# ---- block 1 ----
`src/rtl/led_request_arbiter_if.sv`:
```
// led_request_arbiter_if: requester-side inputs and LED-driver-side outputs of the LED arbiter
interface led_request_arbiter_if;
    logic [2:0] req;
    logic [2:0] pat0;
    logic [2:0] pat1;
    logic [2:0] pat2;
    logic [2:0] cmd;
    logic [2:0] grant;
    logic [2:0] done;
    logic       busy;
    modport master (output req, pat0, pat1, pat2, input cmd, grant, done, busy);
    modport slave (input req, pat0, pat1, pat2, output cmd, grant, done, busy);
endinterface

```
`src/rtl/led_request_arbiter.sv`:
```
// led_request_arbiter: shares a 3-LED bank between an alarm (fixed priority, blinking)
// and two round-robin requesters, holding each grant for a fixed window plus a blank gap.
module led_request_arbiter #(
    parameter int HOLD_CYCLES  = 25000000,
    parameter int BLINK_CYCLES = 12500000,
    parameter int GAP_CYCLES   = 1
) (
    input logic clk,
    input logic reset,
    led_request_arbiter_if.slave bus
);
    typedef enum logic [1:0] {IDLE, SHOW, GAP} state_t;
    localparam logic [31:0] HOLD_LAST  = 32'(HOLD_CYCLES - 1);
    localparam logic [31:0] BLINK_LAST = 32'(BLINK_CYCLES - 1);
    localparam logic [31:0] GAP_LAST   = 32'(GAP_CYCLES - 1);
    state_t      r_state, w_state;
    logic [31:0] r_cnt, w_cnt;
    logic [31:0] r_bcnt, w_bcnt;
    logic        r_blank, w_blank;
    logic        r_rr, w_rr;
    logic [1:0]  r_win, w_win;
    logic [2:0]  r_pat, w_pat;
    logic [2:0]  r_cmd, w_cmd;
    logic [2:0]  r_grant, w_grant;
    logic [2:0]  r_done, w_done;
    logic        r_busy, w_busy;
    logic [1:0]  w_sel;
    logic [2:0]  w_sel_pat;
    // r_rr names the preferred requester when 0 and 1 both ask
    assign w_sel = bus.req[2] ? 2'd2 :
                   (bus.req[0] & bus.req[1]) ? {1'b0, r_rr} :
                   bus.req[1] ? 2'd1 : 2'd0;
    assign w_sel_pat = (w_sel == 2'd2) ? bus.pat2 : (w_sel == 2'd1) ? bus.pat1 : bus.pat0;
    always_ff @(posedge clk or posedge reset) begin
        if (reset) begin
            r_state <= IDLE;
            r_cnt   <= '0;
            r_bcnt  <= '0;
            r_blank <= 1'b0;
            r_rr    <= 1'b0;
            r_win   <= 2'd0;
            r_pat   <= 3'b000;
            r_cmd   <= 3'b000;
            r_grant <= 3'b000;
            r_done  <= 3'b000;
            r_busy  <= 1'b0;
        end else begin
            r_state <= w_state;
            r_cnt   <= w_cnt;
            r_bcnt  <= w_bcnt;
            r_blank <= w_blank;
            r_rr    <= w_rr;
            r_win   <= w_win;
            r_pat   <= w_pat;
            r_cmd   <= w_cmd;
            r_grant <= w_grant;
            r_done  <= w_done;
            r_busy  <= w_busy;
        end
    end
    always_comb begin
        w_state = r_state;
        w_cnt   = r_cnt;
        w_bcnt  = r_bcnt;
        w_blank = r_blank;
        w_rr    = r_rr;
        w_win   = r_win;
        w_pat   = r_pat;
        w_cmd   = r_cmd;
        w_grant = r_grant;
        w_done  = 3'b000;
        w_busy  = r_busy;
        case (r_state)
            IDLE: begin
                if (|bus.req) begin
                    w_state = SHOW;
                    w_win   = w_sel;
                    w_pat   = w_sel_pat;
                    w_cmd   = w_sel_pat;
                    w_grant = 3'b001 << w_sel;
                    w_busy  = 1'b1;
                    w_cnt   = '0;
                    w_bcnt  = '0;
                    w_blank = 1'b0;
                end
            end
            SHOW: begin
                if (r_cnt == HOLD_LAST) begin
                    w_done  = 3'b001 << r_win;
                    w_grant = 3'b000;
                    w_cmd   = 3'b000;
                    w_cnt   = '0;
                    w_rr    = (r_win == 2'd0) ? 1'b1 : (r_win == 2'd1) ? 1'b0 : r_rr;
                    w_state = (GAP_CYCLES > 0) ? GAP : IDLE;
                    w_busy  = (GAP_CYCLES > 0);
                end else begin
                    w_cnt   = r_cnt + 32'd1;
                    w_bcnt  = (r_bcnt == BLINK_LAST) ? '0 : r_bcnt + 32'd1;
                    w_blank = (r_bcnt == BLINK_LAST) ? ~r_blank : r_blank;
                    w_cmd   = (r_win == 2'd2 && w_blank) ? 3'b000 : r_pat;
                end
            end
            GAP: begin
                if (r_cnt == GAP_LAST) begin
                    w_state = IDLE;
                    w_busy  = 1'b0;
                end else begin
                    w_cnt = r_cnt + 32'd1;
                end
            end
            default: w_state = IDLE;
        endcase
    end
    assign bus.cmd   = r_cmd;
    assign bus.grant = r_grant;
    assign bus.done  = r_done;
    assign bus.busy  = r_busy;
endmodule

```
`src/flat_wrapper.sv`:
```
// flat-port wrapper written by rule: the top's interface ports become plain ports
module led_request_arbiter_flat 
#(
    parameter int HOLD_CYCLES  = 25000000,
    parameter int BLINK_CYCLES = 12500000,
    parameter int GAP_CYCLES   = 1
)
  (clk, reset, bus_req, bus_pat0, bus_pat1, bus_pat2, bus_cmd, bus_grant, bus_done, bus_busy);
  led_request_arbiter_if bus_i ();
  input logic clk;
  input logic reset;
  input wire logic [$bits(bus_i.req)-1:0] bus_req;
  input wire logic [$bits(bus_i.pat0)-1:0] bus_pat0;
  input wire logic [$bits(bus_i.pat1)-1:0] bus_pat1;
  input wire logic [$bits(bus_i.pat2)-1:0] bus_pat2;
  output wire logic [$bits(bus_i.cmd)-1:0] bus_cmd;
  output wire logic [$bits(bus_i.grant)-1:0] bus_grant;
  output wire logic [$bits(bus_i.done)-1:0] bus_done;
  output wire logic [$bits(bus_i.busy)-1:0] bus_busy;
  assign bus_i.req = bus_req;
  assign bus_i.pat0 = bus_pat0;
  assign bus_i.pat1 = bus_pat1;
  assign bus_i.pat2 = bus_pat2;
  assign bus_cmd = bus_i.cmd;
  assign bus_grant = bus_i.grant;
  assign bus_done = bus_i.done;
  assign bus_busy = bus_i.busy;
  led_request_arbiter #(.HOLD_CYCLES(HOLD_CYCLES), .BLINK_CYCLES(BLINK_CYCLES), .GAP_CYCLES(GAP_CYCLES)) u_core (.clk(clk), .reset(reset), .bus(bus_i));
endmodule
```
`config.mk`:
```
export PLATFORM = sky130hd
export DESIGN_NAME = led_request_arbiter_flat
export DESIGN_NICKNAME = d
export VERILOG_FILES = /design/src/rtl/led_request_arbiter_if.sv /design/src/rtl/led_request_arbiter.sv /design/src/flat_wrapper.sv
export SDC_FILE = /design/constraint.sdc
export NUM_CORES = 1
export LEC_CHECK = 0
export ABC_CLOCK_PERIOD_IN_PS = 4850
export CAP_MARGIN = 10
export CORE_MARGIN = 2
export CORE_UTILIZATION = 57
export CTS_CLUSTER_SIZE = 24
export DETAILED_ROUTE_END_ITERATION = 6
export PLACE_DENSITY = 0.76
export RECOVER_POWER = 100
export SLEW_MARGIN = 10
export SYNTH_ARGS = -nofsm -noshare
export SYNTH_HDL_FRONTEND = slang
export SYNTH_SLANG_ARGS = --single-unit
```
`constraint.sdc`:
```
create_clock -name clk -period 4.85 [get_ports clk]
set_input_delay 0.7275 -clock clk [delete_from_list [all_inputs] [get_ports clk]]
set_output_delay 0.7275 -clock clk [all_outputs]
set_load 0.05 [all_outputs]
```
### Routed metal per tile, block 1

The bar under the picture is 20 um long. 20 x 20 tiles, from black (low) to pale yellow (high), scaled to the fullest tile. Values are wire area over tile area, all layers added.
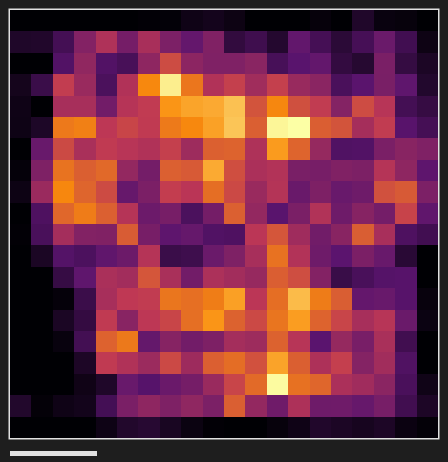
- emptiest ninth of the die: south-west
- fullest tile: 0.66
- tiles over half the peak: 26%
- mean over tiles: 0.23
- nearly empty tiles: 13%
via count: 4,869
DRT Wirelength: 13.4 mm
All-Layer GR Usage: 28.1%
DR WL/cell: 19.4 um

==> results_slide.txt <==
Implementation Results

Clocking
  – Clk slew on worst S/H paths: 90 ps
  – CTS tree: yes
  – Clk sinks: 83

Synthesis
  – Yosys warnings: 0
  – Area leader share: 40.9%
  – Async set-reset flop share out of synthesis: 100%
  – Distinct lib cells used: 57
  – Yosys Instances: roughly 570

Global route
  – Vias in the first global route: between 4k and 5k
  – GRT busiest layer: met2
  – Overflow after GRT: 0

Route
  – Uppermost routed layer: met4
  – DR iter-0 viols: approximately 410
  – Met3 wire length: about 990 um

Flow run
  – Number of max-cap violations: 1

Pwr
  – Net Sw Frac: between 40% and 50%
  – Internal power: 1.24 mW
  – Clock network fraction of design power: between 20 and 25%
  – PD cells: 376 nW/um2
  – Comb pwr: ~760 uW

Status
  – Failing checks: capacitance limit, slew limit
  – Status: complete, but fails checks

STA
  – Final Skew: 13.7 ps
  – Pins Over Slew Limit: 60

Floorplan
  – Num rows: 34
  – DIE HEIGHT: 98.4 um

Finish
  – Diode count: 0

Placement
  – Pre-CTS setup slack: between 1000 and 1500 ps
## critical path, stage by stage (launching register included)
cell	delay, ps
dfrtp_1	410
ha_1	440
nor4b_1	520
nand3_1	130
or4_1	590
o21ai_0	190
clkbuf_1	1040
a22oi_1	270
## logic make-up (layout without fill, tap and decap cells)
kind of cell	count (synthesis)	after routing	share of synthesized area, %
AND/OR/NAND/NOR	253	253	28.9
AND-OR/OR-AND	160	160	22.4
flip-flops	83	83	40.9
buffers and inverters	55	68	4.36
adder cells (fa/ha/maj)	8	8	1.97
multiplexers	4	4	0.887
XOR/XNOR	3	3	0.518

# ---- block 2 ----
--- src/rtl/heat_pixel_writer.sv ---
// Scans a row of column node values into RGB332 pixel writes and paces the column
// array with a start pulse once every active column has its row value ready.
module heat_pixel_writer #(
    parameter int unsigned NUM_COLS = 16,
    parameter int unsigned X_OFFSET = 0,
    parameter int unsigned Y_OFFSET = 0
) (
    input  logic                     clk,
    input  logic                     reset,
    input  logic                     run,
    input  logic [7:0]               width,
    input  logic [7:0]               height,
    input  logic [NUM_COLS-1:0]      flags,
    input  logic [NUM_COLS*32-1:0]   node_bus,
    output logic                     start,
    output logic                     pix_req,
    output logic [9:0]               pix_x,
    output logic [9:0]               pix_y,
    output logic [7:0]               pix_color,
    input  logic                     pix_ack,
    output logic [7:0]               row_idx,
    output logic [15:0]              frame_cnt
);

    localparam int unsigned CW = (NUM_COLS > 1) ? $clog2(NUM_COLS) : 1;

    typedef enum logic [2:0] {
        StWait,
        StCapture,
        StStart,
        StWrite,
        StAdvance
    } state_e;

    state_e      state_q;
    logic        start_q;
    logic        pix_req_q;
    logic [9:0]  pix_x_q;
    logic [9:0]  pix_y_q;
    logic [7:0]  pix_color_q;
    logic [7:0]  row_idx_q;
    logic [15:0] frame_cnt_q;
    logic [7:0]  row_q;
    logic [7:0]  col_q;
    logic [31:0] shadow_q [NUM_COLS];

    logic [7:0]  n_cols_d;
    logic [7:0]  last_col_d;
    logic [7:0]  col_nxt_d;
    logic        flags_ok_d;

    // s4.27 value to RGB332: positive heat in red, negative heat in blue.
    function automatic logic [7:0] color_map(input logic [31:0] v);
        logic [2:0]  r;
        logic [1:0]  b;
        logic [31:0] m;
        r = 3'd0;
        b = 2'd0;
        if (!v[31]) begin
            r = (v[31:27] > 5'd7) ? 3'd7 : v[30:28];
        end else begin
            m = (v == 32'h8000_0000) ? 32'h7FFF_FFFF : (~v + 32'd1);
            b = (m >= 32'h2000_0000) ? 2'd3 : m[29:28];
        end
        return {r, 3'b000, b};
    endfunction

    always_comb begin
        n_cols_d = width;
        if (width == 8'd0 || 32'(width) > NUM_COLS) begin
            n_cols_d = 8'(NUM_COLS);
        end
        last_col_d = n_cols_d - 8'd1;
        col_nxt_d  = col_q + 8'd1;
        flags_ok_d = 1'b1;
        for (int i = 0; i < int'(NUM_COLS); i++) begin
            if (i < int'(n_cols_d) && !flags[i]) begin
                flags_ok_d = 1'b0;
            end
        end
    end

    always_ff @(posedge clk or posedge reset) begin
        if (reset) begin
            state_q     <= StWait;
            start_q     <= 1'b0;
            pix_req_q   <= 1'b0;
            pix_x_q     <= 10'd0;
            pix_y_q     <= 10'd0;
            pix_color_q <= 8'd0;
            row_idx_q   <= 8'd0;
            frame_cnt_q <= 16'd0;
            row_q       <= 8'd0;
            col_q       <= 8'd0;
            for (int i = 0; i < int'(NUM_COLS); i++) begin
                shadow_q[i] <= 32'd0;
            end
        end else begin
            unique case (state_q)
                StWait: begin
                    if (run && flags_ok_d) begin
                        state_q <= StCapture;
                    end
                end
                StCapture: begin
                    for (int i = 0; i < int'(NUM_COLS); i++) begin
                        if (i < int'(n_cols_d)) begin
                            shadow_q[i] <= node_bus[32*i +: 32];
                        end
                    end
                    row_idx_q <= row_q;
                    start_q   <= 1'b1;
                    state_q   <= StStart;
                end
                StStart: begin
                    start_q     <= 1'b0;
                    col_q       <= 8'd0;
                    pix_req_q   <= 1'b1;
                    pix_x_q     <= 10'(X_OFFSET);
                    pix_y_q     <= 10'(Y_OFFSET) + 10'(row_idx_q);
                    pix_color_q <= color_map(shadow_q[0]);
                    state_q     <= StWrite;
                end
                StWrite: begin
                    if (pix_ack) begin
                        // >= guards against width shrinking while a row is in flight.
                        if (col_q >= last_col_d) begin
                            pix_req_q <= 1'b0;
                            state_q   <= StAdvance;
                        end else begin
                            col_q       <= col_nxt_d;
                            pix_x_q     <= 10'(X_OFFSET) + 10'(col_nxt_d);
                            pix_color_q <= color_map(shadow_q[col_nxt_d[CW-1:0]]);
                        end
                    end
                end
                StAdvance: begin
                    if (row_q == height) begin
                        row_q       <= 8'd0;
                        frame_cnt_q <= frame_cnt_q + 16'd1;
                    end else begin
                        row_q <= row_q + 8'd1;
                    end
                    state_q <= StWait;
                end
                default: state_q <= StWait;
            endcase
        end
    end

    assign start     = start_q;
    assign pix_req   = pix_req_q;
    assign pix_x     = pix_x_q;
    assign pix_y     = pix_y_q;
    assign pix_color = pix_color_q;
    assign row_idx   = row_idx_q;
    assign frame_cnt = frame_cnt_q;

endmodule

--- config.mk ---
export PLATFORM = sky130hd
export DESIGN_NAME = heat_pixel_writer
export DESIGN_NICKNAME = d
export VERILOG_FILES = /design/src/rtl/heat_pixel_writer.sv
export SDC_FILE = /design/constraint.sdc
export NUM_CORES = 1
export LEC_CHECK = 0
export CORE_AREA = 2 2 235 237
export DETAILED_ROUTE_END_ITERATION = 10
export DIE_AREA = 0 0 237 239
export PLACE_DENSITY = 0.77
export SYNTH_ARGS = -nofsm -noshare
export SYNTH_HDL_FRONTEND = slang
export SYNTH_SLANG_ARGS = --single-unit
--- constraint.sdc ---
create_clock -name clk -period 53.3 [get_ports clk]
set_input_delay 15.99 -clock clk [delete_from_list [all_inputs] [get_ports clk]]
set_output_delay 15.99 -clock clk [all_outputs]
set_load 0.05 [all_outputs]
### Local utilization, block 2

The bar under the picture is 50 um long. 24 x 24 tiles, from black (low) to pale yellow (high), 0 to 100% covered.
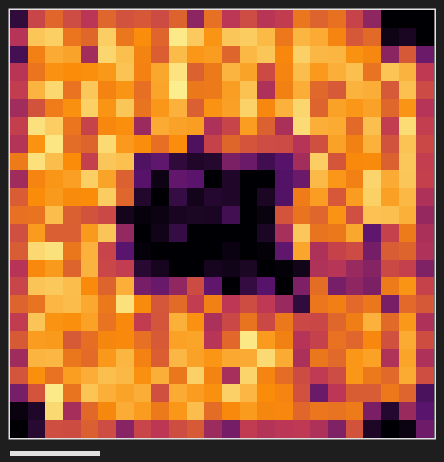
- fullest tile: 96%
- tiles over 75% full: 33%
- emptiest ninth of the die: center
- mean over tiles: 59%
- nearly empty tiles: 5.4%

==> results_slide.txt <==
Implementation Results

Status
  – Status: finished, final reports clean

Pwr
  – P_leak: around 15 nW
  – PD cells: roughly 49 nW/um2

Synthesis
  – Mapped Cells: around 1.8k
  – Synth top area cells: dfrtp_1 (56%), mux2_2 (24%), mux4_2 (3.7%)

Global route
  – GRT busiest layer: met2

Route
  – Vias per cell: between 5 and 6

Finish
  – Area of the multi-input gates: ~11,000 um2
  – Fin util: 63.0%
  – Finished Layout Cells: around 3.2k
  – Flop share of the area: a little over two fifths

Clocking
  – # H-tree levels: 2
  – Post_cts resized: 0

Floorplan
  – Num rows: about 86

Setup path
  – Terminus of the critical flop-to-flop path: pix_color[0]

STA
  – Measured slew at the worst slew-check pin: about 1300 ps
  – Minimum clock period: approximately 20,000 ps

Placement
  – Pre-CTS setup slack: 32,860 ps
  – Placer Congestion: 0.920

Worst hold path
  – Hold Path Cell Cnt: 1
==> where the power goes <==
part	internal [mW]	switching [mW]	leakage [nW]
logic	0.288	0.306	6.59
registers	0.564	0.0895	7.31
clock network	0.265	0.175	1.01
total	1.12	0.571	14.9
==> sequential cells by signal, indices dropped and copies added (netlist names) <==
register,count
frame_cnt,16
pix_color,5
pix_req,1
pix_x,8
pix_y,8
row_idx,8
row_q,8
shadow_q,512
start,1
state_q,3

# ---- block 3 ----
## src/rtl/multi38_2_if.sv

```systemverilog
// Handshake bundle for multi38_2: carry-save pair input channel and resolved-result output channel.
interface multi38_2_if #(
  parameter int ACC_W = 46
);
  logic             in_valid;
  logic             in_ready;
  logic [37:0]      cout3;
  logic [37:0]      mulout3;
  logic             in_first;
  logic             out_valid;
  logic             out_ready;
  logic [ACC_W-1:0] out_data;

  modport master (
    output in_valid, cout3, mulout3, in_first, out_ready,
    input  in_ready, out_valid, out_data
  );

  modport slave (
    input  in_valid, cout3, mulout3, in_first, out_ready,
    output in_ready, out_valid, out_data
  );
endinterface

```

## src/rtl/multi38_2.sv

```systemverilog
// Two-stage carry-propagate resolver for the 31x8 carry-save product, split at bit 19.
// Define MULTI38_2_ACC_EN to accumulate products into a running sum (in_first restarts it).
module multi38_2 #(
  parameter int ACC_W = 46
) (
  input  logic        clk,
  input  logic        rst,
  multi38_2_if.slave  io
);
  localparam int DATA_W = 38;
  localparam int HALF_W = 19;

  function automatic logic signed [ACC_W-1:0] sext_p(input logic [DATA_W-1:0] p);
    logic signed [DATA_W-1:0] ps;
    ps = p;
    return ACC_W'(ps);
  endfunction

  function automatic logic signed [ACC_W-1:0] wrap_add(input logic signed [ACC_W-1:0] a,
                                                      input logic signed [ACC_W-1:0] b);
    return a + b;
  endfunction

  logic                     vld_p1_q, vld_p1_d;
  logic [HALF_W-1:0]        lo_p1_q, lo_p1_d;
  logic                     cy_p1_q, cy_p1_d;
  logic [HALF_W-1:0]        a_hi_p1_q, a_hi_p1_d;
  logic [HALF_W-1:0]        b_hi_p1_q, b_hi_p1_d;
  logic                     vld_p2_q, vld_p2_d;
  logic signed [ACC_W-1:0]  data_p2_q, data_p2_d;
`ifdef MULTI38_2_ACC_EN
  logic                     first_p1_q, first_p1_d;
  logic signed [ACC_W-1:0]  acc_q, acc_d;
`endif

  logic                     adv1_w, adv2_w, accept_w;
  logic [DATA_W-1:0]        a_w, b_w;
  logic [HALF_W:0]          lo_sum_w;
  logic [HALF_W-1:0]        hi_w;
  logic signed [ACC_W-1:0]  res_w;
  logic                     unused_ok_w;

  // Carry bit 37 falls off the shift; it never contributes to the mod-2^38 product.
  assign unused_ok_w = ^{io.cout3[DATA_W-1], io.in_first};

  assign adv2_w   = !vld_p2_q || io.out_ready;
  assign adv1_w   = !vld_p1_q || adv2_w;
  assign accept_w = io.in_valid && io.in_ready;

  assign io.in_ready  = !rst && adv1_w;
  assign io.out_valid = vld_p2_q;
  assign io.out_data  = data_p2_q;

  // Stage 0 -> 1: low-half add, capture upper operand halves and carry.
  assign a_w      = io.mulout3;
  assign b_w      = {io.cout3[DATA_W-2:0], 1'b0};
  assign lo_sum_w = {1'b0, a_w[HALF_W-1:0]} + {1'b0, b_w[HALF_W-1:0]};

  always_comb begin
    vld_p1_d  = vld_p1_q;
    lo_p1_d   = lo_p1_q;
    cy_p1_d   = cy_p1_q;
    a_hi_p1_d = a_hi_p1_q;
    b_hi_p1_d = b_hi_p1_q;
`ifdef MULTI38_2_ACC_EN
    first_p1_d = first_p1_q;
`endif
    if (adv1_w) begin
      vld_p1_d = accept_w;
    end
    if (accept_w) begin
      lo_p1_d   = lo_sum_w[HALF_W-1:0];
      cy_p1_d   = lo_sum_w[HALF_W];
      a_hi_p1_d = a_w[DATA_W-1:HALF_W];
      b_hi_p1_d = b_w[DATA_W-1:HALF_W];
`ifdef MULTI38_2_ACC_EN
      first_p1_d = io.in_first;
`endif
    end
  end

  // Stage 1 -> 2: upper-half add with the registered carry, then resolve/accumulate.
  assign hi_w = a_hi_p1_q + b_hi_p1_q + HALF_W'(cy_p1_q);

  always_comb begin
`ifdef MULTI38_2_ACC_EN
    res_w = first_p1_q ? sext_p({hi_w, lo_p1_q})
                       : wrap_add(acc_q, sext_p({hi_w, lo_p1_q}));
`else
    res_w = wrap_add('0, sext_p({hi_w, lo_p1_q}));
`endif
  end

  always_comb begin
    vld_p2_d  = vld_p2_q;
    data_p2_d = data_p2_q;
`ifdef MULTI38_2_ACC_EN
    acc_d     = acc_q;
`endif
    if (adv2_w) begin
      vld_p2_d = vld_p1_q;
      if (vld_p1_q) begin
        data_p2_d = res_w;
`ifdef MULTI38_2_ACC_EN
        acc_d     = res_w;
`endif
      end
    end
  end

  always_ff @(posedge clk) begin
    if (rst) begin
      vld_p1_q  <= 1'b0;
      vld_p2_q  <= 1'b0;
      data_p2_q <= '0;
`ifdef MULTI38_2_ACC_EN
      acc_q     <= '0;
`endif
    end else begin
      vld_p1_q  <= vld_p1_d;
      vld_p2_q  <= vld_p2_d;
      data_p2_q <= data_p2_d;
`ifdef MULTI38_2_ACC_EN
      acc_q     <= acc_d;
`endif
    end
  end

  always_ff @(posedge clk) begin
    lo_p1_q   <= lo_p1_d;
    cy_p1_q   <= cy_p1_d;
    a_hi_p1_q <= a_hi_p1_d;
    b_hi_p1_q <= b_hi_p1_d;
`ifdef MULTI38_2_ACC_EN
    first_p1_q <= first_p1_d;
`endif
  end
endmodule
```

## src/flat_wrapper.sv

```systemverilog
// flat-port wrapper written by rule: the top's interface ports become plain ports
module multi38_2_flat 
#(
  parameter int ACC_W = 46
)
  (clk, rst, io_in_valid, io_cout3, io_mulout3, io_in_first, io_out_ready, io_in_ready, io_out_valid, io_out_data);
  multi38_2_if #(.ACC_W(ACC_W)) io_i ();
  input  logic clk;
  input  logic rst;
  input wire logic [$bits(io_i.in_valid)-1:0] io_in_valid;
  input wire logic [$bits(io_i.cout3)-1:0] io_cout3;
  input wire logic [$bits(io_i.mulout3)-1:0] io_mulout3;
  input wire logic [$bits(io_i.in_first)-1:0] io_in_first;
  input wire logic [$bits(io_i.out_ready)-1:0] io_out_ready;
  output wire logic [$bits(io_i.in_ready)-1:0] io_in_ready;
  output wire logic [$bits(io_i.out_valid)-1:0] io_out_valid;
  output wire logic [$bits(io_i.out_data)-1:0] io_out_data;
  assign io_i.in_valid = io_in_valid;
  assign io_i.cout3 = io_cout3;
  assign io_i.mulout3 = io_mulout3;
  assign io_i.in_first = io_in_first;
  assign io_i.out_ready = io_out_ready;
  assign io_in_ready = io_i.in_ready;
  assign io_out_valid = io_i.out_valid;
  assign io_out_data = io_i.out_data;
  multi38_2 #(.ACC_W(ACC_W)) u_core (.clk(clk), .rst(rst), .io(io_i));
endmodule
```

## config.mk

```make
export PLATFORM = sky130hd
export DESIGN_NAME = multi38_2_flat
export DESIGN_NICKNAME = d
export VERILOG_FILES = /design/src/rtl/multi38_2_if.sv /design/src/rtl/multi38_2.sv /design/src/flat_wrapper.sv
export SDC_FILE = /design/constraint.sdc
export NUM_CORES = 1
export LEC_CHECK = 0
export CAP_MARGIN = 20
export CORE_AREA = 4 4 143 145
export CTS_CLUSTER_DIAMETER = 50
export DETAILED_ROUTE_END_ITERATION = 12
export DIE_AREA = 0 0 147 149
export MAX_ROUTING_LAYER = met4
export PLACE_DENSITY = 0.46
export SLEW_MARGIN = 20
export SYNTH_ARGS = -nofsm -noshare
export SYNTH_HDL_FRONTEND = slang
export SYNTH_SLANG_ARGS = --single-unit
```

## constraint.sdc

```tcl
create_clock -name clk -period 3.45 [get_ports clk]
set_clock_uncertainty 0.1 [all_clocks]
set_input_delay 0.69 -clock clk [delete_from_list [all_inputs] [get_ports clk]]
set_output_delay 0.69 -clock clk [all_outputs]
set_load 0.03 [all_outputs]
```

### Signal wires on met1, block 3

The bar under the picture is 50 um long.
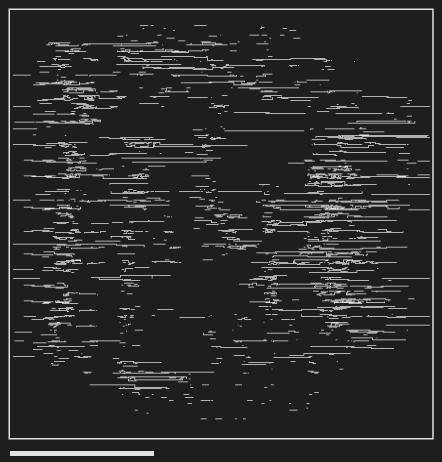
- longest straight run: 34.5 um
- share of all routed wire: 42%
- nets with wire on the layer: 646
- main direction: horizontal
global routing usage on met1: 12.8%
DRT Wirelength: 12.3 mm

### Met2 routing, block 3

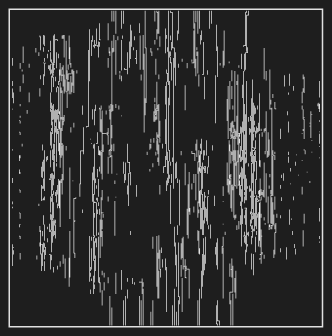
- longest straight run: 61.5 um
- wire length on this layer: 5,760 um
- share of all routed wire: 47%
- nets with wire on the layer: 590
via count: 3,926
met2 GRT Util: 19.4%

### Local utilization, block 3

The bar under the picture is 50 um long. 15 x 15 tiles, from black (low) to pale yellow (high), 0 to 100% covered.
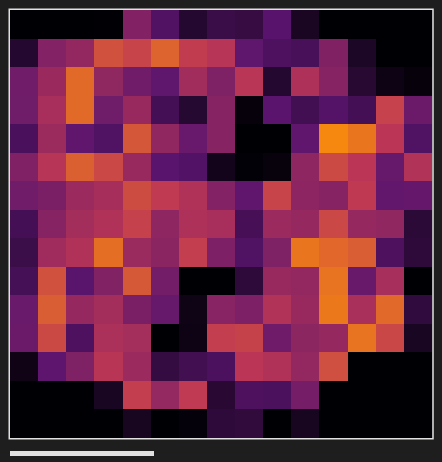
- nearly empty tiles: 18%
- mean over tiles: 29%
- fullest tile: 74%
Core Box Area: 19,200 um2
fin util: 35.2%
fp util: 25.8%

==> results_slide.txt <==
Implementation Results

Synthesis
  – Cell with the most instances after synthesis: nand2_1
  – Main logic family: AND-OR/OR-AND gates
  – Flops after synth: 98

Status
  – Status: finished, final reports clean

Global route
  – Maximum number of pins on one net before global-route repair: 31

Pwr
  – Total Power: 2.90 mW
  – Net Sw Frac: 27.6%
  – Comb pwr: 601 uW
  – Combinational power share: between 20% and 30%

Placement
  – Placer Congestion: between 0.8 and 0.9

Route
  – Met3 wire length: ~1.1 mm
  – # DRC: 0
  – Routed wl met2: 5.76 mm

Setup path
  – Terminus of the critical flop-to-flop path: u_core.io.out_data[33]
  – Critical Path Stages: 10
  – Slowest stage cell on the critical path: clkdlybuf4s50_1
  – Worst Path Max Fanout: 4

Floorplan
  – Die ar.: around 22,000 um2
  – Num rows: a little over 50

Finish
  – Final net count: 724
worst reg2reg max path, delay by kind of cell, from the launching register on:
| kind | cells | cell delay, ps |
|---|---|---|
| compound gates | 4 | 720 |
| simple gates | 2 | 690 |
| fa+ha+maj | 2 | 680 |
| flops | 1 | 400 |
| buf+inv | 1 | 100 |
per-stage QoR:
step	util, %	std cells	setup WS, ps	hold slack (ps)
2_1_floorplan	-	483	60.1	371
3_3_place_gp	33.7	859	199	342
3_5_place_dp	33.7	859	145	350
4_1_cts	35.1	875	531	359
5_1_grt	35.2	877	289	381
6_report	35.2	877	486	357

# ---- block 4 ----
### Local utilization, block 4

The bar under the picture is 20 um long. 10 x 10 tiles, from black (low) to pale yellow (high), 0 to 100% covered.
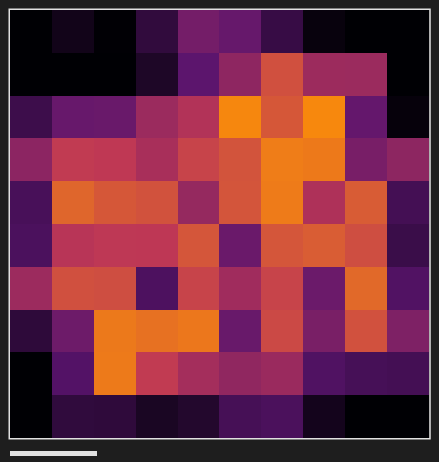
### Signal wires on met1, block 4

The bar under the picture is 20 um long.
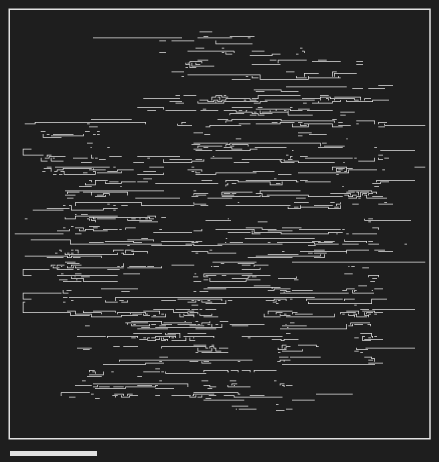
### Routed metal per tile, block 4

The bar under the picture is 20 um long. 19 x 20 tiles, from black (low) to pale yellow (high), scaled to the fullest tile. Values are wire area over tile area, all layers added.
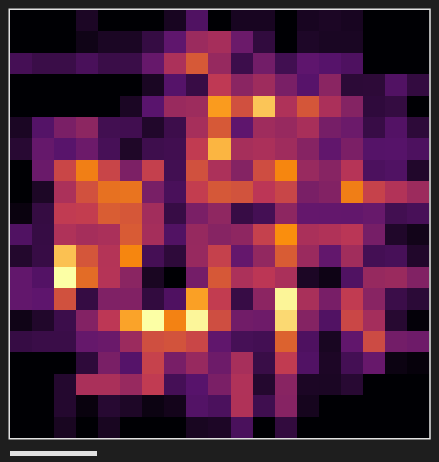
`config.mk`:
```
export PLATFORM = sky130hd
export DESIGN_NAME = seven_segment_capture
export DESIGN_NICKNAME = d
export VERILOG_FILES = /design/src/rtl/seven_segment_capture_pkg.sv /design/src/rtl/seven_segment_capture_decode.sv /design/src/rtl/seven_segment_capture.sv
export SDC_FILE = /design/constraint.sdc
export NUM_CORES = 1
export LEC_CHECK = 0
export ABC_AREA = 1
export CORE_AREA = 3 3 93 95
export DETAILED_ROUTE_END_ITERATION = 7
export DIE_AREA = 0 0 96 98
export DONT_BUFFER_PORTS = 1
export HOLD_SLACK_MARGIN = 0.06
export PLACE_DENSITY = 0.52
export SLEW_MARGIN = 20
export SYNTH_ARGS = -nofsm -noshare
export SYNTH_HDL_FRONTEND = slang
export SYNTH_HIERARCHICAL = 1
export SYNTH_SLANG_ARGS = --single-unit
```
`constraint.sdc`:
```
create_clock -name clk -period 3.7 [get_ports clk]
set_clock_uncertainty 0.1 [all_clocks]
set_input_delay 0.555 -clock clk [delete_from_list [all_inputs] [get_ports clk]]
set_output_delay 0.555 -clock clk [all_outputs]
set_load 0.005 [all_outputs]
```
`src/rtl/seven_segment_capture_pkg.sv`:
```
// ---------------------------------------------------------------------------
// seven_seg_pkg
// Shared constants for the multiplexed 4-digit seven-segment display bus.
// Both the counter display driver and the receive-side capture monitor
// import this package so that the two ends agree on encodings.
//   - SEG_0..SEG_9, SEG_BLANK : active-low cathode patterns, bit 6 = a .. bit 0 = g
//   - AN_DIG3..AN_DIG0, AN_NONE : active-low anode selects, bit 3 = thousands
//   - bcd_t                    : one BCD digit
// ---------------------------------------------------------------------------
package seven_seg_pkg;

    typedef logic [3:0] bcd_t;

    localparam logic [6:0] SEG_0     = 7'b0000001;
    localparam logic [6:0] SEG_1     = 7'b1001111;
    localparam logic [6:0] SEG_2     = 7'b0010010;
    localparam logic [6:0] SEG_3     = 7'b0000110;
    localparam logic [6:0] SEG_4     = 7'b1001100;
    localparam logic [6:0] SEG_5     = 7'b0100100;
    localparam logic [6:0] SEG_6     = 7'b0100000;
    localparam logic [6:0] SEG_7     = 7'b0001111;
    localparam logic [6:0] SEG_8     = 7'b0000000;
    localparam logic [6:0] SEG_9     = 7'b0000100;
    localparam logic [6:0] SEG_BLANK = 7'h7F;

    localparam logic [3:0] AN_DIG3 = 4'b0111;
    localparam logic [3:0] AN_DIG2 = 4'b1011;
    localparam logic [3:0] AN_DIG1 = 4'b1101;
    localparam logic [3:0] AN_DIG0 = 4'b1110;
    localparam logic [3:0] AN_NONE = 4'hF;

endpackage

```
`src/rtl/seven_segment_capture_decode.sv`:
```
// ---------------------------------------------------------------------------
// seven_seg_decode
// Combinational inverse of the display driver's digit encoder.
//   i_pattern : active-low cathodes, bit 6 = a .. bit 0 = g
//   o_bcd     : decoded digit (0 when the pattern is not a digit)
//   o_legal   : 1 when i_pattern is one of the ten digit patterns
// ---------------------------------------------------------------------------
module seven_seg_decode
    import seven_seg_pkg::*;
(
    input  logic [6:0] i_pattern,
    output logic [3:0] o_bcd,
    output logic       o_legal
);

    always_comb begin
        o_bcd   = 4'd0;
        o_legal = 1'b1;
        case (i_pattern)
            SEG_0:   o_bcd = 4'd0;
            SEG_1:   o_bcd = 4'd1;
            SEG_2:   o_bcd = 4'd2;
            SEG_3:   o_bcd = 4'd3;
            SEG_4:   o_bcd = 4'd4;
            SEG_5:   o_bcd = 4'd5;
            SEG_6:   o_bcd = 4'd6;
            SEG_7:   o_bcd = 4'd7;
            SEG_8:   o_bcd = 4'd8;
            SEG_9:   o_bcd = 4'd9;
            default: o_legal = 1'b0;
        endcase
    end

endmodule

```
`src/rtl/seven_segment_capture.sv`:
```
// ---------------------------------------------------------------------------
// seven_segment_capture
// Receive-side monitor for the multiplexed 4-digit seven-segment bus.
// Each {anode, segment} pair must stay unchanged for SETTLE_CYCLES cycles
// before it is sampled; sampled digits are collected per position and a full
// 4-digit BCD frame is published once every position has been seen.
//   clk             : system clock
//   rst_n           : asynchronous reset, active-high (1 = in reset)
//   i_anode_sel     : active-low digit select, bit 3 = thousands
//   i_seven_segment : active-low cathodes, bit 6 = a .. bit 0 = g
//   i_clear_err     : clears both sticky error flags
//   o_bcd           : last complete frame, [15:12] thousands .. [3:0] units
//   o_valid         : one-cycle pulse when o_bcd updates
//   o_digits_seen   : positions captured in the current partial frame
//   o_err_pattern   : sticky, a settled pattern was not a legal digit
//   o_err_anode     : sticky, a settled anode had more than one digit active
// ---------------------------------------------------------------------------
module seven_segment_capture
    import seven_seg_pkg::*;
#(
    parameter int SETTLE_CYCLES = 1024
) (
    input  logic        clk,
    input  logic        rst_n,
    input  logic [3:0]  i_anode_sel,
    input  logic [6:0]  i_seven_segment,
    input  logic        i_clear_err,
    output logic [15:0] o_bcd,
    output logic        o_valid,
    output logic [3:0]  o_digits_seen,
    output logic        o_err_pattern,
    output logic        o_err_anode
);

    localparam int CNT_W = $clog2(SETTLE_CYCLES + 1);
    localparam logic [CNT_W-1:0] CNT_SAT    = CNT_W'(SETTLE_CYCLES);
    localparam logic [CNT_W-1:0] CNT_SAMPLE = CNT_W'(SETTLE_CYCLES - 1);

    logic [10:0]      in_q, in_d;
    logic [CNT_W-1:0] cnt_q, cnt_d;
    logic [3:0]       seen_q, seen_d;
    logic [15:0]      bcd_q, bcd_d;
    logic             valid_q, valid_d;
    logic             err_pattern_q, err_pattern_d;
    logic             err_anode_q, err_anode_d;
    bcd_t             digit_q [4];
    bcd_t             digit_d [4];

    logic [3:0] anode;
    logic [6:0] segs;
    logic       sample;
    logic [3:0] new_bit;
    logic [3:0] dec_bcd;
    logic       dec_legal;

    assign anode  = in_q[10:7];
    assign segs   = in_q[6:0];
    // Saturation at SETTLE_CYCLES guarantees this matches once per dwell.
    assign sample = (cnt_q == CNT_SAMPLE);

    seven_seg_decode u_decode (
        .i_pattern (segs),
        .o_bcd     (dec_bcd),
        .o_legal   (dec_legal)
    );

    always_comb begin
        in_d          = {i_anode_sel, i_seven_segment};
        seen_d        = seen_q;
        bcd_d         = bcd_q;
        valid_d       = 1'b0;
        err_pattern_d = i_clear_err ? 1'b0 : err_pattern_q;
        err_anode_d   = i_clear_err ? 1'b0 : err_anode_q;
        new_bit       = ~anode;
        for (int i = 0; i < 4; i++) begin
            digit_d[i] = digit_q[i];
        end

        // Comparing the incoming pair against the held one makes the counter
        // read 0 in the first cycle the new pair is registered.
        if (in_d != in_q) begin
            cnt_d = '0;
        end else if (cnt_q != CNT_SAT) begin
            cnt_d = cnt_q + CNT_W'(1);
        end else begin
            cnt_d = cnt_q;
        end

        if (sample) begin
            case (anode)
                AN_NONE: ;
                AN_DIG3, AN_DIG2, AN_DIG1, AN_DIG0: begin
                    if (dec_legal) begin
                        for (int i = 0; i < 4; i++) begin
                            if (new_bit[i]) digit_d[i] = dec_bcd;
                        end
                        // Frame includes the digit captured in this very event.
                        if ((seen_q | new_bit) == 4'hF) begin
                            bcd_d   = {digit_d[3], digit_d[2], digit_d[1], digit_d[0]};
                            valid_d = 1'b1;
                            seen_d  = 4'h0;
                        end else begin
                            seen_d  = seen_q | new_bit;
                        end
                    end else begin
                        // A new error outranks a simultaneous clear.
                        err_pattern_d = 1'b1;
                    end
                end
                default: err_anode_d = 1'b1;
            endcase
        end
    end

    always_ff @(posedge clk or posedge rst_n) begin
        if (rst_n) begin
            in_q          <= '1;
            cnt_q         <= '0;
            seen_q        <= 4'h0;
            bcd_q         <= 16'h0;
            valid_q       <= 1'b0;
            err_pattern_q <= 1'b0;
            err_anode_q   <= 1'b0;
        end else begin
            in_q          <= in_d;
            cnt_q         <= cnt_d;
            seen_q        <= seen_d;
            bcd_q         <= bcd_d;
            valid_q       <= valid_d;
            err_pattern_q <= err_pattern_d;
            err_anode_q   <= err_anode_d;
        end
    end

    // Digit storage needs no reset: seen clears on reset, so every position is
    // rewritten before any frame can be published from it.
    always_ff @(posedge clk) begin
        for (int i = 0; i < 4; i++) begin
            digit_q[i] <= digit_d[i];
        end
    end

    assign o_bcd         = bcd_q;
    assign o_valid       = valid_q;
    assign o_digits_seen = seen_q;
    assign o_err_pattern = err_pattern_q;
    assign o_err_anode   = err_anode_q;

endmodule

```
==> results_slide.txt <==
Implementation Results

Status
  – Status: finished, final reports clean

Clocking
  – Clk slew on worst S/H paths: ~70 ps
  – CTS tree: yes
  – Clk sinks: between 60 and 70

STA
  – WHS: roughly 110 ps
  – Minimum clock period: 2100 ps

Finish
  – Most frequent cells in the layout: nand2_1 (106), inv_1 (39), nor2_1 (38)
  – Proportion of layout cells with a drive suffix above 1: 15.9%
  – Diode count: 0

Worst hold path
  – Worst Hold End: in_q[9]

Floorplan
  – Core Box Area: about 7800 um2

Global route
  – Maximum number of pins on one net before global-route repair: approximately 46
  – Vias in the first global route: roughly 2.1k

Synthesis
  – Commonest cells in the netlist: nand2_1 (106), inv_1 (40), nor2_1 (38)

Setup path
  – CP top delay family: simple AND/OR/NAND/NOR gates
Notes on 'Local utilization' of block 4 above:
- nearly empty tiles: 13%
- emptiest ninth of the die: north-west
- fullest tile: 74%
- mean over tiles: 35%

Notes on 'Signal wires on met1' of block 4 above:
- longest straight run: 45.5 um
- share of all routed wire: 48%
- main direction: horizontal
- wire length on this layer: 2,960 um
- nets with wire on the layer: 362

Notes on 'Routed metal per tile' of block 4 above:
- nearly empty tiles: 17%
- tiles over half the peak: 16%
- fullest tile: 0.38
- emptiest ninth of the die: north-west
DR WL/cell: 13.0 um
All-Layer GR Usage: 14.7%
via count: 2,226

## cell type report
type,instances,area share (%)
multi-input cells,248,37.2
clock buffers,11,3.87
flip-flops and latches,61,47.7
clock inverters,5,2.25
well taps,102,3.76
inverters,45,5.01
repair buffers,1,0.221
## per-layer routing
layer | vias to the layer above | global-route usage [%]
met3 | 10 | 3.70
li1 | 1153 | -
met2 | 37 | 22.0
met4 | 0 | 6.56
met5 | - | 0
met1 | 1026 | 19.8
## power by group
part           switching, mW  internal (mW)  total [mW]
clock network          0.260          0.377       0.637
logic                 0.0459         0.0195      0.0654
registers             0.0132          0.702       0.715

# ---- block 5 ----
### Congestion heat map, block 5

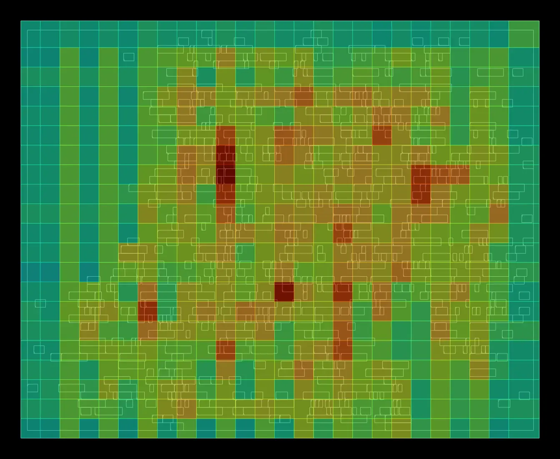
### Routed metal per tile, block 5

The bar under the picture is 50 um long. 37 x 29 tiles, from black (low) to pale yellow (high), scaled to the fullest tile. Values are wire area over tile area, all layers added.
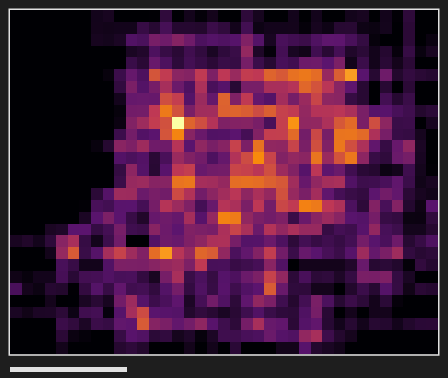
$ cat config.mk
export PLATFORM = sky130hd
export DESIGN_NAME = lcd_spi_receiver
export DESIGN_NICKNAME = d
export VERILOG_FILES = /design/src/rtl/lcd_spi_pkg.sv /design/src/rtl/lcd_spi_deser.sv /design/src/rtl/lcd_spi_receiver.sv
export SDC_FILE = /design/constraint.sdc
export NUM_CORES = 1
export LEC_CHECK = 0
export CAP_MARGIN = 10
export CORE_ASPECT_RATIO = 0.8
export CORE_MARGIN = 2
export CORE_UTILIZATION = 26
export DETAILED_ROUTE_END_ITERATION = 12
export PLACE_DENSITY_LB_ADDON = 0.12
export SLEW_MARGIN = 20
export SYNTH_ARGS = -nofsm -noshare
export SYNTH_HDL_FRONTEND = slang
export SYNTH_SLANG_ARGS = --single-unit
$ cat constraint.sdc
create_clock -name clk -period 2.2 [get_ports clk]
set_clock_uncertainty 0.15 [all_clocks]
set_input_delay 0.22 -clock clk [delete_from_list [all_inputs] [get_ports clk]]
set_output_delay 0.22 -clock clk [all_outputs]
set_load 0.03 [all_outputs]
$ cat src/rtl/lcd_spi_pkg.sv
// Shared constants and decoder state type for the LCD SPI receiver.
package lcd_spi_pkg;

  localparam logic [7:0] CMD_CASET = 8'h2A;
  localparam logic [7:0] CMD_RASET = 8'h2B;
  localparam logic [7:0] CMD_RAMWR = 8'h2C;

  typedef enum logic [1:0] {
    ST_IDLE,
    ST_CASET,
    ST_RASET,
    ST_RAMWR
  } dec_state_t;

  function automatic dec_state_t cmd_to_state(input logic [7:0] cmd);
    case (cmd)
      CMD_CASET: return ST_CASET;
      CMD_RASET: return ST_RASET;
      CMD_RAMWR: return ST_RAMWR;
      default:   return ST_IDLE;
    endcase
  endfunction

endpackage

$ cat src/rtl/lcd_spi_deser.sv
// Oversampling SPI mode-0 deserialiser: synchronisers, sclk edge detect,
// MSB-first shift register, byte strobe and partial-byte framing error.
module lcd_spi_deser #(
  parameter int SYNC_STAGES = 2
) (
  input  logic       clk,
  input  logic       rst_n,
  input  logic       spi_sclk,
  input  logic       spi_mosi,
  input  logic       spi_cs_n,
  input  logic       spi_dc,
  output logic       byte_valid,
  output logic [7:0] byte_data,
  output logic       byte_dc,
  output logic       frame_err
);

  logic [SYNC_STAGES-1:0] sclk_sync, mosi_sync, dc_sync, cs_sync;
  logic       sclk_prev, cs_prev;
  logic [2:0] bit_cnt, bit_cnt_next;
  logic [7:0] shift_q;
  logic       dc_lat, done_q;
  logic       sclk_s, cs_s, sample, cs_rise;

  // NOTE: the cs_n chain resets to 1 (deselected) so leaving reset never looks like a select edge.
  always_ff @(posedge clk or negedge rst_n) begin
    if (!rst_n) begin
      sclk_sync <= '0;
      mosi_sync <= '0;
      dc_sync   <= '0;
      cs_sync   <= '1;
      sclk_prev <= 1'b0;
      cs_prev   <= 1'b1;
    end else begin
      sclk_sync <= {sclk_sync[SYNC_STAGES-2:0], spi_sclk};
      mosi_sync <= {mosi_sync[SYNC_STAGES-2:0], spi_mosi};
      dc_sync   <= {dc_sync[SYNC_STAGES-2:0], spi_dc};
      cs_sync   <= {cs_sync[SYNC_STAGES-2:0], spi_cs_n};
      sclk_prev <= sclk_s;
      cs_prev   <= cs_s;
    end
  end

  assign sclk_s  = sclk_sync[SYNC_STAGES-1];
  assign cs_s    = cs_sync[SYNC_STAGES-1];
  assign cs_rise = cs_s & ~cs_prev;
  // A bit arriving in the same cycle as the deselect edge still counts.
  assign sample  = sclk_s & ~sclk_prev & (~cs_s | ~cs_prev);
  assign bit_cnt_next = sample ? bit_cnt + 3'd1 : bit_cnt;

  always_ff @(posedge clk or negedge rst_n) begin
    if (!rst_n) begin
      bit_cnt    <= '0;
      shift_q    <= '0;
      dc_lat     <= 1'b0;
      done_q     <= 1'b0;
      frame_err  <= 1'b0;
      byte_valid <= 1'b0;
      byte_data  <= '0;
      byte_dc    <= 1'b0;
    end else begin
      if (sample) shift_q <= {shift_q[6:0], mosi_sync[SYNC_STAGES-1]};
      if (sample && bit_cnt == 3'd7) dc_lat <= dc_sync[SYNC_STAGES-1];
      done_q     <= sample && (bit_cnt == 3'd7);
      frame_err  <= cs_rise && (bit_cnt_next != 3'd0);
      bit_cnt    <= cs_rise ? 3'd0 : bit_cnt_next;
      byte_valid <= done_q;
      if (done_q) begin
        byte_data <= shift_q;
        byte_dc   <= dc_lat;
      end
    end
  end

endmodule

$ cat src/rtl/lcd_spi_receiver.sv
// LCD SPI responder: byte deserialiser plus CASET/RASET/RAMWR decoder that
// turns the RAMWR stream into addressed RGB565 pixels.
module lcd_spi_receiver
  import lcd_spi_pkg::*;
#(
  parameter int SYNC_STAGES = 2,
  parameter int H_RES       = 240,
  parameter int V_RES       = 240,
  parameter int COORD_W     = 9
) (
  input  logic               clk,
  input  logic               rst_n,
  input  logic               spi_sclk,
  input  logic               spi_mosi,
  input  logic               spi_cs_n,
  input  logic               spi_dc,
  output logic               byte_valid,
  output logic [7:0]         byte_data,
  output logic               byte_dc,
  output logic               pix_valid,
  output logic [COORD_W-1:0] pix_x,
  output logic [COORD_W-1:0] pix_y,
  output logic [15:0]        pix_rgb565,
  output logic               frame_err
);

  localparam logic [COORD_W-1:0] XE_RST = COORD_W'(H_RES - 1);
  localparam logic [COORD_W-1:0] YE_RST = COORD_W'(V_RES - 1);

  lcd_spi_deser #(.SYNC_STAGES(SYNC_STAGES)) u_deser (
    .clk        (clk),
    .rst_n      (rst_n),
    .spi_sclk   (spi_sclk),
    .spi_mosi   (spi_mosi),
    .spi_cs_n   (spi_cs_n),
    .spi_dc     (spi_dc),
    .byte_valid (byte_valid),
    .byte_data  (byte_data),
    .byte_dc    (byte_dc),
    .frame_err  (frame_err)
  );

  dec_state_t         state_q, state_d;
  logic [1:0]         idx_q;
  logic [15:0]        s_buf_q;
  logic [7:0]         e_hi_q, hold_q;
  logic               half_q;
  logic [COORD_W-1:0] xs_q, xe_q, ys_q, ye_q, x_q, y_q;
  logic               cmd_in, param_in, win_load, pix_in, pix_fire, ramwr_enter;
  logic [COORD_W-1:0] s_new, e_new, e_fix;

  always_ff @(posedge clk or negedge rst_n) begin
    if (!rst_n) state_q <= ST_IDLE;
    else        state_q <= state_d;
  end

  always_comb begin
    state_d = state_q;
    if (byte_valid) begin
      if (!byte_dc) state_d = cmd_to_state(byte_data);
      else if ((state_q == ST_CASET || state_q == ST_RASET) && idx_q == 2'd3) state_d = ST_IDLE;
    end
  end

  // NOTE: every strobe gets a value on every path, so no latch can be inferred here.
  always_comb begin
    cmd_in      = byte_valid & ~byte_dc;
    param_in    = byte_valid & byte_dc & (state_q == ST_CASET || state_q == ST_RASET);
    win_load    = param_in & (idx_q == 2'd3);
    pix_in      = byte_valid & byte_dc & (state_q == ST_RAMWR);
    pix_fire    = pix_in & half_q;
    ramwr_enter = cmd_in & (byte_data == CMD_RAMWR);
    s_new       = COORD_W'(s_buf_q);
    e_new       = COORD_W'({e_hi_q, byte_data});
    e_fix       = (e_new < s_new) ? s_new : e_new;
  end

  always_ff @(posedge clk or negedge rst_n) begin
    if (!rst_n) begin
      idx_q      <= '0;
      s_buf_q    <= '0;
      e_hi_q     <= '0;
      hold_q     <= '0;
      half_q     <= 1'b0;
      xs_q       <= '0;
      xe_q       <= XE_RST;
      ys_q       <= '0;
      ye_q       <= YE_RST;
      x_q        <= '0;
      y_q        <= '0;
      pix_valid  <= 1'b0;
      pix_x      <= '0;
      pix_y      <= '0;
      pix_rgb565 <= '0;
    end else begin
      // A new command discards any half-collected parameter set.
      if (cmd_in) idx_q <= 2'd0;
      else if (param_in) begin
        case (idx_q)
          2'd0:    s_buf_q[15:8] <= byte_data;
          2'd1:    s_buf_q[7:0]  <= byte_data;
          2'd2:    e_hi_q        <= byte_data;
          default: ;
        endcase
        idx_q <= idx_q + 2'd1;
      end

      if (win_load) begin
        if (state_q == ST_CASET) begin
          xs_q <= s_new;
          xe_q <= e_fix;
        end else begin
          ys_q <= s_new;
          ye_q <= e_fix;
        end
      end

      if (ramwr_enter) begin
        x_q    <= xs_q;
        y_q    <= ys_q;
        half_q <= 1'b0;
      end else if (pix_in) begin
        half_q <= ~half_q;
        if (!half_q) hold_q <= byte_data;
        else if (x_q == xe_q) begin
          x_q <= xs_q;
          y_q <= (y_q == ye_q) ? ys_q : y_q + COORD_W'(1);
        end else begin
          x_q <= x_q + COORD_W'(1);
        end
      end

      pix_valid <= pix_fire;
      if (pix_fire) begin
        pix_x      <= x_q;
        pix_y      <= y_q;
        pix_rgb565 <= {hold_q, byte_data};
      end
    end
  end

endmodule

==> results_slide.txt <==
Implementation Results

Setup path
  – Slowest cell delay on critical path: a little under 700 ps
  – Crit path DRT: between 1500 and 2000 ps

Finish
  – Largest register FFs: 16
  – # clk buffers: 19
  – Top class by area: registers
  – Reg area: 3680 um2
  – Fin util: around a third

STA
  – WHS: approximately 53 ps
  – Setup violations, final: 0
  – Final worst setup slack: ~88 ps

Floorplan
  – Die x size: ~180 um
  – Fp util: between 20% and 30%

Status
  – Status: finished, final reports clean

Synthesis
  – Yosys xor share: between 2 and 3%
  – Dominant cell type by area after synthesis: dfrtp_1
  – Synthesized area: approximately 6700 um2
  – Async set-reset flop share out of synthesis: 100%
  – Area leader share: 48.3%
  – Synth top area cells: dfrtp_1 (48%), mux2_2 (9.4%), dfstp_2 (6.7%)

Pwr
  – P_seq: between 2 and 3 mW

Global route
  – M3 GR Usage: 2.86%

Worst hold path
  – Hold Path Class: input pin to register

Placement
  – Number of port buffers: between 50 and 60
About 'Congestion heat map' of block 5:
global routing usage on met1: 21.6%
DR WL/cell: 17.7 um
GRT busiest layer: met1

About 'Routed metal per tile' of block 5:
- densest ninth of the die: center
- nearly empty tiles: 25%
- mean over tiles: 0.10
via count: 4,814
DRT Wirelength: 18.3 mm

[worst max-delay path, delay by kind of cell, from the launching register on]
| kind | cells | cell delay [ps] |
|---|---|---|
| flops | 1 | 450 |
| buf+inv | 2 | 880 |
[Yosys cell counts, drive strengths merged (3+ instances only)]
library cell    n
dfrtp         129
nand2         117
mux2           56
nor2           33
nand3          26
o21ai          24
inv            23
a31oi          19
xnor2          19
ha             18
buf            17
dfstp          17
mux2i          10
clkbuf          9
a21oi           8
o22ai           8
and3            7
nand4           7
a22oi           5
a211oi          4
nor2b           4
nor3            4
and2            3
and4            3

# ---- block 6 ----
File: src/rtl/row_mult_engine.sv
// Row x vector dot-product responder for the main_controller row handshake.
// Define MULT_SAT_EN to saturate wr_data instead of truncating it.
module row_mult_engine #(
  parameter int DATA_W = 8,
  parameter int N_COLS = 10,
  parameter int N_ROWS = 10,
  parameter int RES_W  = 16
) (
  input  logic              clk,
  input  logic              n_reset,
  input  logic              begin_mult,
  input  logic [3:0]        res_add,
  output logic              rd_en,
  output logic [3:0]        rd_row,
  output logic [3:0]        rd_col,
  input  logic [DATA_W-1:0] rd_a,
  input  logic [DATA_W-1:0] rd_b,
  output logic              wr_en,
  output logic [3:0]        wr_addr,
  output logic [RES_W-1:0]  wr_data,
  output logic              done_row
);

  localparam int ACC_W = 2*DATA_W + 4;
  localparam int PW    = 2*DATA_W;
  localparam int WW    = ACC_W + RES_W;
  localparam logic [3:0] LAST_COL = 4'(N_COLS - 1);

  typedef enum logic [2:0] {
    S_IDLE,
    S_FETCH,
    S_ACCUM,
    S_WRITE,
    S_WAIT
  } state_t;

  state_t state_q, state_d;

  logic [3:0]       row_q, row_d;
  logic [3:0]       col_q, col_d;
  logic [ACC_W-1:0] acc_q;
  logic             rd_v_q;
  logic             clr_acc;
  logic             req_ok;
  logic [PW-1:0]    prod;
  logic [WW-1:0]    acc_wide;
  logic [RES_W-1:0] result;

  assign req_ok = begin_mult &&
                  ({1'b0, res_add} < 5'(N_ROWS));

  always_ff @(posedge clk) begin
    if (!n_reset) begin
      state_q <= S_IDLE;
      row_q   <= '0;
      col_q   <= '0;
      rd_v_q  <= 1'b0;
    end else begin
      state_q <= state_d;
      row_q   <= row_d;
      col_q   <= col_d;
      rd_v_q  <= rd_en;
    end
  end

  always_comb begin
    state_d = state_q;
    row_d   = row_q;
    col_d   = col_q;
    clr_acc = 1'b0;
    unique case (state_q)
      S_IDLE: begin
        if (req_ok) begin
          row_d   = res_add;
          col_d   = '0;
          clr_acc = 1'b1;
          state_d = S_FETCH;
        end
      end
      S_FETCH: begin
        if (!begin_mult) begin
          col_d   = '0;
          state_d = S_IDLE;
        end else if (col_q == LAST_COL) begin
          col_d   = '0;
          state_d = S_ACCUM;
        end else begin
          col_d = col_q + 4'd1;
        end
      end
      S_ACCUM: begin
        state_d = begin_mult ? S_WRITE : S_IDLE;
      end
      S_WRITE: begin
        state_d = S_WAIT;
      end
      S_WAIT: begin
        unique case (1'b1)
          !begin_mult: state_d = S_IDLE;
          (req_ok && res_add != row_q): begin
            row_d   = res_add;
            col_d   = '0;
            clr_acc = 1'b1;
            state_d = S_FETCH;
          end
          default: state_d = S_WAIT;
        endcase
      end
      default: state_d = S_IDLE;
    endcase
  end

  // Read data lags rd_en by one cycle, so accumulate on the delayed strobe.
  assign prod = PW'(rd_a) * PW'(rd_b);

  always_ff @(posedge clk) begin
    if (!n_reset) begin
      acc_q <= '0;
    end else if (clr_acc) begin
      acc_q <= '0;
    end else if (rd_v_q) begin
      acc_q <= acc_q + ACC_W'(prod);
    end
  end

  assign acc_wide = WW'(acc_q);

`ifdef MULT_SAT_EN
  assign result = (|acc_wide[WW-1:RES_W]) ?
                  {RES_W{1'b1}} :
                  acc_wide[RES_W-1:0];
`else
  logic [WW-RES_W-1:0] unused_acc_hi;
  assign unused_acc_hi = acc_wide[WW-1:RES_W];
  assign result        = acc_wide[RES_W-1:0];
`endif

  assign rd_en    = (state_q == S_FETCH);
  assign rd_row   = rd_en ? row_q : '0;
  assign rd_col   = rd_en ? col_q : '0;
  assign wr_en    = (state_q == S_WRITE);
  assign wr_addr  = wr_en ? row_q : '0;
  assign wr_data  = wr_en ? result : '0;
  assign done_row = wr_en;

endmodule

File: config.mk
export PLATFORM = sky130hd
export DESIGN_NAME = row_mult_engine
export DESIGN_NICKNAME = d
export VERILOG_FILES = /design/src/rtl/row_mult_engine.sv
export SDC_FILE = /design/constraint.sdc
export NUM_CORES = 1
export LEC_CHECK = 0
export CAP_MARGIN = 0
export CORE_MARGIN = 2
export CORE_UTILIZATION = 40
export CTS_BUF_LIST = sky130_fd_sc_hd__clkbuf_2 sky130_fd_sc_hd__clkbuf_4 sky130_fd_sc_hd__clkbuf_8
export DETAILED_ROUTE_END_ITERATION = 16
export SLEW_MARGIN = 5
export SYNTH_ARGS = -nofsm -noshare
export SYNTH_HDL_FRONTEND = slang
export SYNTH_SLANG_ARGS = --single-unit
File: constraint.sdc
create_clock -name clk -period 6.1 [get_ports clk]
set_clock_uncertainty 0.2 [all_clocks]
set_input_delay 1.22 -clock clk [delete_from_list [all_inputs] [get_ports clk]]
set_output_delay 1.22 -clock clk [all_outputs]
set_load 0.01 [all_outputs]
### Local utilization, block 6

The bar under the picture is 20 um long. 10 x 10 tiles, from black (low) to pale yellow (high), 0 to 100% covered.
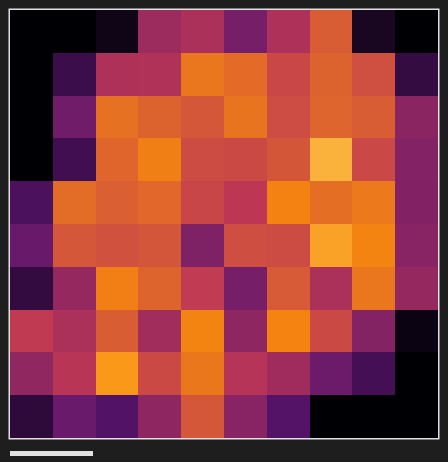
- tiles over 75% full: 3.0%
- mean over tiles: 44%
- fullest tile: 83%
fp util: 40.7%
fin util: 50.0%

### Met2 routing, block 6

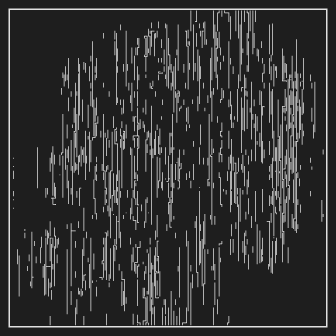
- share of all routed wire: 48%
- wire length on this layer: 4,160 um
- nets with wire on the layer: 541
- main direction: vertical
DRT Wirelength: 8.65 mm
met2 GRT Util: 29.8%

==> results_slide.txt <==
Implementation Results

Synthesis
  – Dominant cell type by area after synthesis: fa_1
  – Cell with the most instances after synthesis: inv_1
  – Flops after synth: 28
  – Distinct lib cells used: 50
  – Yosys xor share: under 10%
  – Mux share: under 10%
  – Yosys Instances: between 400 and 500

Route
  – Post-route ant nets: 0

Pwr
  – P_seq: 206 uW
  – Combinational power share: approximately 72%
  – Total Power: around 1.2 mW

STA
  – Pins Over Slew Limit: 0
  – Measured slew at the worst slew-check pin: 1090 ps
  – Final period utilization: between 90% and 100%
  – Minimum clock period: ~5900 ps
  – RSZ-0062 raised after global routing: false

Clocking
  – CTS Buffer Depth: 2
  – CTS Buf Count: 3
  – Clk sinks: 28

Flow run
  – Number of max-cap violations: 0

Finish
  – Area grow syn2layout: 22.8%
  – Most frequent cells in the layout: inv_1 (99), and2_1 (57), clkdlybuf4s50_1 (52)
  – Non-clk buf share: between 15 and 20%
  – Flop share of the area: a little under an eighth

Setup path
  – Worst Path Max Fanout: 6
  – CP dominant cell by count: fa_1

Global route
  – Maximum number of pins on one net before global-route repair: 28
  – Antenna violations before repair: 0

Floorplan
  – Num tapcells: between 100 and 150

Status
  – Status: finished, final reports clean
==> routing by layer <==
layer,track usage (%),part of all wire (%),up-vias
li1,-,-,1613
met1,24.1,47,1528
met2,29.8,48,51
met3,2.02,2.8,11
met4,3.14,1.7,0
met5,0,0,-
==> through the flow <==
stage	hold slack [ps]	TNS, ps	cells	instance area [um2]
CTS	292	0	675	4840
detailed placement	277	-198	671	4780
floorplan	244	0	472	3940
finish	287	0	675	4840
global route	324	0	675	4840
global placement	270	0	671	4780
==> sequential cells by signal, indices dropped and copies added (netlist names) <==
name and flops:
acc_q 16, col_q 4, rd_v_q 1, state_q 3, row_q 4

# ---- block 7 ----
--- config.mk ---
export PLATFORM = sky130hd
export DESIGN_NAME = pipe_hazard_ctrl
export DESIGN_NICKNAME = d
export VERILOG_FILES = /design/src/rtl/core_pkg.sv /design/src/rtl/fwd_unit.sv /design/src/rtl/pipe_hazard_ctrl.sv
export SDC_FILE = /design/constraint.sdc
export NUM_CORES = 1
export LEC_CHECK = 0
export CAP_MARGIN = 10
export CORE_AREA = 2 2 61 78
export CTS_CLUSTER_DIAMETER = 200
export DETAILED_ROUTE_END_ITERATION = 10
export DIE_AREA = 0 0 63 80
export DONT_BUFFER_PORTS = 1
export PLACE_DENSITY = 0.65
export SYNTH_ARGS = -nofsm -noshare
export SYNTH_HDL_FRONTEND = slang
export SYNTH_SLANG_ARGS = --single-unit
--- constraint.sdc ---
create_clock -name clk -period 2.05 [get_ports clk]
set_input_delay 0.41 -clock clk [delete_from_list [all_inputs] [get_ports clk]]
set_output_delay 0.41 -clock clk [all_outputs]
set_load 0.01 [all_outputs]
--- src/rtl/core_pkg.sv ---
// Shared definitions for the core pipeline control blocks: register address width,
// forward-select encodings, hazard FSM states and the register-match helper.
package core_pkg;

  localparam int unsigned REG_AW = 4;

  localparam logic [1:0] FWD_RF  = 2'b00;
  localparam logic [1:0] FWD_MEM = 2'b01;
  localparam logic [1:0] FWD_WB  = 2'b10;

  typedef enum logic [0:0] {
    StRun,
    StMulti
  } hz_state_e;

  // Register 0 is hardwired when zero_reg is set, so it can never carry a dependency.
  function automatic logic addr_match(logic [REG_AW-1:0] a, logic [REG_AW-1:0] b,
                                      logic zero_reg);
    return (a == b) && !(zero_reg && (a == '0));
  endfunction

endpackage

--- src/rtl/fwd_unit.sv ---
// Combinational operand-forwarding select for one EX source register.
module fwd_unit
  import core_pkg::*;
#(
  parameter bit ZERO_REG = 1'b1
) (
  input  logic [REG_AW-1:0] src_addr,
  input  logic [REG_AW-1:0] mem_rd_addr,
  input  logic              mem_wr_en,
  input  logic [REG_AW-1:0] wb_rd_addr,
  input  logic              wb_wr_en,
  output logic [1:0]        fwd_sel
);

  // MEM holds the younger result, so it wins over WB.
  always_comb begin
    fwd_sel = FWD_RF;
    if (mem_wr_en && addr_match(mem_rd_addr, src_addr, ZERO_REG)) begin
      fwd_sel = FWD_MEM;
    end else if (wb_wr_en && addr_match(wb_rd_addr, src_addr, ZERO_REG)) begin
      fwd_sel = FWD_WB;
    end
  end

endmodule

--- src/rtl/pipe_hazard_ctrl.sv ---
// Pipeline hazard controller: stall/bubble/flush decode, EX operand forwarding,
// multi-cycle ALU sequencing and saturating debug event counters.
module pipe_hazard_ctrl
  import core_pkg::*;
#(
  parameter int unsigned MULTI_LAT = 4,
  parameter bit          ZERO_REG  = 1'b1
) (
  input  logic              clk,
  input  logic              rst_n,
  input  logic [REG_AW-1:0] id_rq_addr,
  input  logic [REG_AW-1:0] id_rs_addr,
  input  logic              id_uses_rq,
  input  logic              id_uses_rs,
  input  logic [REG_AW-1:0] ex_rq_addr,
  input  logic [REG_AW-1:0] ex_rs_addr,
  input  logic [REG_AW-1:0] ex_rd_addr,
  input  logic              ex_wr_en,
  input  logic              ex_is_load,
  input  logic              ex_multi,
  input  logic              ex_flush,
  input  logic [REG_AW-1:0] mem_rd_addr,
  input  logic              mem_wr_en,
  input  logic [REG_AW-1:0] wb_rd_addr,
  input  logic              wb_wr_en,
  output logic              pc_hold,
  output logic              ifid_hold,
  output logic              idex_hold,
  output logic              idex_bubble,
  output logic              exmem_bubble,
  output logic              ifid_flush,
  output logic [1:0]        fwd_rq_sel,
  output logic [1:0]        fwd_rs_sel,
  output logic              alu_busy,
  output logic [15:0]       stall_cnt,
  output logic [15:0]       flush_cnt
);

  localparam logic [3:0]  CntInit = 4'(MULTI_LAT - 2);
  localparam logic [15:0] CntMax  = 16'hFFFF;

  hz_state_e   state_q, state_d;
  logic [3:0]  cnt_q, cnt_d;
  logic [15:0] stall_cnt_q, flush_cnt_q;
  logic        load_use;
  logic        hold_c, idex_hold_c, idex_bubble_c, exmem_bubble_c, ifid_flush_c, busy_c;
  logic [1:0]  fwd_rq_raw, fwd_rs_raw;

  assign load_use = ex_is_load && ex_wr_en &&
                    ((id_uses_rq && addr_match(ex_rd_addr, id_rq_addr, ZERO_REG)) ||
                     (id_uses_rs && addr_match(ex_rd_addr, id_rs_addr, ZERO_REG)));

  always_comb begin
    state_d        = state_q;
    cnt_d          = cnt_q;
    hold_c         = 1'b0;
    idex_hold_c    = 1'b0;
    idex_bubble_c  = 1'b0;
    exmem_bubble_c = 1'b0;
    ifid_flush_c   = 1'b0;
    busy_c         = 1'b0;
    case (state_q)
      StRun: begin
        if (ex_flush) begin
          ifid_flush_c  = 1'b1;
          idex_bubble_c = 1'b1;
        end else if (ex_multi) begin
          hold_c         = 1'b1;
          idex_hold_c    = 1'b1;
          exmem_bubble_c = 1'b1;
          cnt_d          = CntInit;
          // A 2-cycle op needs only this one held cycle, so MULTI is skipped.
          if (MULTI_LAT > 2) state_d = StMulti;
        end else if (load_use) begin
          hold_c        = 1'b1;
          idex_bubble_c = 1'b1;
        end
      end
      StMulti: begin
        hold_c         = 1'b1;
        idex_hold_c    = 1'b1;
        exmem_bubble_c = 1'b1;
        busy_c         = 1'b1;
        cnt_d          = cnt_q - 4'd1;
        if (cnt_q <= 4'd1) state_d = StRun;
      end
      default: state_d = StRun;
    endcase
  end

  always_ff @(posedge clk or negedge rst_n) begin
    if (!rst_n) begin
      state_q <= StRun;
      cnt_q   <= '0;
    end else begin
      state_q <= state_d;
      cnt_q   <= cnt_d;
    end
  end

  fwd_unit #(.ZERO_REG(ZERO_REG)) u_fwd_rq (
    .src_addr    (ex_rq_addr),
    .mem_rd_addr (mem_rd_addr),
    .mem_wr_en   (mem_wr_en),
    .wb_rd_addr  (wb_rd_addr),
    .wb_wr_en    (wb_wr_en),
    .fwd_sel     (fwd_rq_raw)
  );

  fwd_unit #(.ZERO_REG(ZERO_REG)) u_fwd_rs (
    .src_addr    (ex_rs_addr),
    .mem_rd_addr (mem_rd_addr),
    .mem_wr_en   (mem_wr_en),
    .wb_rd_addr  (wb_rd_addr),
    .wb_wr_en    (wb_wr_en),
    .fwd_sel     (fwd_rs_raw)
  );

  // Controls are forced quiet for the whole time reset is low, not just at the edge.
  assign pc_hold      = rst_n & hold_c;
  assign ifid_hold    = rst_n & hold_c;
  assign idex_hold    = rst_n & idex_hold_c;
  assign idex_bubble  = rst_n & idex_bubble_c;
  assign exmem_bubble = rst_n & exmem_bubble_c;
  assign ifid_flush   = rst_n & ifid_flush_c;
  assign alu_busy     = rst_n & busy_c;
  assign fwd_rq_sel   = rst_n ? fwd_rq_raw : FWD_RF;
  assign fwd_rs_sel   = rst_n ? fwd_rs_raw : FWD_RF;

  always_ff @(posedge clk or negedge rst_n) begin
    if (!rst_n) begin
      stall_cnt_q <= '0;
      flush_cnt_q <= '0;
    end else begin
      if (pc_hold && (stall_cnt_q != CntMax)) stall_cnt_q <= stall_cnt_q + 16'd1;
      if (ifid_flush && (flush_cnt_q != CntMax)) flush_cnt_q <= flush_cnt_q + 16'd1;
    end
  end

  assign stall_cnt = stall_cnt_q;
  assign flush_cnt = flush_cnt_q;

endmodule

### Local utilization, block 7

The bar under the picture is 20 um long. 6 x 8 tiles, from black (low) to pale yellow (high), 0 to 100% covered.
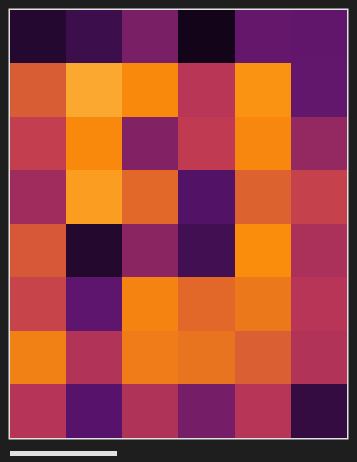
- tiles over 75% full: 8.3%
- mean over tiles: 48%
- fullest tile: 81%

### Routed metal per tile, block 7

The bar under the picture is 20 um long. 13 x 16 tiles, from black (low) to pale yellow (high), scaled to the fullest tile. Values are wire area over tile area, all layers added.
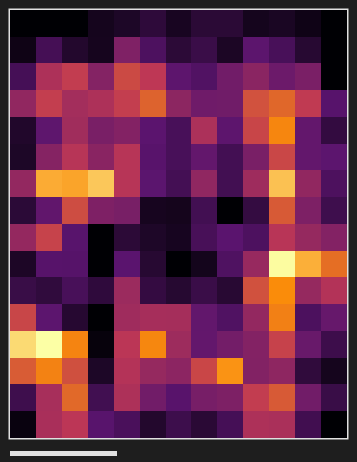
- nearly empty tiles: 6.2%
- mean over tiles: 0.15
- fullest tile: 0.47
- tiles over half the peak: 18%
via count: 1,709
DRT Wirelength: 4.67 mm
All-Layer GR Usage: 20.0%
DR WL/cell: 15.9 um

==> results_slide.txt <==
Implementation Results

Status
  – Status: finished, final reports clean

Pwr
  – P_seq: approximately 1.1 mW
  – PD cells: just under 1000 nW/um2
  – Comb pwr: about 740 uW
  – Pwr top: registers

STA
  – Minimum clock period: about 2000 ps
  – Final Hold Vio Count: 0
  – Setup TNS after final layout: 0 ps

Global route
  – Met2 GRT Util: between 30% and 40%

Placement
  – Number of port buffers: 0

Flow run
  – OpenROAD warning count: 27

Route
  – Vias per cell: about 5.8

Floorplan
  – Core Box Area: 4290 um2
  – # IOs: around 80

Synthesis
  – Mux share: around 2.3%
  – Synth top area cells: dfrtp_1 (43%), xnor2_1 (13%), xor2_1 (6.1%)
  – Distinct lib cells used: 40
  – Yosys xor share: 19.0%

Setup path
  – Worst reg-to-reg path cell count: 7
  – Setup Crit Path Kind: register to primary output

Finish
  – Proportion of layout cells with a drive suffix above 1: between 10% and 20%
  – # clk buffers: 5
  – MI comb cells: 165
## stage by stage
step,hold WS (ps),cells,area (um2)
after floorplan,114,211,2170
after global placement,116,284,2350
after detailed placement,116,284,2350
after CTS,439,293,2480
after global routing,444,293,2480
final,451,293,2480
## timing repair
action,4_1_cts,5_1_grt
gates resized,0,1
hold buffers,2,0
endpoints found under the hold margin,37,0
buffers inserted,0,0
setup endpoints to repair,0,3
## critical path: stages, from the launching register on
cell      delay [ps]
dfrtp_2          450
o21ai_0          100
or2_2            310
o21bai_4         130
buf_4            250

# ---- block 8 ----
### Congestion heat map, block 8

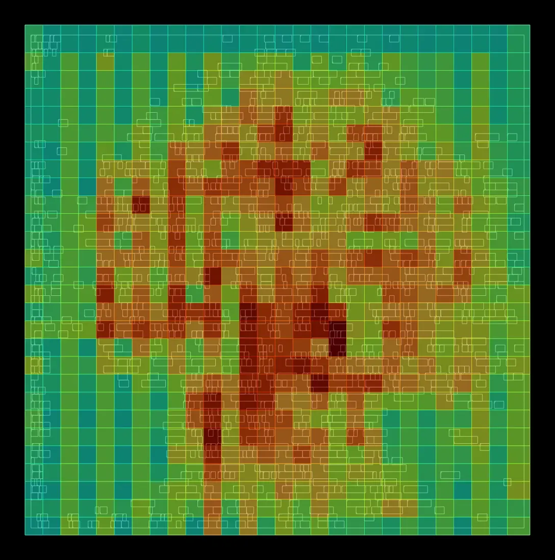
### Met2 routing, block 8

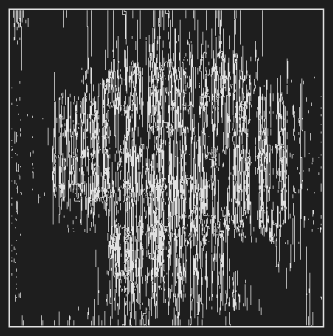
### config.mk
export PLATFORM = sky130hd
export DESIGN_NAME = register_writeback_queue
export DESIGN_NICKNAME = d
export VERILOG_FILES = /design/src/rtl/register_writeback_queue.sv
export SDC_FILE = /design/constraint.sdc
export NUM_CORES = 1
export LEC_CHECK = 0
export CORE_AREA = 2 2 193 195
export DETAILED_ROUTE_END_ITERATION = 7
export DIE_AREA = 0 0 195 197
export GPL_TIMING_DRIVEN = 0
export PLACE_DENSITY = 0.49
export SLEW_MARGIN = 20
export SYNTH_ARGS = -nofsm -noshare
export SYNTH_HDL_FRONTEND = slang
export SYNTH_SLANG_ARGS = --single-unit
### constraint.sdc
create_clock -name clk -period 2.8 [get_ports clk]
set_input_delay 0.84 -clock clk [delete_from_list [all_inputs] [get_ports clk]]
set_output_delay 0.84 -clock clk [all_outputs]
set_load 0.01 [all_outputs]
### src/rtl/register_writeback_queue.sv
// register_writeback_queue
//   Collects register-file writes from the ALU and load paths into a small FIFO
//   and issues them one per cycle on the register file's single write port.
//   While writes wait in the queue or sit in the output stage, it also supplies
//   forwarding data so operand reads see values that are not yet committed.
//
//   Optional feature macro: WB_FORWARD_EN
//     defined   -> forwarding comparators and mux are built
//     undefined -> rsHit/rtHit/rsForward/rtForward are tied to 0
//
// Ports
//   clk, rst                      clock, asynchronous active-low reset
//   aluValid/aluAddress/aluData   ALU writeback request
//   memValid/memAddress/memData   load writeback request (older when both valid)
//   wbReady                       room for two requests this cycle
//   registerWrite/writeAddress/writeData  registered register-file write port
//   rsAddress/rtAddress           operand addresses being read
//   rsHit/rtHit, rsForward/rtForward      youngest pending write for each operand
//   pendingCount                  queued entries, not counting the output stage
//   idle                          queue empty and no write in flight
module register_writeback_queue #(
  parameter int DEPTH      = 4,
  parameter int DATA_WIDTH = 32,
  parameter int ADDR_WIDTH = 5
) (
  input  logic                     clk,
  input  logic                     rst,
  input  logic                     aluValid,
  input  logic [ADDR_WIDTH-1:0]    aluAddress,
  input  logic [DATA_WIDTH-1:0]    aluData,
  input  logic                     memValid,
  input  logic [ADDR_WIDTH-1:0]    memAddress,
  input  logic [DATA_WIDTH-1:0]    memData,
  output logic                     wbReady,
  output logic                     registerWrite,
  output logic [ADDR_WIDTH-1:0]    writeAddress,
  output logic [DATA_WIDTH-1:0]    writeData,
  input  logic [ADDR_WIDTH-1:0]    rsAddress,
  input  logic [ADDR_WIDTH-1:0]    rtAddress,
  output logic                     rsHit,
  output logic                     rtHit,
  output logic [DATA_WIDTH-1:0]    rsForward,
  output logic [DATA_WIDTH-1:0]    rtForward,
  output logic [$clog2(DEPTH):0]   pendingCount,
  output logic                     idle
);
  localparam int PW = $clog2(DEPTH);
  localparam int CW = PW + 1;

  logic [DEPTH-1:0][ADDR_WIDTH-1:0] qaddr_q;
  logic [DEPTH-1:0][DATA_WIDTH-1:0] qdata_q;
  logic [PW-1:0] head_q, head_d, tail_q, tail_d, alu_slot;
  logic [CW-1:0] count_q, count_d;
  logic          wr_q;
  logic [ADDR_WIDTH-1:0] waddr_q;
  logic [DATA_WIDTH-1:0] wdata_q;
  logic          push_mem, push_alu, pop;
  logic [1:0]    n_push;

  // Readiness looks only at the registered count, so it is stable all cycle.
  assign wbReady = (count_q <= CW'(DEPTH - 2));

  always_comb begin
    // Writes to r0 are architecturally void; requests while not ready are dropped.
    push_mem = memValid && (memAddress != '0) && wbReady;
    push_alu = aluValid && (aluAddress != '0) && wbReady;
    pop      = (count_q != '0);
    n_push   = {1'b0, push_mem} + {1'b0, push_alu};
    // The mem entry is older, so the ALU entry lands one slot behind it.
    alu_slot = tail_q + PW'(push_mem);
    tail_d   = tail_q + PW'(n_push);
    head_d   = head_q + PW'(pop);
    count_d  = count_q + CW'(n_push) - CW'(pop);
  end

  // Storage needs no reset: only entries inside head..count are ever observed.
  always_ff @(posedge clk) begin
    if (push_mem) begin
      qaddr_q[tail_q] <= memAddress;
      qdata_q[tail_q] <= memData;
    end
    if (push_alu) begin
      qaddr_q[alu_slot] <= aluAddress;
      qdata_q[alu_slot] <= aluData;
    end
  end

  always_ff @(posedge clk or negedge rst) begin
    if (!rst) begin
      head_q  <= '0;
      tail_q  <= '0;
      count_q <= '0;
      wr_q    <= 1'b0;
      waddr_q <= '0;
      wdata_q <= '0;
    end else begin
      head_q  <= head_d;
      tail_q  <= tail_d;
      count_q <= count_d;
      wr_q    <= pop;
      if (pop) begin
        waddr_q <= qaddr_q[head_q];
        wdata_q <= qdata_q[head_q];
      end
    end
  end

  assign registerWrite = wr_q;
  assign writeAddress  = waddr_q;
  assign writeData     = wdata_q;
  assign pendingCount  = count_q;
  assign idle          = (count_q == '0) && !wr_q;

`ifdef WB_FORWARD_EN
  // Lane 0 serves rs, lane 1 serves rt.
  logic [1:0][ADDR_WIDTH-1:0] rd_addr;
  logic [1:0]                 hit;
  logic [1:0][DATA_WIDTH-1:0] fwd;
  assign rd_addr = {rtAddress, rsAddress};

  for (genvar g = 0; g < 2; g++) begin : g_fwd
    logic                  l_hit;
    logic [DATA_WIDTH-1:0] l_fwd;
    logic [PW-1:0]         idx;
    // Scan oldest to youngest so the last match (youngest) wins.
    always_comb begin
      l_hit = 1'b0;
      l_fwd = '0;
      idx   = '0;
      if (wr_q && (waddr_q == rd_addr[g])) begin
        l_hit = 1'b1;
        l_fwd = wdata_q;
      end
      for (int i = 0; i < DEPTH; i++) begin
        idx = head_q + PW'(i);
        if ((CW'(i) < count_q) && (qaddr_q[idx] == rd_addr[g])) begin
          l_hit = 1'b1;
          l_fwd = qdata_q[idx];
        end
      end
      if (rd_addr[g] == '0) begin
        l_hit = 1'b0;
        l_fwd = '0;
      end
    end
    assign hit[g] = l_hit;
    assign fwd[g] = l_fwd;
  end

  assign rsHit     = hit[0];
  assign rtHit     = hit[1];
  assign rsForward = fwd[0];
  assign rtForward = fwd[1];
`else
  logic unused_rd;
  assign unused_rd = ^{rsAddress, rtAddress};
  assign rsHit     = 1'b0;
  assign rtHit     = 1'b0;
  assign rsForward = '0;
  assign rtForward = '0;
`endif

`ifndef SYNTHESIS
  // Presenting a request while not ready is a producer bug.
  a_no_overrun: assert property (@(posedge clk) disable iff (!rst)
    (aluValid || memValid) |-> wbReady);
`endif

endmodule

==> results_slide.txt <==
Implementation Results

Setup path
  – Flop2flop setup slack: about 180 ps
  – Startpoint types: input pin
  – CP startpoint: memAddress[1]

Placement
  – Placed instance count: about 1.7k

Clocking
  – Latency at later pin: roughly 460 ps
  – Root Buffer: clkbuf_16
  – Clk slew on worst S/H paths: 90 ps

Route
  – Vias per cell: ~5.4
  – Via count: roughly 9.6k
  – Pre-antenna DRT Iters: 5

Synthesis
  – Synth top area cells: dfxtp_1 (29%), dfrtp_1 (11%), a31oi_1 (9.2%)
  – Syn avg cell area: 9.24 um2
  – Post-synth EDFFs: 0

Status
  – Status: complete, but fails checks
  – Failing checks: setup timing

STA
  – Final period utilization: 102%
  – Setup violations, final: 1
  – Final worst setup slack: -61.2 ps

Finish
  – Number of fill cells: 3,769
  – Area of the multi-input gates: roughly 5200 um2

Pwr
  – Maximum VDD drop: around 0.00045 V
About 'Congestion heat map' of block 8:
M3 GR Usage: 4.06%
fin util: 35.9%
global routing usage on met1: 27.1%

About 'Met2 routing' of block 8:
- wire length on this layer: 18,400 um
- longest straight run: 110 um
- main direction: vertical
met2 GRT Util: 33.5%
DRT Wirelength: 39.8 mm

-- metal layers --
layer,vias to the layer above,share of wire (%),track usage [%]
li1,4409,-,-
met5,-,0,0
met2,503,46,33.5
met1,4646,43,27.1
met4,0,2.9,7.66
met3,72,7.7,4.06
-- critical path: cells and delay by family --
family	cells	cell delay (ps)
XOR/XNOR	2	270
AND/OR/NAND/NOR	3	590
buffers and inverters	4	460
adder cells (fa/ha/maj)	4	1030

# ---- block 9 ----
### Signal wires on met1, block 9

The bar under the picture is 20 um long.
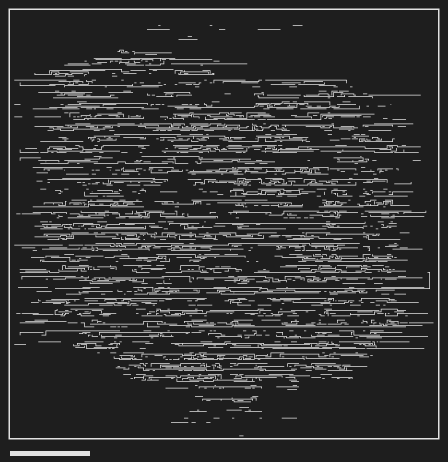
File: src/rtl/ucounter_param.sv
// Parametrised up/down counter with min/max window, wrap or stop-and-halt bounds.
// Define UCOUNTER_STICKY_OVF_EN to make overflow/underflow sticky until _ovf_clr or _reset.
module ucounter_param #(
    parameter int unsigned           WIDTH      = 16,
    parameter int unsigned           STEP_WIDTH = 4,
    parameter logic [WIDTH-1:0]      RESET_VAL  = '0
) (
    input  logic                  clk,
    input  logic                  _reset,
    input  logic                  _set,
    input  logic                  _load,
    input  logic [WIDTH-1:0]      preld_val,
    input  logic [WIDTH-1:0]      min_val,
    input  logic [WIDTH-1:0]      max_val,
    input  logic [STEP_WIDTH-1:0] step,
    input  logic                  _updown,
    input  logic                  _wrapstop,
    input  logic                  _carry_in,
    input  logic                  _ovf_clr,
    output logic [WIDTH-1:0]      dcount,
    output logic                  overflow,
    output logic                  underflow,
    output logic                  wrap,
    output logic                  halted,
    output logic                  tc,
    output logic                  cfg_err
);

    typedef enum logic {
        RUN  = 1'b0,
        HALT = 1'b1
    } state_e;

    state_e           state_q, state_d;
    logic [WIDTH-1:0] dcount_q, dcount_d;
    logic             overflow_q, overflow_d;
    logic             underflow_q, underflow_d;
    logic             wrap_q, wrap_d;

    logic [WIDTH:0]   step_w;
    logic [WIDTH:0]   sum_w;
    logic [WIDTH:0]   lim_dn_w;
    logic             cross_up;
    logic             cross_dn;
    logic             count_en;

    assign cfg_err = (min_val > max_val);
    assign tc      = _updown ? (dcount_q == max_val) : (dcount_q == min_val);

    // Crossing tests use one extra bit so up-sums and min+step never wrap.
    always_comb begin
        step_w   = (WIDTH+1)'(step);
        sum_w    = {1'b0, dcount_q} + step_w;
        lim_dn_w = {1'b0, min_val} + step_w;
        cross_up = (sum_w > {1'b0, max_val});
        cross_dn = ({1'b0, dcount_q} < lim_dn_w);
        count_en = (state_q == RUN) && _carry_in && !cfg_err && (step != '0);
    end

    always_comb begin
        dcount_d = dcount_q;
        state_d  = state_q;
        wrap_d   = 1'b0;
`ifdef UCOUNTER_STICKY_OVF_EN
        overflow_d  = overflow_q  & ~_ovf_clr;
        underflow_d = underflow_q & ~_ovf_clr;
`else
        overflow_d  = 1'b0;
        underflow_d = 1'b0;
`endif
        if (_set) begin
            dcount_d = max_val;
            state_d  = RUN;
        end else if (_load) begin
            dcount_d = preld_val;
            state_d  = RUN;
        end else if (count_en) begin
            if (_updown) begin
                if (!cross_up) begin
                    dcount_d = sum_w[WIDTH-1:0];
                end else if (_wrapstop) begin
                    dcount_d = min_val;
                    wrap_d   = 1'b1;
                end else begin
                    dcount_d   = max_val;
                    overflow_d = 1'b1;
                    state_d    = HALT;
                end
            end else begin
                if (!cross_dn) begin
                    dcount_d = dcount_q - WIDTH'(step);
                end else if (_wrapstop) begin
                    dcount_d = max_val;
                    wrap_d   = 1'b1;
                end else begin
                    dcount_d    = min_val;
                    underflow_d = 1'b1;
                    state_d     = HALT;
                end
            end
        end
    end

    always_ff @(posedge clk) begin
        if (_reset) begin
            dcount_q    <= RESET_VAL;
            state_q     <= RUN;
            overflow_q  <= 1'b0;
            underflow_q <= 1'b0;
            wrap_q      <= 1'b0;
        end else begin
            dcount_q    <= dcount_d;
            state_q     <= state_d;
            overflow_q  <= overflow_d;
            underflow_q <= underflow_d;
            wrap_q      <= wrap_d;
        end
    end

    assign dcount    = dcount_q;
    assign overflow  = overflow_q;
    assign underflow = underflow_q;
    assign wrap      = wrap_q;
    assign halted    = (state_q == HALT);

endmodule

File: config.mk
export PLATFORM = sky130hd
export DESIGN_NAME = ucounter_param
export DESIGN_NICKNAME = d
export VERILOG_FILES = /design/src/rtl/ucounter_param.sv
export SDC_FILE = /design/constraint.sdc
export NUM_CORES = 1
export LEC_CHECK = 0
export ABC_AREA = 1
export CAP_MARGIN = 10
export CORE_MARGIN = 2
export CORE_UTILIZATION = 45
export DETAILED_ROUTE_END_ITERATION = 12
export PLACE_DENSITY = 0.78
export SLEW_MARGIN = 20
export SYNTH_ARGS = -nofsm -noshare
export SYNTH_HDL_FRONTEND = slang
export SYNTH_SLANG_ARGS = --single-unit
File: constraint.sdc
create_clock -name clk -period 9.45 [get_ports clk]
set_clock_uncertainty 0.1 [all_clocks]
set_input_delay 1.4175 -clock clk [delete_from_list [all_inputs] [get_ports clk]]
set_output_delay 1.4175 -clock clk [all_outputs]
set_load 0.02 [all_outputs]
==> results_slide.txt <==
Implementation Results

Route
  – Via count: around 5.4k
  – DR iter-0 viols: 359

Finish
  – Fin util: between 50% and 60%

Clocking
  – # hold bufs at CTS: 0
  – Post-CTS Setup Bufs: 0
  – Clk sinks: 20

Synthesis
  – Dominant cell type by area after synthesis: ha_1
  – Async set-reset flop share out of synthesis: 0%
  – Commonest cells in the netlist: nand2_1 (192), inv_1 (84), o21ai_0 (70)
  – Adder Area Share: between 15 and 20%
  – Post-synth seq share: between 8 and 9%

Setup path
  – Terminus of the critical flop-to-flop path: dcount[0]
  – Critical path, cell by cell: buf_2 -> buf_4 -> clkinv_1 -> o21ai_0 -> xor2_1 -> nor4_1 -> nand4_1 -> nor3_1 -> clkdlybuf4s50_1
  – Setup Crit Path Kind: input pin to primary output

Placement
  – Pre-CTS setup slack: 3590 ps

STA
  – Setup TNS after final layout: 0 ps
  – Minimum clock period: about 6000 ps

Flow run
  – OpenROAD warning count: 31

Floorplan
  – Die ar.: approximately 11,000 um2
  – DIE HEIGHT: around 110 um

Status
  – Status: finished, final reports clean

Global route
  – Maximum number of pins on one net before global-route repair: ~64
  – Vias in the first global route: roughly 5k
Notes on 'Signal wires on met1' of block 9 above:
- longest straight run: 42.8 um
- nets with wire on the layer: 835
- wire length on this layer: 6,060 um
- main direction: horizontal
- share of all routed wire: 40%

[metrics by stage]
step                      cells  total power [mW]  area (um2)
after floorplan             776             0.322        4750
after global placement      961             0.412        5520
after detailed placement    961             0.415        5520
after CTS                   965             0.508        5590
after global routing        965             0.551        5590
final                       965             0.512        5590
[power by group]
group	internal [mW]	leakage (nW)	switching, mW
registers	0.0913	0.166	0.0204
logic	0.121	2.49	0.186
clock network	0.0567	0.0357	0.0368
total	0.269	2.69	0.244
[registers in the layout (all words and copies together), names as in the netlist]
signal	cells
overflow	1
dcount	16
halted	1
wrap	1
underflow	1

# ---- block 10 ----
--- src/rtl/midi_tx_sched.sv ---
// midi_tx_sched: round-robin scheduler that shares one MIDI UART transmitter
// between N_REQ message sources. It latches one 1-3 byte message per grant,
// streams it over a byte valid/ready handshake, and can use MIDI running
// status so that a repeated channel status byte is left out.
module midi_tx_sched #(
  parameter int          N_REQ          = 2,
  parameter int          RUNNING_STATUS = 1,
  parameter logic [15:0] RS_TIMEOUT     = 16'd50000
) (
  input  logic                  clk,
  input  logic                  rst,
  input  logic [N_REQ-1:0]      req,
  input  logic [N_REQ*24-1:0]   req_msg,
  output logic [N_REQ-1:0]      grant,
  output logic                  drop,
  output logic                  busy,
  output logic [7:0]            tx_data,
  output logic                  tx_valid,
  input  logic                  tx_ready
);

  localparam int                PTR_W = (N_REQ > 1) ? $clog2(N_REQ) : 1;
  localparam logic [PTR_W:0]    N_VAL = (PTR_W+1)'(N_REQ);
  localparam logic [PTR_W-1:0]  LAST  = PTR_W'(N_REQ - 1);

  typedef enum logic [1:0] {IDLE, S_STAT, S_D1, S_D2} state_t;

  state_t           state_q, state_d;
  logic [PTR_W-1:0] ptr_q, ptr_d;
  logic [23:0]      msg_q, msg_d;
  logic [1:0]       len_q, len_d;
  logic [7:0]       rs_q, rs_d;
  logic             rs_valid_q, rs_valid_d;
  logic [15:0]      cnt_q, cnt_d;

  // Requests rotated so that bit 0 is the requester the pointer favours.
  logic [2*N_REQ-1:0] rot2;
  logic [N_REQ-1:0]   rot;
  logic               found;
  logic [PTR_W-1:0]   off;
  logic [PTR_W:0]     sum;
  logic [PTR_W-1:0]   win;
  logic [23:0]        win_msg;
  logic [7:0]         win_stat;
  logic               win_bad;
  logic               win_rt;
  logic [1:0]         win_len;
  logic               xfer;

  // Bits that are deliberately never consumed (upper rotation copy, data MSBs).
  logic unused_bits;
  assign unused_bits = ^{rot2[2*N_REQ-1:N_REQ], msg_q[15], msg_q[7]};

  assign rot2 = {req, req} >> ptr_q;
  assign rot  = rot2[N_REQ-1:0];

  // Lowest set bit of the rotated request vector is the round-robin winner.
  always_comb begin
    found = 1'b0;
    off   = '0;
    for (int k = N_REQ - 1; k >= 0; k--) begin
      if (rot[k]) begin
        found = 1'b1;
        off   = PTR_W'(k);
      end
    end
  end

  assign sum = {1'b0, ptr_q} + {1'b0, off};
  assign win = (sum >= N_VAL) ? PTR_W'(sum - N_VAL) : sum[PTR_W-1:0];

  // Select the winner's message and classify its status byte.
  always_comb begin
    win_msg = '0;
    for (int i = 0; i < N_REQ; i++) begin
      if (win == PTR_W'(i)) win_msg = req_msg[24*i +: 24];
    end
    win_stat = win_msg[23:16];
    win_bad  = !win_stat[7] || (win_stat[7:3] == 5'b11110);
    win_rt   = (win_stat[7:3] == 5'b11111);
    if (win_rt)                                              win_len = 2'd1;
    else if (win_stat[7:4] == 4'hC || win_stat[7:4] == 4'hD) win_len = 2'd2;
    else                                                     win_len = 2'd3;
  end

  // Next-state, handshake outputs and running-status bookkeeping.
  always_comb begin
    state_d    = state_q;
    ptr_d      = ptr_q;
    msg_d      = msg_q;
    len_d      = len_q;
    rs_d       = rs_q;
    rs_valid_d = rs_valid_q;
    cnt_d      = cnt_q;
    grant      = '0;
    drop       = 1'b0;
    busy       = (state_q != IDLE);
    tx_valid   = 1'b0;
    tx_data    = 8'h00;

    // The timeout invalidates first so a status transfer below can re-arm it.
    if (RS_TIMEOUT != 16'd0 && cnt_q == RS_TIMEOUT) rs_valid_d = 1'b0;

    case (state_q)
      IDLE: begin
        if (found && !rst) begin
          for (int i = 0; i < N_REQ; i++) grant[i] = (win == PTR_W'(i));
          ptr_d = (win == LAST) ? '0 : win + 1'b1;
          msg_d = win_msg;
          len_d = win_len;
          if (win_bad) begin
            drop = 1'b1;
          end else if (RUNNING_STATUS != 0 && !win_rt && rs_valid_q && rs_q == win_stat) begin
            state_d = S_D1;
          end else begin
            state_d = S_STAT;
          end
        end
      end
      S_STAT: begin
        tx_valid = 1'b1;
        tx_data  = msg_q[23:16];
        if (tx_ready) begin
          if (len_q == 2'd1) begin
            state_d = IDLE;
          end else begin
            rs_d       = msg_q[23:16];
            rs_valid_d = 1'b1;
            state_d    = S_D1;
          end
        end
      end
      S_D1: begin
        tx_valid = 1'b1;
        tx_data  = {1'b0, msg_q[14:8]};
        if (tx_ready) state_d = (len_q == 2'd3) ? S_D2 : IDLE;
      end
      default: begin
        tx_valid = 1'b1;
        tx_data  = {1'b0, msg_q[6:0]};
        if (tx_ready) state_d = IDLE;
      end
    endcase

    xfer = tx_valid && tx_ready;
    if (xfer)                                   cnt_d = 16'd0;
    else if (state_q == IDLE && cnt_q != RS_TIMEOUT) cnt_d = cnt_q + 16'd1;
  end

  // State registers with synchronous reset.
  always_ff @(posedge clk) begin
    if (rst) begin
      state_q    <= IDLE;
      ptr_q      <= '0;
      msg_q      <= '0;
      len_q      <= '0;
      rs_q       <= '0;
      rs_valid_q <= 1'b0;
      cnt_q      <= '0;
    end else begin
      state_q    <= state_d;
      ptr_q      <= ptr_d;
      msg_q      <= msg_d;
      len_q      <= len_d;
      rs_q       <= rs_d;
      rs_valid_q <= rs_valid_d;
      cnt_q      <= cnt_d;
    end
  end

endmodule

--- config.mk ---
export PLATFORM = sky130hd
export DESIGN_NAME = midi_tx_sched
export DESIGN_NICKNAME = d
export VERILOG_FILES = /design/src/rtl/midi_tx_sched.sv
export SDC_FILE = /design/constraint.sdc
export NUM_CORES = 1
export LEC_CHECK = 0
export ABC_CLOCK_PERIOD_IN_PS = 3880
export CORE_ASPECT_RATIO = 2
export CORE_MARGIN = 3
export CORE_UTILIZATION = 53
export CTS_CLUSTER_SIZE = 12
export DETAILED_ROUTE_END_ITERATION = 7
export HOLD_SLACK_MARGIN = 0.03
export PLACE_DENSITY = 0.85
export SLEW_MARGIN = 10
export SYNTH_ARGS = -nofsm -noshare
export SYNTH_HDL_FRONTEND = slang
export SYNTH_SLANG_ARGS = --single-unit
--- constraint.sdc ---
create_clock -name clk -period 3.88 [get_ports clk]
set_clock_uncertainty 0.2 [all_clocks]
set_input_delay 0.582 -clock clk [delete_from_list [all_inputs] [get_ports clk]]
set_output_delay 0.582 -clock clk [all_outputs]
set_load 0.01 [all_outputs]
### Congestion heat map, block 10

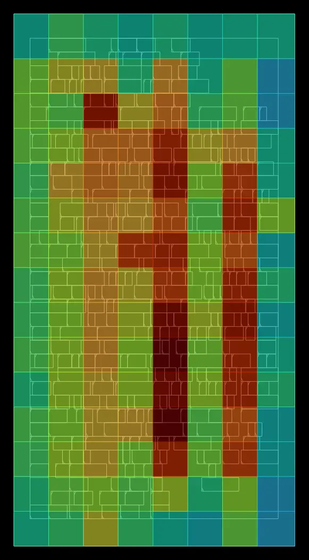
GRT busiest layer: met2
All-Layer GR Usage: 22.3%

==> results_slide.txt <==
Implementation Results

Worst hold path
  – Hold Path Cell Cnt: 2

Status
  – Status: finished, final reports clean

Synthesis
  – Syn avg cell area: 8.80 um2
  – Mux share: 16.2%
  – Yosys warnings: 0
  – Distinct lib cells used: 39
  – Syn_nets: about 350
  – Yosys Instances: ~300
  – Async set-reset flop share out of synthesis: 0%
  – Compound-gate portion of the synthesized area: about an eighth

Setup path
  – Critical R2R Launch: state_q[1]
  – Slowest cell delay on critical path: 570 ps
  – Critical Path Stages: 8
  – Worst endpoint data arrival time: roughly 2900 ps
  – Flop2flop setup slack: just under 900 ps

Route
  – Uppermost routed layer: met4
  – Met1 Routed Length: 2.21 mm
  – # DRC: 0

Finish
  – Non-clk buf share: roughly a fifth
  – Top class by area: multi-input combinational cells
  – # clk buffers: 6
  – Final net count: approximately 400
  – Largest Register: msg_q
  – Fin area: roughly 3400 um2

Global route
  – M3 GR Usage: roughly 4.4%
  – Antenna violations before repair: 0

Floorplan
  – # IOs: roughly 66

Pwr
  – Sequential power share: between 40% and 50%
  – Combinational power share: a little over a third

Placement
  – Number of port buffers: 61
### Routed metal per tile, block 10

The bar under the picture is 20 um long. 11 x 21 tiles, from black (low) to pale yellow (high), scaled to the fullest tile. Values are wire area over tile area, all layers added.
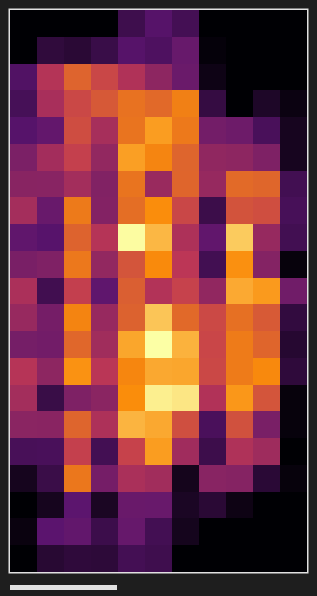
- fullest tile: 0.45
- mean over tiles: 0.17
- nearly empty tiles: 15%
- tiles over half the peak: 32%
- densest ninth of the die: center
- emptiest ninth of the die: north-east
DR WL/cell: 14.9 um
via count: 2,320
DRT Wirelength: 6.11 mm

power groups by stage:
stage	clock (mW)	sequential, mW	combinational (mW)
final	0.369	0.694	0.571
after global routing	0.393	0.707	0.634
after CTS	0.374	0.694	0.575
after detailed placement	0	0.706	0.570
after global placement	0	0.702	0.562
after floorplan	0	0.670	0.411
worst min-delay path by stage:
stage and to:
4_1_cts msg_q[5], 3_3_place_gp rs_valid_q, 5_1_grt msg_q[5], 3_5_place_dp msg_q[5], 2_1_floorplan rs_valid_q, 6_report msg_q[9]

# ---- block 11 ----
$ cat src/rtl/codec_cmd_arbiter.sv
`default_nettype none
// ============================================================================
//  Module      : codec_cmd_arbiter
//  Description : Round-robin arbiter that serialises register writes from
//                three requesters onto the single manual-write port of the
//                codec-init block. A four-state FSM (IDLE/SEND/WAIT/DONE)
//                latches the winning request, strobes manualSend and returns
//                a one-cycle ack to the winner once manualDone arrives.
//                Optional WAIT timeout enabled by macro CODEC_CMD_TIMEOUT_EN.
//  Revision    : 1.0  initial release
// ============================================================================
module codec_cmd_arbiter #(
    parameter int TIMEOUT_CYCLES = 100000
) (
    input  logic        clk,
    input  logic        rst,
    input  logic        initDone,
    input  logic [2:0]  req,
    input  logic [20:0] reqReg,
    input  logic [26:0] reqData,
    output logic [2:0]  ack,
    output logic [2:0]  err,
    output logic [2:0]  grant,
    output logic        manualSend,
    output logic [6:0]  manualRegister,
    output logic [8:0]  manualData,
    input  logic        manualDone,
    output logic        busy
);

    typedef enum logic [1:0] {
        ST_IDLE = 2'd0,
        ST_SEND = 2'd1,
        ST_WAIT = 2'd2,
        ST_DONE = 2'd3
    } state_t;

    state_t     r_state, w_state_nxt;
    logic [1:0] r_last,  w_last_nxt;
    logic [1:0] r_win,   w_win_nxt;
    logic [2:0] r_grant, w_grant_nxt;
    logic [2:0] r_ack,   w_ack_nxt;
    logic       r_send,  w_send_nxt;
    logic       r_busy,  w_busy_nxt;
    logic [6:0] r_reg,   w_reg_nxt;
    logic [8:0] r_data,  w_data_nxt;
    logic [1:0] w_pick;
    logic [6:0] w_pick_reg;
    logic [8:0] w_pick_data;

`ifdef CODEC_CMD_TIMEOUT_EN
    localparam int c_TMO_W = (TIMEOUT_CYCLES > 1) ? $clog2(TIMEOUT_CYCLES) : 1;
    localparam logic [c_TMO_W-1:0] c_TMO_LAST = c_TMO_W'(TIMEOUT_CYCLES - 1);
    logic [2:0]         r_err, w_err_nxt;
    logic [c_TMO_W-1:0] r_tmo, w_tmo_nxt;
`endif

    // Round-robin pick: first active requester searching from last+1 upward
    always_comb begin
        case (r_last)
            2'd0:    w_pick = req[1] ? 2'd1 : (req[2] ? 2'd2 : 2'd0);
            2'd1:    w_pick = req[2] ? 2'd2 : (req[0] ? 2'd0 : 2'd1);
            default: w_pick = req[0] ? 2'd0 : (req[1] ? 2'd1 : 2'd2);
        endcase
    end

    // Select the register/data slice belonging to the picked requester
    always_comb begin
        case (w_pick)
            2'd1:    begin w_pick_reg = reqReg[13:7];  w_pick_data = reqData[17:9];  end
            2'd2:    begin w_pick_reg = reqReg[20:14]; w_pick_data = reqData[26:18]; end
            default: begin w_pick_reg = reqReg[6:0];   w_pick_data = reqData[8:0];   end
        endcase
    end

    // Next-state and next-output logic; every output is registered below
    always_comb begin
        w_state_nxt = r_state;
        w_last_nxt  = r_last;
        w_win_nxt   = r_win;
        w_grant_nxt = r_grant;
        w_reg_nxt   = r_reg;
        w_data_nxt  = r_data;
        w_busy_nxt  = r_busy;
        w_ack_nxt   = 3'b000;
        w_send_nxt  = 1'b0;
`ifdef CODEC_CMD_TIMEOUT_EN
        w_err_nxt   = 3'b000;
        w_tmo_nxt   = r_tmo;
`endif
        case (r_state)
            ST_IDLE: begin
                if (initDone && (req != 3'b000)) begin
                    w_win_nxt   = w_pick;
                    w_grant_nxt = 3'b001 << w_pick;
                    w_reg_nxt   = w_pick_reg;
                    w_data_nxt  = w_pick_data;
                    w_send_nxt  = 1'b1;
                    w_busy_nxt  = 1'b1;
                    w_state_nxt = ST_SEND;
                end
            end
            ST_SEND: begin
                w_state_nxt = ST_WAIT;
`ifdef CODEC_CMD_TIMEOUT_EN
                w_tmo_nxt   = '0;
`endif
            end
            ST_WAIT: begin
                if (manualDone) begin
                    w_ack_nxt   = r_grant;
                    w_state_nxt = ST_DONE;
                end
`ifdef CODEC_CMD_TIMEOUT_EN
                else if (r_tmo == c_TMO_LAST) begin
                    // Codec never answered: complete anyway, flagged as error
                    w_ack_nxt   = r_grant;
                    w_err_nxt   = r_grant;
                    w_state_nxt = ST_DONE;
                end else begin
                    w_tmo_nxt   = r_tmo + 1'b1;
                end
`endif
            end
            default: begin
                w_grant_nxt = 3'b000;
                w_busy_nxt  = 1'b0;
                w_last_nxt  = r_win;
                w_state_nxt = ST_IDLE;
            end
        endcase
    end

    // State and output registers; reset abandons any transaction in flight
    always_ff @(posedge clk or negedge rst) begin
        if (!rst) begin
            r_state <= ST_IDLE;
            r_last  <= 2'd2;
            r_win   <= 2'd0;
            r_grant <= 3'b000;
            r_ack   <= 3'b000;
            r_send  <= 1'b0;
            r_busy  <= 1'b0;
            r_reg   <= 7'd0;
            r_data  <= 9'd0;
        end else begin
            r_state <= w_state_nxt;
            r_last  <= w_last_nxt;
            r_win   <= w_win_nxt;
            r_grant <= w_grant_nxt;
            r_ack   <= w_ack_nxt;
            r_send  <= w_send_nxt;
            r_busy  <= w_busy_nxt;
            r_reg   <= w_reg_nxt;
            r_data  <= w_data_nxt;
        end
    end

`ifdef CODEC_CMD_TIMEOUT_EN
    // Timeout counter and error pulse registers
    always_ff @(posedge clk or negedge rst) begin
        if (!rst) begin
            r_tmo <= '0;
            r_err <= 3'b000;
        end else begin
            r_tmo <= w_tmo_nxt;
            r_err <= w_err_nxt;
        end
    end
    assign err = r_err;
`else
    assign err = 3'b000;
`endif

    assign ack            = r_ack;
    assign grant          = r_grant;
    assign manualSend     = r_send;
    assign manualRegister = r_reg;
    assign manualData     = r_data;
    assign busy           = r_busy;

endmodule
`default_nettype wire

$ cat config.mk
export PLATFORM = sky130hd
export DESIGN_NAME = codec_cmd_arbiter
export DESIGN_NICKNAME = d
export VERILOG_FILES = /design/src/rtl/codec_cmd_arbiter.sv
export SDC_FILE = /design/constraint.sdc
export NUM_CORES = 1
export LEC_CHECK = 0
export ABC_AREA = 1
export CAP_MARGIN = 10
export CORE_AREA = 2 2 72 74
export CTS_BUF_LIST = sky130_fd_sc_hd__clkbuf_16
export DETAILED_ROUTE_END_ITERATION = 10
export DIE_AREA = 0 0 74 76
export MAX_ROUTING_LAYER = met4
export PLACE_DENSITY = 0.69
export SYNTH_ARGS = -nofsm -noshare
export SYNTH_HDL_FRONTEND = slang
export SYNTH_SLANG_ARGS = --single-unit
$ cat constraint.sdc
create_clock -name clk -period 2 [get_ports clk]
set_clock_uncertainty 0.2 [all_clocks]
set_input_delay 0.6 -clock clk [delete_from_list [all_inputs] [get_ports clk]]
set_output_delay 0.6 -clock clk [all_outputs]
set_load 0.005 [all_outputs]
### Met2 routing, block 11

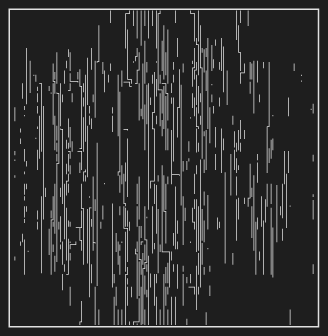
- nets with wire on the layer: 306
- main direction: vertical
- wire length on this layer: 2,450 um
- longest straight run: 34.3 um

==> results_slide.txt <==
Implementation Results

Finish
  – Non-CTS buffers: about 100
  – MI comb cells: around 170
  – Seq cells: 30
  – # clk buffers: 5
  – Number of fill cells: 425
  – Final net count: 388
  – Area of the multi-input gates: around 900 um2

Synthesis
  – Cell with the most instances after synthesis: nand2_1
  – Simple-Gate Fraction of Synth Area: between 30% and 40%
  – Adder Area Share: 4.46%
  – Synthesized area: 1680 um2
  – Yosys xor share: 0%

Placement
  – DP HPWL: between 3 and 4 mm
  – Placer Congestion: between 0.7 and 0.8

Floorplan
  – # IOs: 82

Status
  – Status: finished, final reports clean

STA
  – Final period utilization: between 90 and 100%

Pwr
  – Maximum VDD drop: around 0.00074 V
  – Clock network fraction of design power: between 10% and 20%

Global route
  – First-pass GRT wire length: just over 8 mm

Clocking
  – # hold bufs at CTS: 0
  – # H-tree levels: 2

Setup path
  – Slowest stage cell on the critical path: clkdlybuf4s50_1
  – Slowest cell delay on critical path: roughly 510 ps
  – Flop2flop setup slack: approximately 60 ps
  – Setup Crit Path Kind: register to primary output
  – CP top delay family: buffers and inverters
==> timing repair <==
action                     4_1_cts  5_1_grt
setup endpoints to repair       18       20
resized                         26       13
setup buffers                    3        1
pin swaps                        6       15
hold endpoints to repair         0        0
cloned                           3        1
==> metal layers <==
layer | part of all wire (%) | wire length (um) | global-route usage, %
met1 | 41 | 2080 | 24.0
met2 | 48 | 2450 | 29.9
met4 | 3.7 | 189 | 9.45
met5 | 0 | 0 | -
met3 | 6.6 | 336 | 4.76

# ---- block 12 ----
### config.mk
export PLATFORM = sky130hd
export DESIGN_NAME = piso_serializer
export DESIGN_NICKNAME = d
export VERILOG_FILES = /design/src/rtl/piso_pkg.sv /design/src/rtl/piso_bit_counter.sv /design/src/rtl/piso_serializer.sv
export SDC_FILE = /design/constraint.sdc
export NUM_CORES = 1
export LEC_CHECK = 0
export ABC_AREA = 1
export CAP_MARGIN = 20
export CORE_UTILIZATION = 44
export CTS_BUF_LIST = sky130_fd_sc_hd__clkbuf_16
export DETAILED_ROUTE_END_ITERATION = 16
export PLACE_DENSITY = 0.73
export SLEW_MARGIN = 20
export SYNTH_ARGS = -nofsm -noshare
export SYNTH_HDL_FRONTEND = slang
export SYNTH_SLANG_ARGS = --single-unit
### constraint.sdc
create_clock -name clk_i -period 1.2 [get_ports clk_i]
set_clock_uncertainty 0.1 [all_clocks]
set_input_delay 0.24 -clock clk_i [delete_from_list [all_inputs] [get_ports clk_i]]
set_output_delay 0.24 -clock clk_i [all_outputs]
set_load 0.005 [all_outputs]
### src/rtl/piso_pkg.sv
// Shared definitions for the parallel-in/serial-out serializer.
// State encoding and counter sizing helper used by piso_serializer and piso_bit_counter.
package piso_pkg;

  typedef enum logic [1:0] {
    IDLE   = 2'd0,
    SHIFT  = 2'd1,
    PARITY = 2'd2,
    DONE   = 2'd3
  } state_t;

  // WIDTH is at least 2, but keep the counter at least one bit wide regardless.
  function automatic int cnt_width(input int width);
    return (width > 1) ? $clog2(width) : 1;
  endfunction

endpackage

### src/rtl/piso_bit_counter.sv
// Frame bit counter: synchronous clear/enable, saturates at WIDTH-1 and flags that terminal count.
module piso_bit_counter #(
  parameter int WIDTH = 8,
  parameter int CW    = 3
) (
  input  logic clk,
  input  logic rst,
  input  logic clear,
  input  logic enable,
  output logic last
);

  logic [CW-1:0] count;

  assign last = (count == CW'(WIDTH - 1));

  // Holding at the terminal count keeps the counter from wrapping inside a frame.
  always_ff @(posedge clk) begin
    if (rst) begin
      count <= '0;
    end else if (clear) begin
      count <= '0;
    end else if (enable && !last) begin
      count <= count + 1'b1;
    end
  end

endmodule

### src/rtl/piso_serializer.sv
// Parallel-in/serial-out serializer with framing and a done pulse; all outputs registered.
// Optional even-parity bit after the data bits is enabled by defining PISO_PARITY_EN.
module piso_serializer
  import piso_pkg::*;
#(
  parameter int WIDTH     = 8,
  parameter int MSB_FIRST = 1
) (
  input  logic             clk_i,
  input  logic             rst_i,
  input  logic [WIDTH-1:0] data_i,
  input  logic             load_i,
  output logic             ready_o,
  output logic             busy_o,
  output logic             serial_o,
  output logic             frame_o,
  output logic             done_o
);

  localparam int CW = cnt_width(WIDTH);

  state_t           state;
  logic [WIDTH-1:0] shift_reg;
  logic [WIDTH-1:0] shifted;
  logic             accept;
  logic             count_en;
  logic             count_last;
`ifdef PISO_PARITY_EN
  logic             parity_reg;
`endif

  assign accept   = (state == IDLE) && load_i;
  assign count_en = (state == SHIFT);

  // The head bit is whichever end leaves first; the vacated end fills with zero.
  always_comb begin
    shifted = '0;
    if (MSB_FIRST != 0) begin
      shifted = {shift_reg[WIDTH-2:0], 1'b0};
    end else begin
      shifted = {1'b0, shift_reg[WIDTH-1:1]};
    end
  end

  function automatic logic head(input logic [WIDTH-1:0] word);
    return (MSB_FIRST != 0) ? word[WIDTH-1] : word[0];
  endfunction

  piso_bit_counter #(
    .WIDTH(WIDTH),
    .CW   (CW)
  ) u_bit_counter (
    .clk   (clk_i),
    .rst   (rst_i),
    .clear (accept),
    .enable(count_en),
    .last  (count_last)
  );

  // serial_o is loaded with the bit for the coming cycle, so the first bit shows right after the load edge.
  always_ff @(posedge clk_i) begin
    if (rst_i) begin
      state     <= IDLE;
      shift_reg <= '0;
      ready_o   <= 1'b1;
      busy_o    <= 1'b0;
      serial_o  <= 1'b0;
      frame_o   <= 1'b0;
      done_o    <= 1'b0;
`ifdef PISO_PARITY_EN
      parity_reg <= 1'b0;
`endif
    end else begin
      case (state)
        IDLE: begin
          if (load_i) begin
            state     <= SHIFT;
            shift_reg <= data_i;
            serial_o  <= head(data_i);
            frame_o   <= 1'b1;
            busy_o    <= 1'b1;
            ready_o   <= 1'b0;
`ifdef PISO_PARITY_EN
            parity_reg <= ^data_i;
`endif
          end
        end
        SHIFT: begin
          shift_reg <= shifted;
          if (count_last) begin
`ifdef PISO_PARITY_EN
            state    <= PARITY;
            serial_o <= parity_reg;
`else
            state    <= DONE;
            serial_o <= 1'b0;
            frame_o  <= 1'b0;
            busy_o   <= 1'b0;
            done_o   <= 1'b1;
`endif
          end else begin
            serial_o <= head(shifted);
          end
        end
`ifdef PISO_PARITY_EN
        PARITY: begin
          state    <= DONE;
          serial_o <= 1'b0;
          frame_o  <= 1'b0;
          busy_o   <= 1'b0;
          done_o   <= 1'b1;
        end
`endif
        DONE: begin
          state   <= IDLE;
          done_o  <= 1'b0;
          ready_o <= 1'b1;
        end
        default: begin
          state    <= IDLE;
          serial_o <= 1'b0;
          frame_o  <= 1'b0;
          busy_o   <= 1'b0;
          done_o   <= 1'b0;
          ready_o  <= 1'b1;
        end
      endcase
    end
  end

endmodule

### Routed metal per tile, block 12

The bar under the picture is 10 um long. 9 x 9 tiles, from black (low) to pale yellow (high), scaled to the fullest tile. Values are wire area over tile area, all layers added.
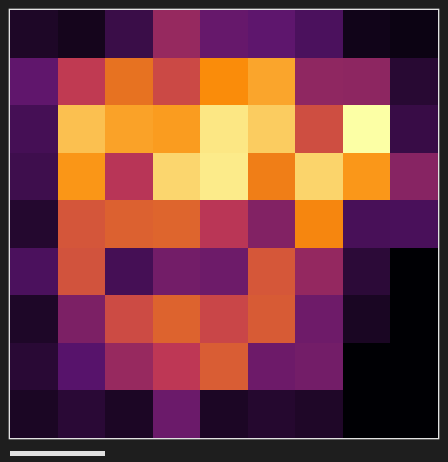
- fullest tile: 0.35
- emptiest ninth of the die: south-east
- mean over tiles: 0.13
- tiles over half the peak: 36%
- nearly empty tiles: 7.4%
DR WL/cell: 10.7 um
All-Layer GR Usage: 19.0%
via count: 757
DRT Wirelength: 1.77 mm

[layout by cell type (no fill, tap or decap)]
master	instances
a21oi_1	1
a21oi_2	4
buf_12	1
buf_4	8
clkbuf_16	4
clkdlybuf4s50_1	9
clkinv_1	2
dfxtp_1	11
dfxtp_2	5
dlygate4sd2_1	5
dlymetal6s2s_1	1
ha_4	2
inv_1	12
inv_2	2
nand2_1	34
nand2_2	8
nand2_4	2
nand3_2	1
nor2_1	11
nor2_2	7
nor2_4	2
nor3_1	1
nor3_2	1
o21ai_0	1
o21ai_2	5
o21ai_4	1
==> results_slide.txt <==
Implementation Results

Status
  – Status: finished, final reports clean

Pwr
  – PD cells: around 1200 nW/um2
  – NetSw: roughly 370 uW
  – Sequential power share: about two fifths

Floorplan
  – Fp util: about 47%
  – Num tapcells: 25
  – Die x size: 44.8 um
  – DIE HEIGHT: ~45 um

Synthesis
  – Main logic family: simple AND/OR/NAND/NOR gates
  – Adder Area Share: slightly above 3%
  – Yosys xor share: 0%
  – Simple-Gate Fraction of Synth Area: 35.3%
  – Mux share: 0%
  – Post-synth area from yosys stat: 807 um2

STA
  – Setup TNS after final layout: 0 ps
  – Final Hold Vio Count: 0
  – Pins Over Slew Limit: 0

Setup path
  – Worst reg-to-reg path cell count: 5

Placement
  – Cell Area, Placed: a little over 1000 um2

Worst hold path
  – Hold Path Cell Cnt: 4
  – Hold Path Class: input pin to register

Global route
  – M3 GR Usage: ~3.6%
  – Antenna violations before repair: 0

Route
  – Vias per cell: around 4.6
  – Met3 wire length: just over 30 um

Flow run
  – Number of max-cap violations: 0

Finish
  – MI comb cells: 81

# ---- block 13 ----
### Local utilization, block 13

The bar under the picture is 50 um long. 20 x 20 tiles, from black (low) to pale yellow (high), 0 to 100% covered.
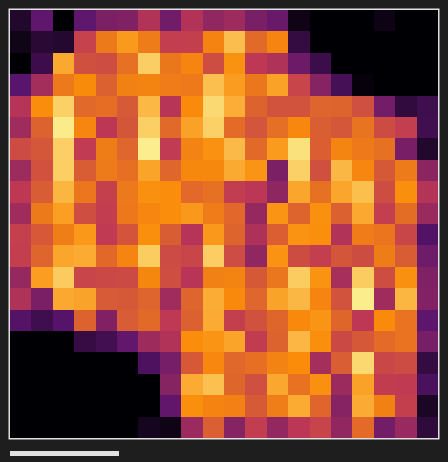
[src/rtl/switch_input_buffer_pkg.sv]
// Shared definitions for the switch ingress buffer: route codes, port count
// and flit width derivation.
package switch_input_buffer_pkg;

  localparam int ROUTE_LEN = 3;
  localparam int PORT_NUM  = 6;

  typedef logic [ROUTE_LEN-1:0] route_t;

  localparam route_t DIR_XPOS = 3'd1;
  localparam route_t DIR_YPOS = 3'd2;
  localparam route_t DIR_ZPOS = 3'd3;
  localparam route_t DIR_XNEG = 3'd4;
  localparam route_t DIR_YNEG = 3'd5;
  localparam route_t DIR_ZNEG = 3'd6;

  function automatic int flit_width(input int valid_bit_pos);
    return valid_bit_pos + 1;
  endfunction

  function automatic int flit_child_width(input int valid_bit_pos, input int lg_numprocs);
    return flit_width(valid_bit_pos) + lg_numprocs;
  endfunction

  // Codes 0 and 7 name no direction port.
  function automatic logic route_legal(input route_t route);
    return (route >= DIR_XPOS) && (route <= DIR_ZNEG);
  endfunction

endpackage

[src/rtl/sync_fifo_fwft.sv]
// First-word-fall-through FIFO: circular RAM plus a registered head, with the
// head counted in the occupancy.
module sync_fifo_fwft #(
  parameter int WIDTH    = 8,
  parameter int LG_DEPTH = 2
) (
  input  logic                clk,
  input  logic                rst_n,
  input  logic                push,
  input  logic [WIDTH-1:0]    push_data,
  input  logic                pop,
  output logic                full,
  output logic [WIDTH-1:0]    head_data,
  output logic                head_valid,
  output logic [LG_DEPTH:0]   count
);

  localparam int DEPTH = 1 << LG_DEPTH;
  localparam int PW    = (LG_DEPTH > 0) ? LG_DEPTH : 1;
  localparam int CW    = LG_DEPTH + 1;

  logic [WIDTH-1:0] mem_q [DEPTH];
  logic [WIDTH-1:0] head_q, head_d;
  logic             head_valid_q, head_valid_d;
  logic [CW-1:0]    count_q, count_d;
  logic [PW-1:0]    wr_ptr_q, wr_ptr_d;
  logic [PW-1:0]    rd_ptr_q, rd_ptr_d;
  logic             mem_we;
  logic             push_ok, pop_ok, ram_empty;

  function automatic logic [PW-1:0] ptr_next(input logic [PW-1:0] p);
    return (p == PW'(DEPTH - 1)) ? '0 : p + 1'b1;
  endfunction

  assign full      = (count_q == CW'(DEPTH));
  assign push_ok   = push && !full;
  assign pop_ok    = pop && head_valid_q;
  // RAM holds everything except the head register.
  assign ram_empty = (count_q == CW'(head_valid_q));

  always_comb begin
    head_d       = head_q;
    head_valid_d = head_valid_q;
    wr_ptr_d     = wr_ptr_q;
    rd_ptr_d     = rd_ptr_q;
    mem_we       = 1'b0;
    count_d      = count_q + CW'(push_ok) - CW'(pop_ok);
    if (!head_valid_q || pop_ok) begin
      if (!ram_empty) begin
        head_d       = mem_q[rd_ptr_q];
        head_valid_d = 1'b1;
        rd_ptr_d     = ptr_next(rd_ptr_q);
        if (push_ok) begin
          mem_we   = 1'b1;
          wr_ptr_d = ptr_next(wr_ptr_q);
        end
      end else if (push_ok) begin
        // Bypass straight into the head so an empty buffer costs one cycle.
        head_d       = push_data;
        head_valid_d = 1'b1;
      end else begin
        head_valid_d = 1'b0;
      end
    end else if (push_ok) begin
      mem_we   = 1'b1;
      wr_ptr_d = ptr_next(wr_ptr_q);
    end
  end

  always_ff @(posedge clk) begin
    if (mem_we) mem_q[wr_ptr_q] <= push_data;
  end

  always_ff @(posedge clk or negedge rst_n) begin
    if (!rst_n) begin
      head_q       <= '0;
      head_valid_q <= 1'b0;
      count_q      <= '0;
      wr_ptr_q     <= '0;
      rd_ptr_q     <= '0;
    end else begin
      head_q       <= head_d;
      head_valid_q <= head_valid_d;
      count_q      <= count_d;
      wr_ptr_q     <= wr_ptr_d;
      rd_ptr_q     <= rd_ptr_d;
    end
  end

  assign head_data  = head_q;
  assign head_valid = head_valid_q;
  assign count      = count_q;

endmodule

[src/rtl/switch_input_buffer.sv]
// Per-port ingress buffer feeding one lane of the collective switch.
// Define ROUTE_CHECK_EN to drop flits with illegal route codes and flag route_err.
module switch_input_buffer
  import switch_input_buffer_pkg::*;
#(
  parameter int ValidBitPos = 81,
  parameter int lg_numprocs = 3,
  parameter int RoutePos    = 0,
  parameter int LG_DEPTH    = 2,
  localparam int FlitChildWidth = flit_child_width(ValidBitPos, lg_numprocs)
) (
  input  logic                      clk,
  input  logic                      rst,
  input  logic [FlitChildWidth-1:0] link_in,
  input  logic                      link_valid,
  output logic                      link_ready,
  output logic [FlitChildWidth-1:0] flit_out,
  output logic [ROUTE_LEN-1:0]      route_out,
  output logic                      valid_out,
  input  logic                      grant,
  output logic [LG_DEPTH:0]         occupancy,
  output logic                      route_err
);

  logic   full;
  logic   accept;
  logic   push;
  route_t route_in;

  assign link_ready = !full;
  assign accept     = link_valid && link_ready && link_in[ValidBitPos];
  assign route_in   = link_in[RoutePos +: ROUTE_LEN];

`ifdef ROUTE_CHECK_EN
  logic route_err_q, route_err_d;

  assign push = accept && route_legal(route_in);

  always_comb begin
    route_err_d = route_err_q;
    if (accept && !route_legal(route_in)) route_err_d = 1'b1;
  end

  always_ff @(posedge clk or negedge rst) begin
    if (!rst) route_err_q <= 1'b0;
    else      route_err_q <= route_err_d;
  end

  assign route_err = route_err_q;
`else
  logic unused_route;

  assign push         = accept;
  assign unused_route = ^route_in;
  assign route_err    = 1'b0;
`endif

  sync_fifo_fwft #(
    .WIDTH    (FlitChildWidth),
    .LG_DEPTH (LG_DEPTH)
  ) u_fifo (
    .clk        (clk),
    .rst_n      (rst),
    .push       (push),
    .push_data  (link_in),
    .pop        (grant),
    .full       (full),
    .head_data  (flit_out),
    .head_valid (valid_out),
    .count      (occupancy)
  );

  // Route rides in the flit, so it is registered together with the head.
  assign route_out = flit_out[RoutePos +: ROUTE_LEN];

endmodule
[config.mk]
export PLATFORM = sky130hd
export DESIGN_NAME = switch_input_buffer
export DESIGN_NICKNAME = d
export VERILOG_FILES = /design/src/rtl/switch_input_buffer_pkg.sv /design/src/rtl/sync_fifo_fwft.sv /design/src/rtl/switch_input_buffer.sv
export SDC_FILE = /design/constraint.sdc
export NUM_CORES = 1
export LEC_CHECK = 0
export CELL_PAD_IN_SITES_DETAIL_PLACEMENT = 1
export CELL_PAD_IN_SITES_GLOBAL_PLACEMENT = 1
export CORE_MARGIN = 2
export CORE_UTILIZATION = 45
export CTS_CLUSTER_SIZE = 16
export DETAILED_ROUTE_END_ITERATION = 16
export PLACE_DENSITY = 0.81
export SLEW_MARGIN = 30
export SYNTH_ARGS = -nofsm -noshare
export SYNTH_HDL_FRONTEND = slang
export SYNTH_SLANG_ARGS = --single-unit
[constraint.sdc]
create_clock -name clk -period 5.1 [get_ports clk]
set_clock_uncertainty 0.05 [all_clocks]
set_input_delay 1.02 -clock clk [delete_from_list [all_inputs] [get_ports clk]]
set_output_delay 1.02 -clock clk [all_outputs]
set_load 0.005 [all_outputs]
==> results_slide.txt <==
Implementation Results

Status
  – Status: finished, final reports clean

Global route
  – M3 GR Usage: between 4 and 5%
  – Vias in the first global route: roughly 9.6k

Synthesis
  – Top_reg_cell synth: edfxtp_1
  – Syn_nets: a little under 900
  – Simple-Gate Fraction of Synth Area: less than 1%
  – Area leader share: just over 60%
  – Post-synth seq share: about 75%

Finish
  – Largest register FFs: ~340
  – Largest Register: u_fifo.mem_q

Route
  – DRT Wirelength: around 40 mm

Pwr
  – P_seq: ~5 mW
  – Combinational power share: between 30% and 40%
  – Internal power: 8.76 mW

Setup path
  – Slowest cell delay on critical path: about 700 ps
  – Critical Path Sink: u_fifo.mem_q[1][29]
  – Critical Path Stages: 5
  – CP top delay family: simple AND/OR/NAND/NOR gates

STA
  – Max transition margin: approximately two fifths
  – Setup TNS after final layout: 0 ps
  – Final period utilization: between 60% and 70%

Clocking
  – Root Buffer: clkbuf_16

Placement
  – Cell Area, Placed: 19,000 um2
About 'Local utilization' of block 13:
- fullest tile: 96%
- emptiest ninth of the die: south-west
- tiles over 75% full: 21%
- nearly empty tiles: 13%
fin util: 56.2%
fp util: 45.7%
Core Box Area: 36,600 um2

per-layer routing:
metal	up-vias	routed length (um)
met3	60	2530
met4	0	828
met2	355	20100
met5	-	0
li1	3690	-
met1	4691	16700
worst reg2reg max path, delay by kind of cell (launching register included):
| kind | cells | cell delay (ps) |
|---|---|---|
| buf+inv | 1 | 360 |
| simple gates | 4 | 1600 |
| flops | 1 | 420 |
area by class of cell:
cell class / count / area (um2)
fillers: 3198 / 16100
flip-flops and latches: 433 / 12500
clock buffers: 64 / 1260
inverters: 4 / 15.0
well taps: 468 / 586
multi-input cells: 292 / 3840
clock inverters: 18 / 245
repair buffers: 200 / 2080


==> gallery <==
Routed metal per tile.
image #1
The bar under the picture is 20 um long. 21 x 21 tiles, from black (low) to pale yellow (high), scaled to the fullest tile. Values are wire area over tile area, all layers added.
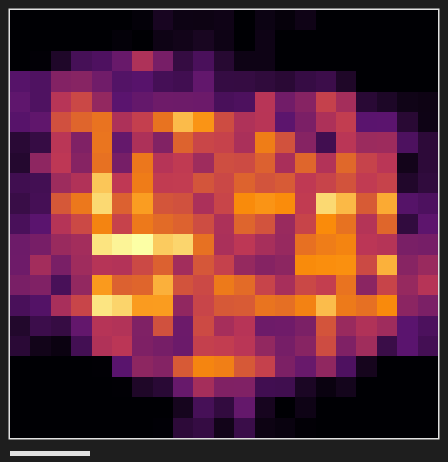
image #2
The bar under the picture is 20 um long. 21 x 21 tiles, from black (low) to pale yellow (high), scaled to the fullest tile. Values are wire area over tile area, all layers added.
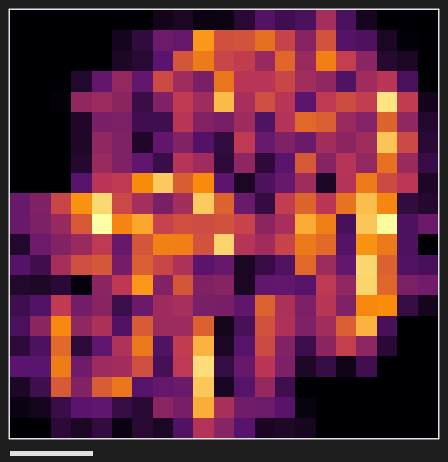
image #3
The bar under the picture is 50 um long. 24 x 24 tiles, from black (low) to pale yellow (high), scaled to the fullest tile. Values are wire area over tile area, all layers added.
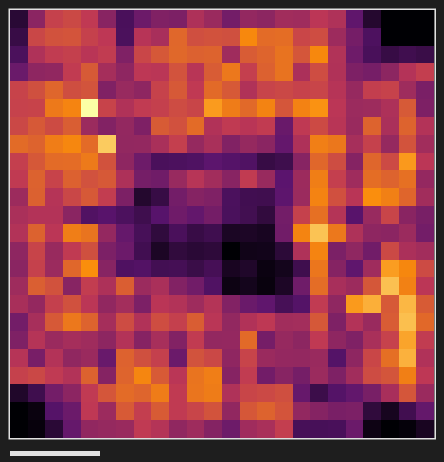
image #4
The bar under the picture is 50 um long. 39 x 39 tiles, from black (low) to pale yellow (high), scaled to the fullest tile. Values are wire area over tile area, all layers added.
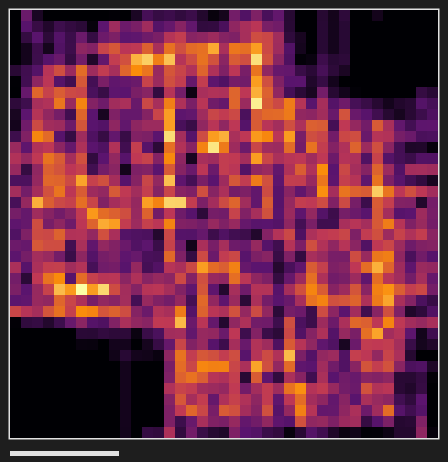
image #5
The bar under the picture is 50 um long. 29 x 30 tiles, from black (low) to pale yellow (high), scaled to the fullest tile. Values are wire area over tile area, all layers added.
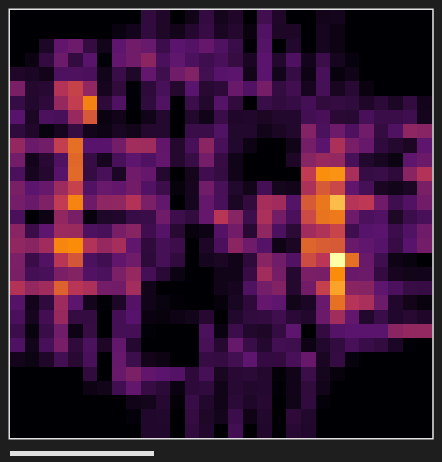
image #6
The bar under the picture is 20 um long. 15 x 15 tiles, from black (low) to pale yellow (high), scaled to the fullest tile. Values are wire area over tile area, all layers added.
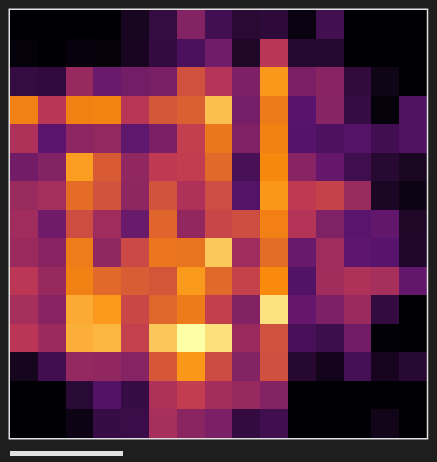
image #3 -> block 2
image #6 -> block 11
image #2 -> block 6
image #4 -> block 13
image #1 -> block 9
image #5 -> block 3
The one with the smallest die is image #6.
The one with the largest die is image #3.

Key to image #3:
- emptiest ninth of the die: center
- mean over tiles: 0.24
- tiles over half the peak: 40%


## Gallery

Signal wires on met1.
shot_01.png
The bar under the picture is 20 um long.
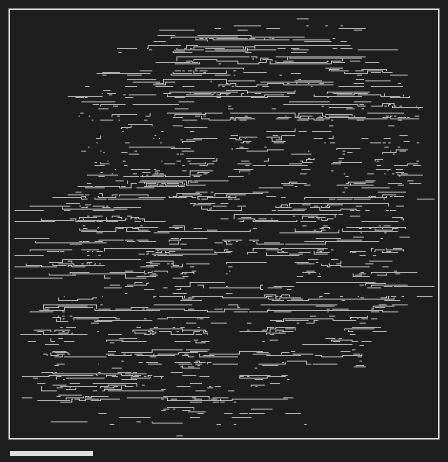
shot_02.png
The bar under the picture is 50 um long.
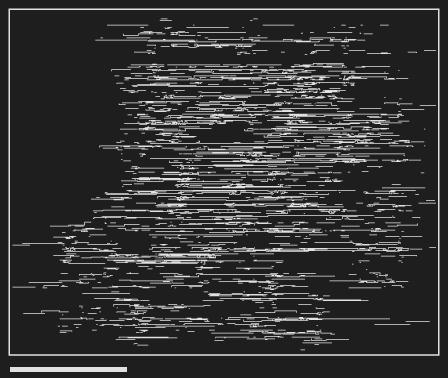
shot_03.png
The bar under the picture is 20 um long.
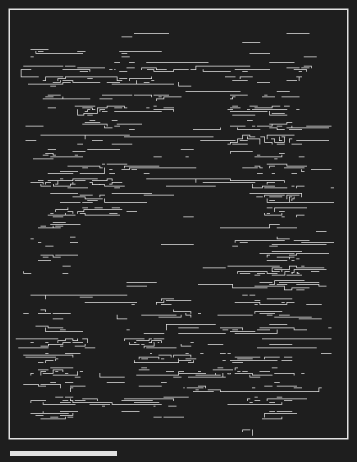
shot_04.png
The bar under the picture is 20 um long.
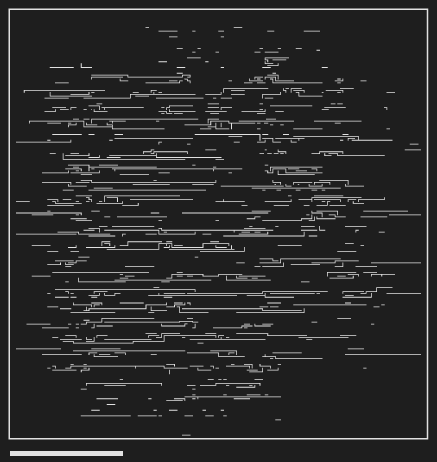
shot_05.png
The bar under the picture is 10 um long.
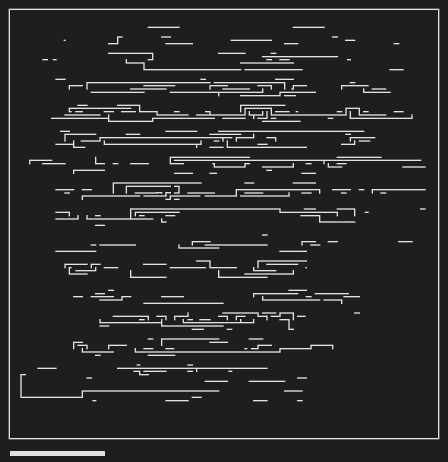
shot_06.png
The bar under the picture is 20 um long.
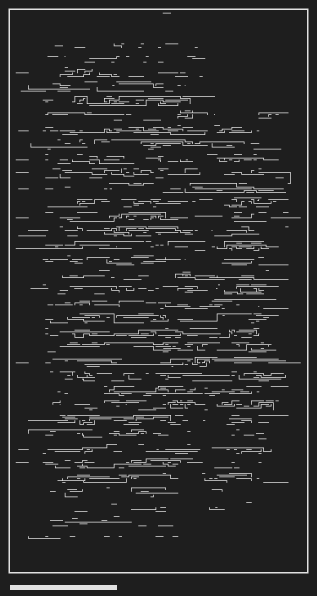
shot_06.png: block 10
shot_01.png: block 6
shot_02.png: block 5
shot_05.png: block 12
shot_04.png: block 11
shot_03.png: block 7
- largest die: shot_02.png

Key to shot_02.png:
- share of all routed wire: 52%
- wire length on this layer: 9,510 um
- longest straight run: 48.8 um

Power figures rest on the tool's default switching activity, not on a simulated workload.
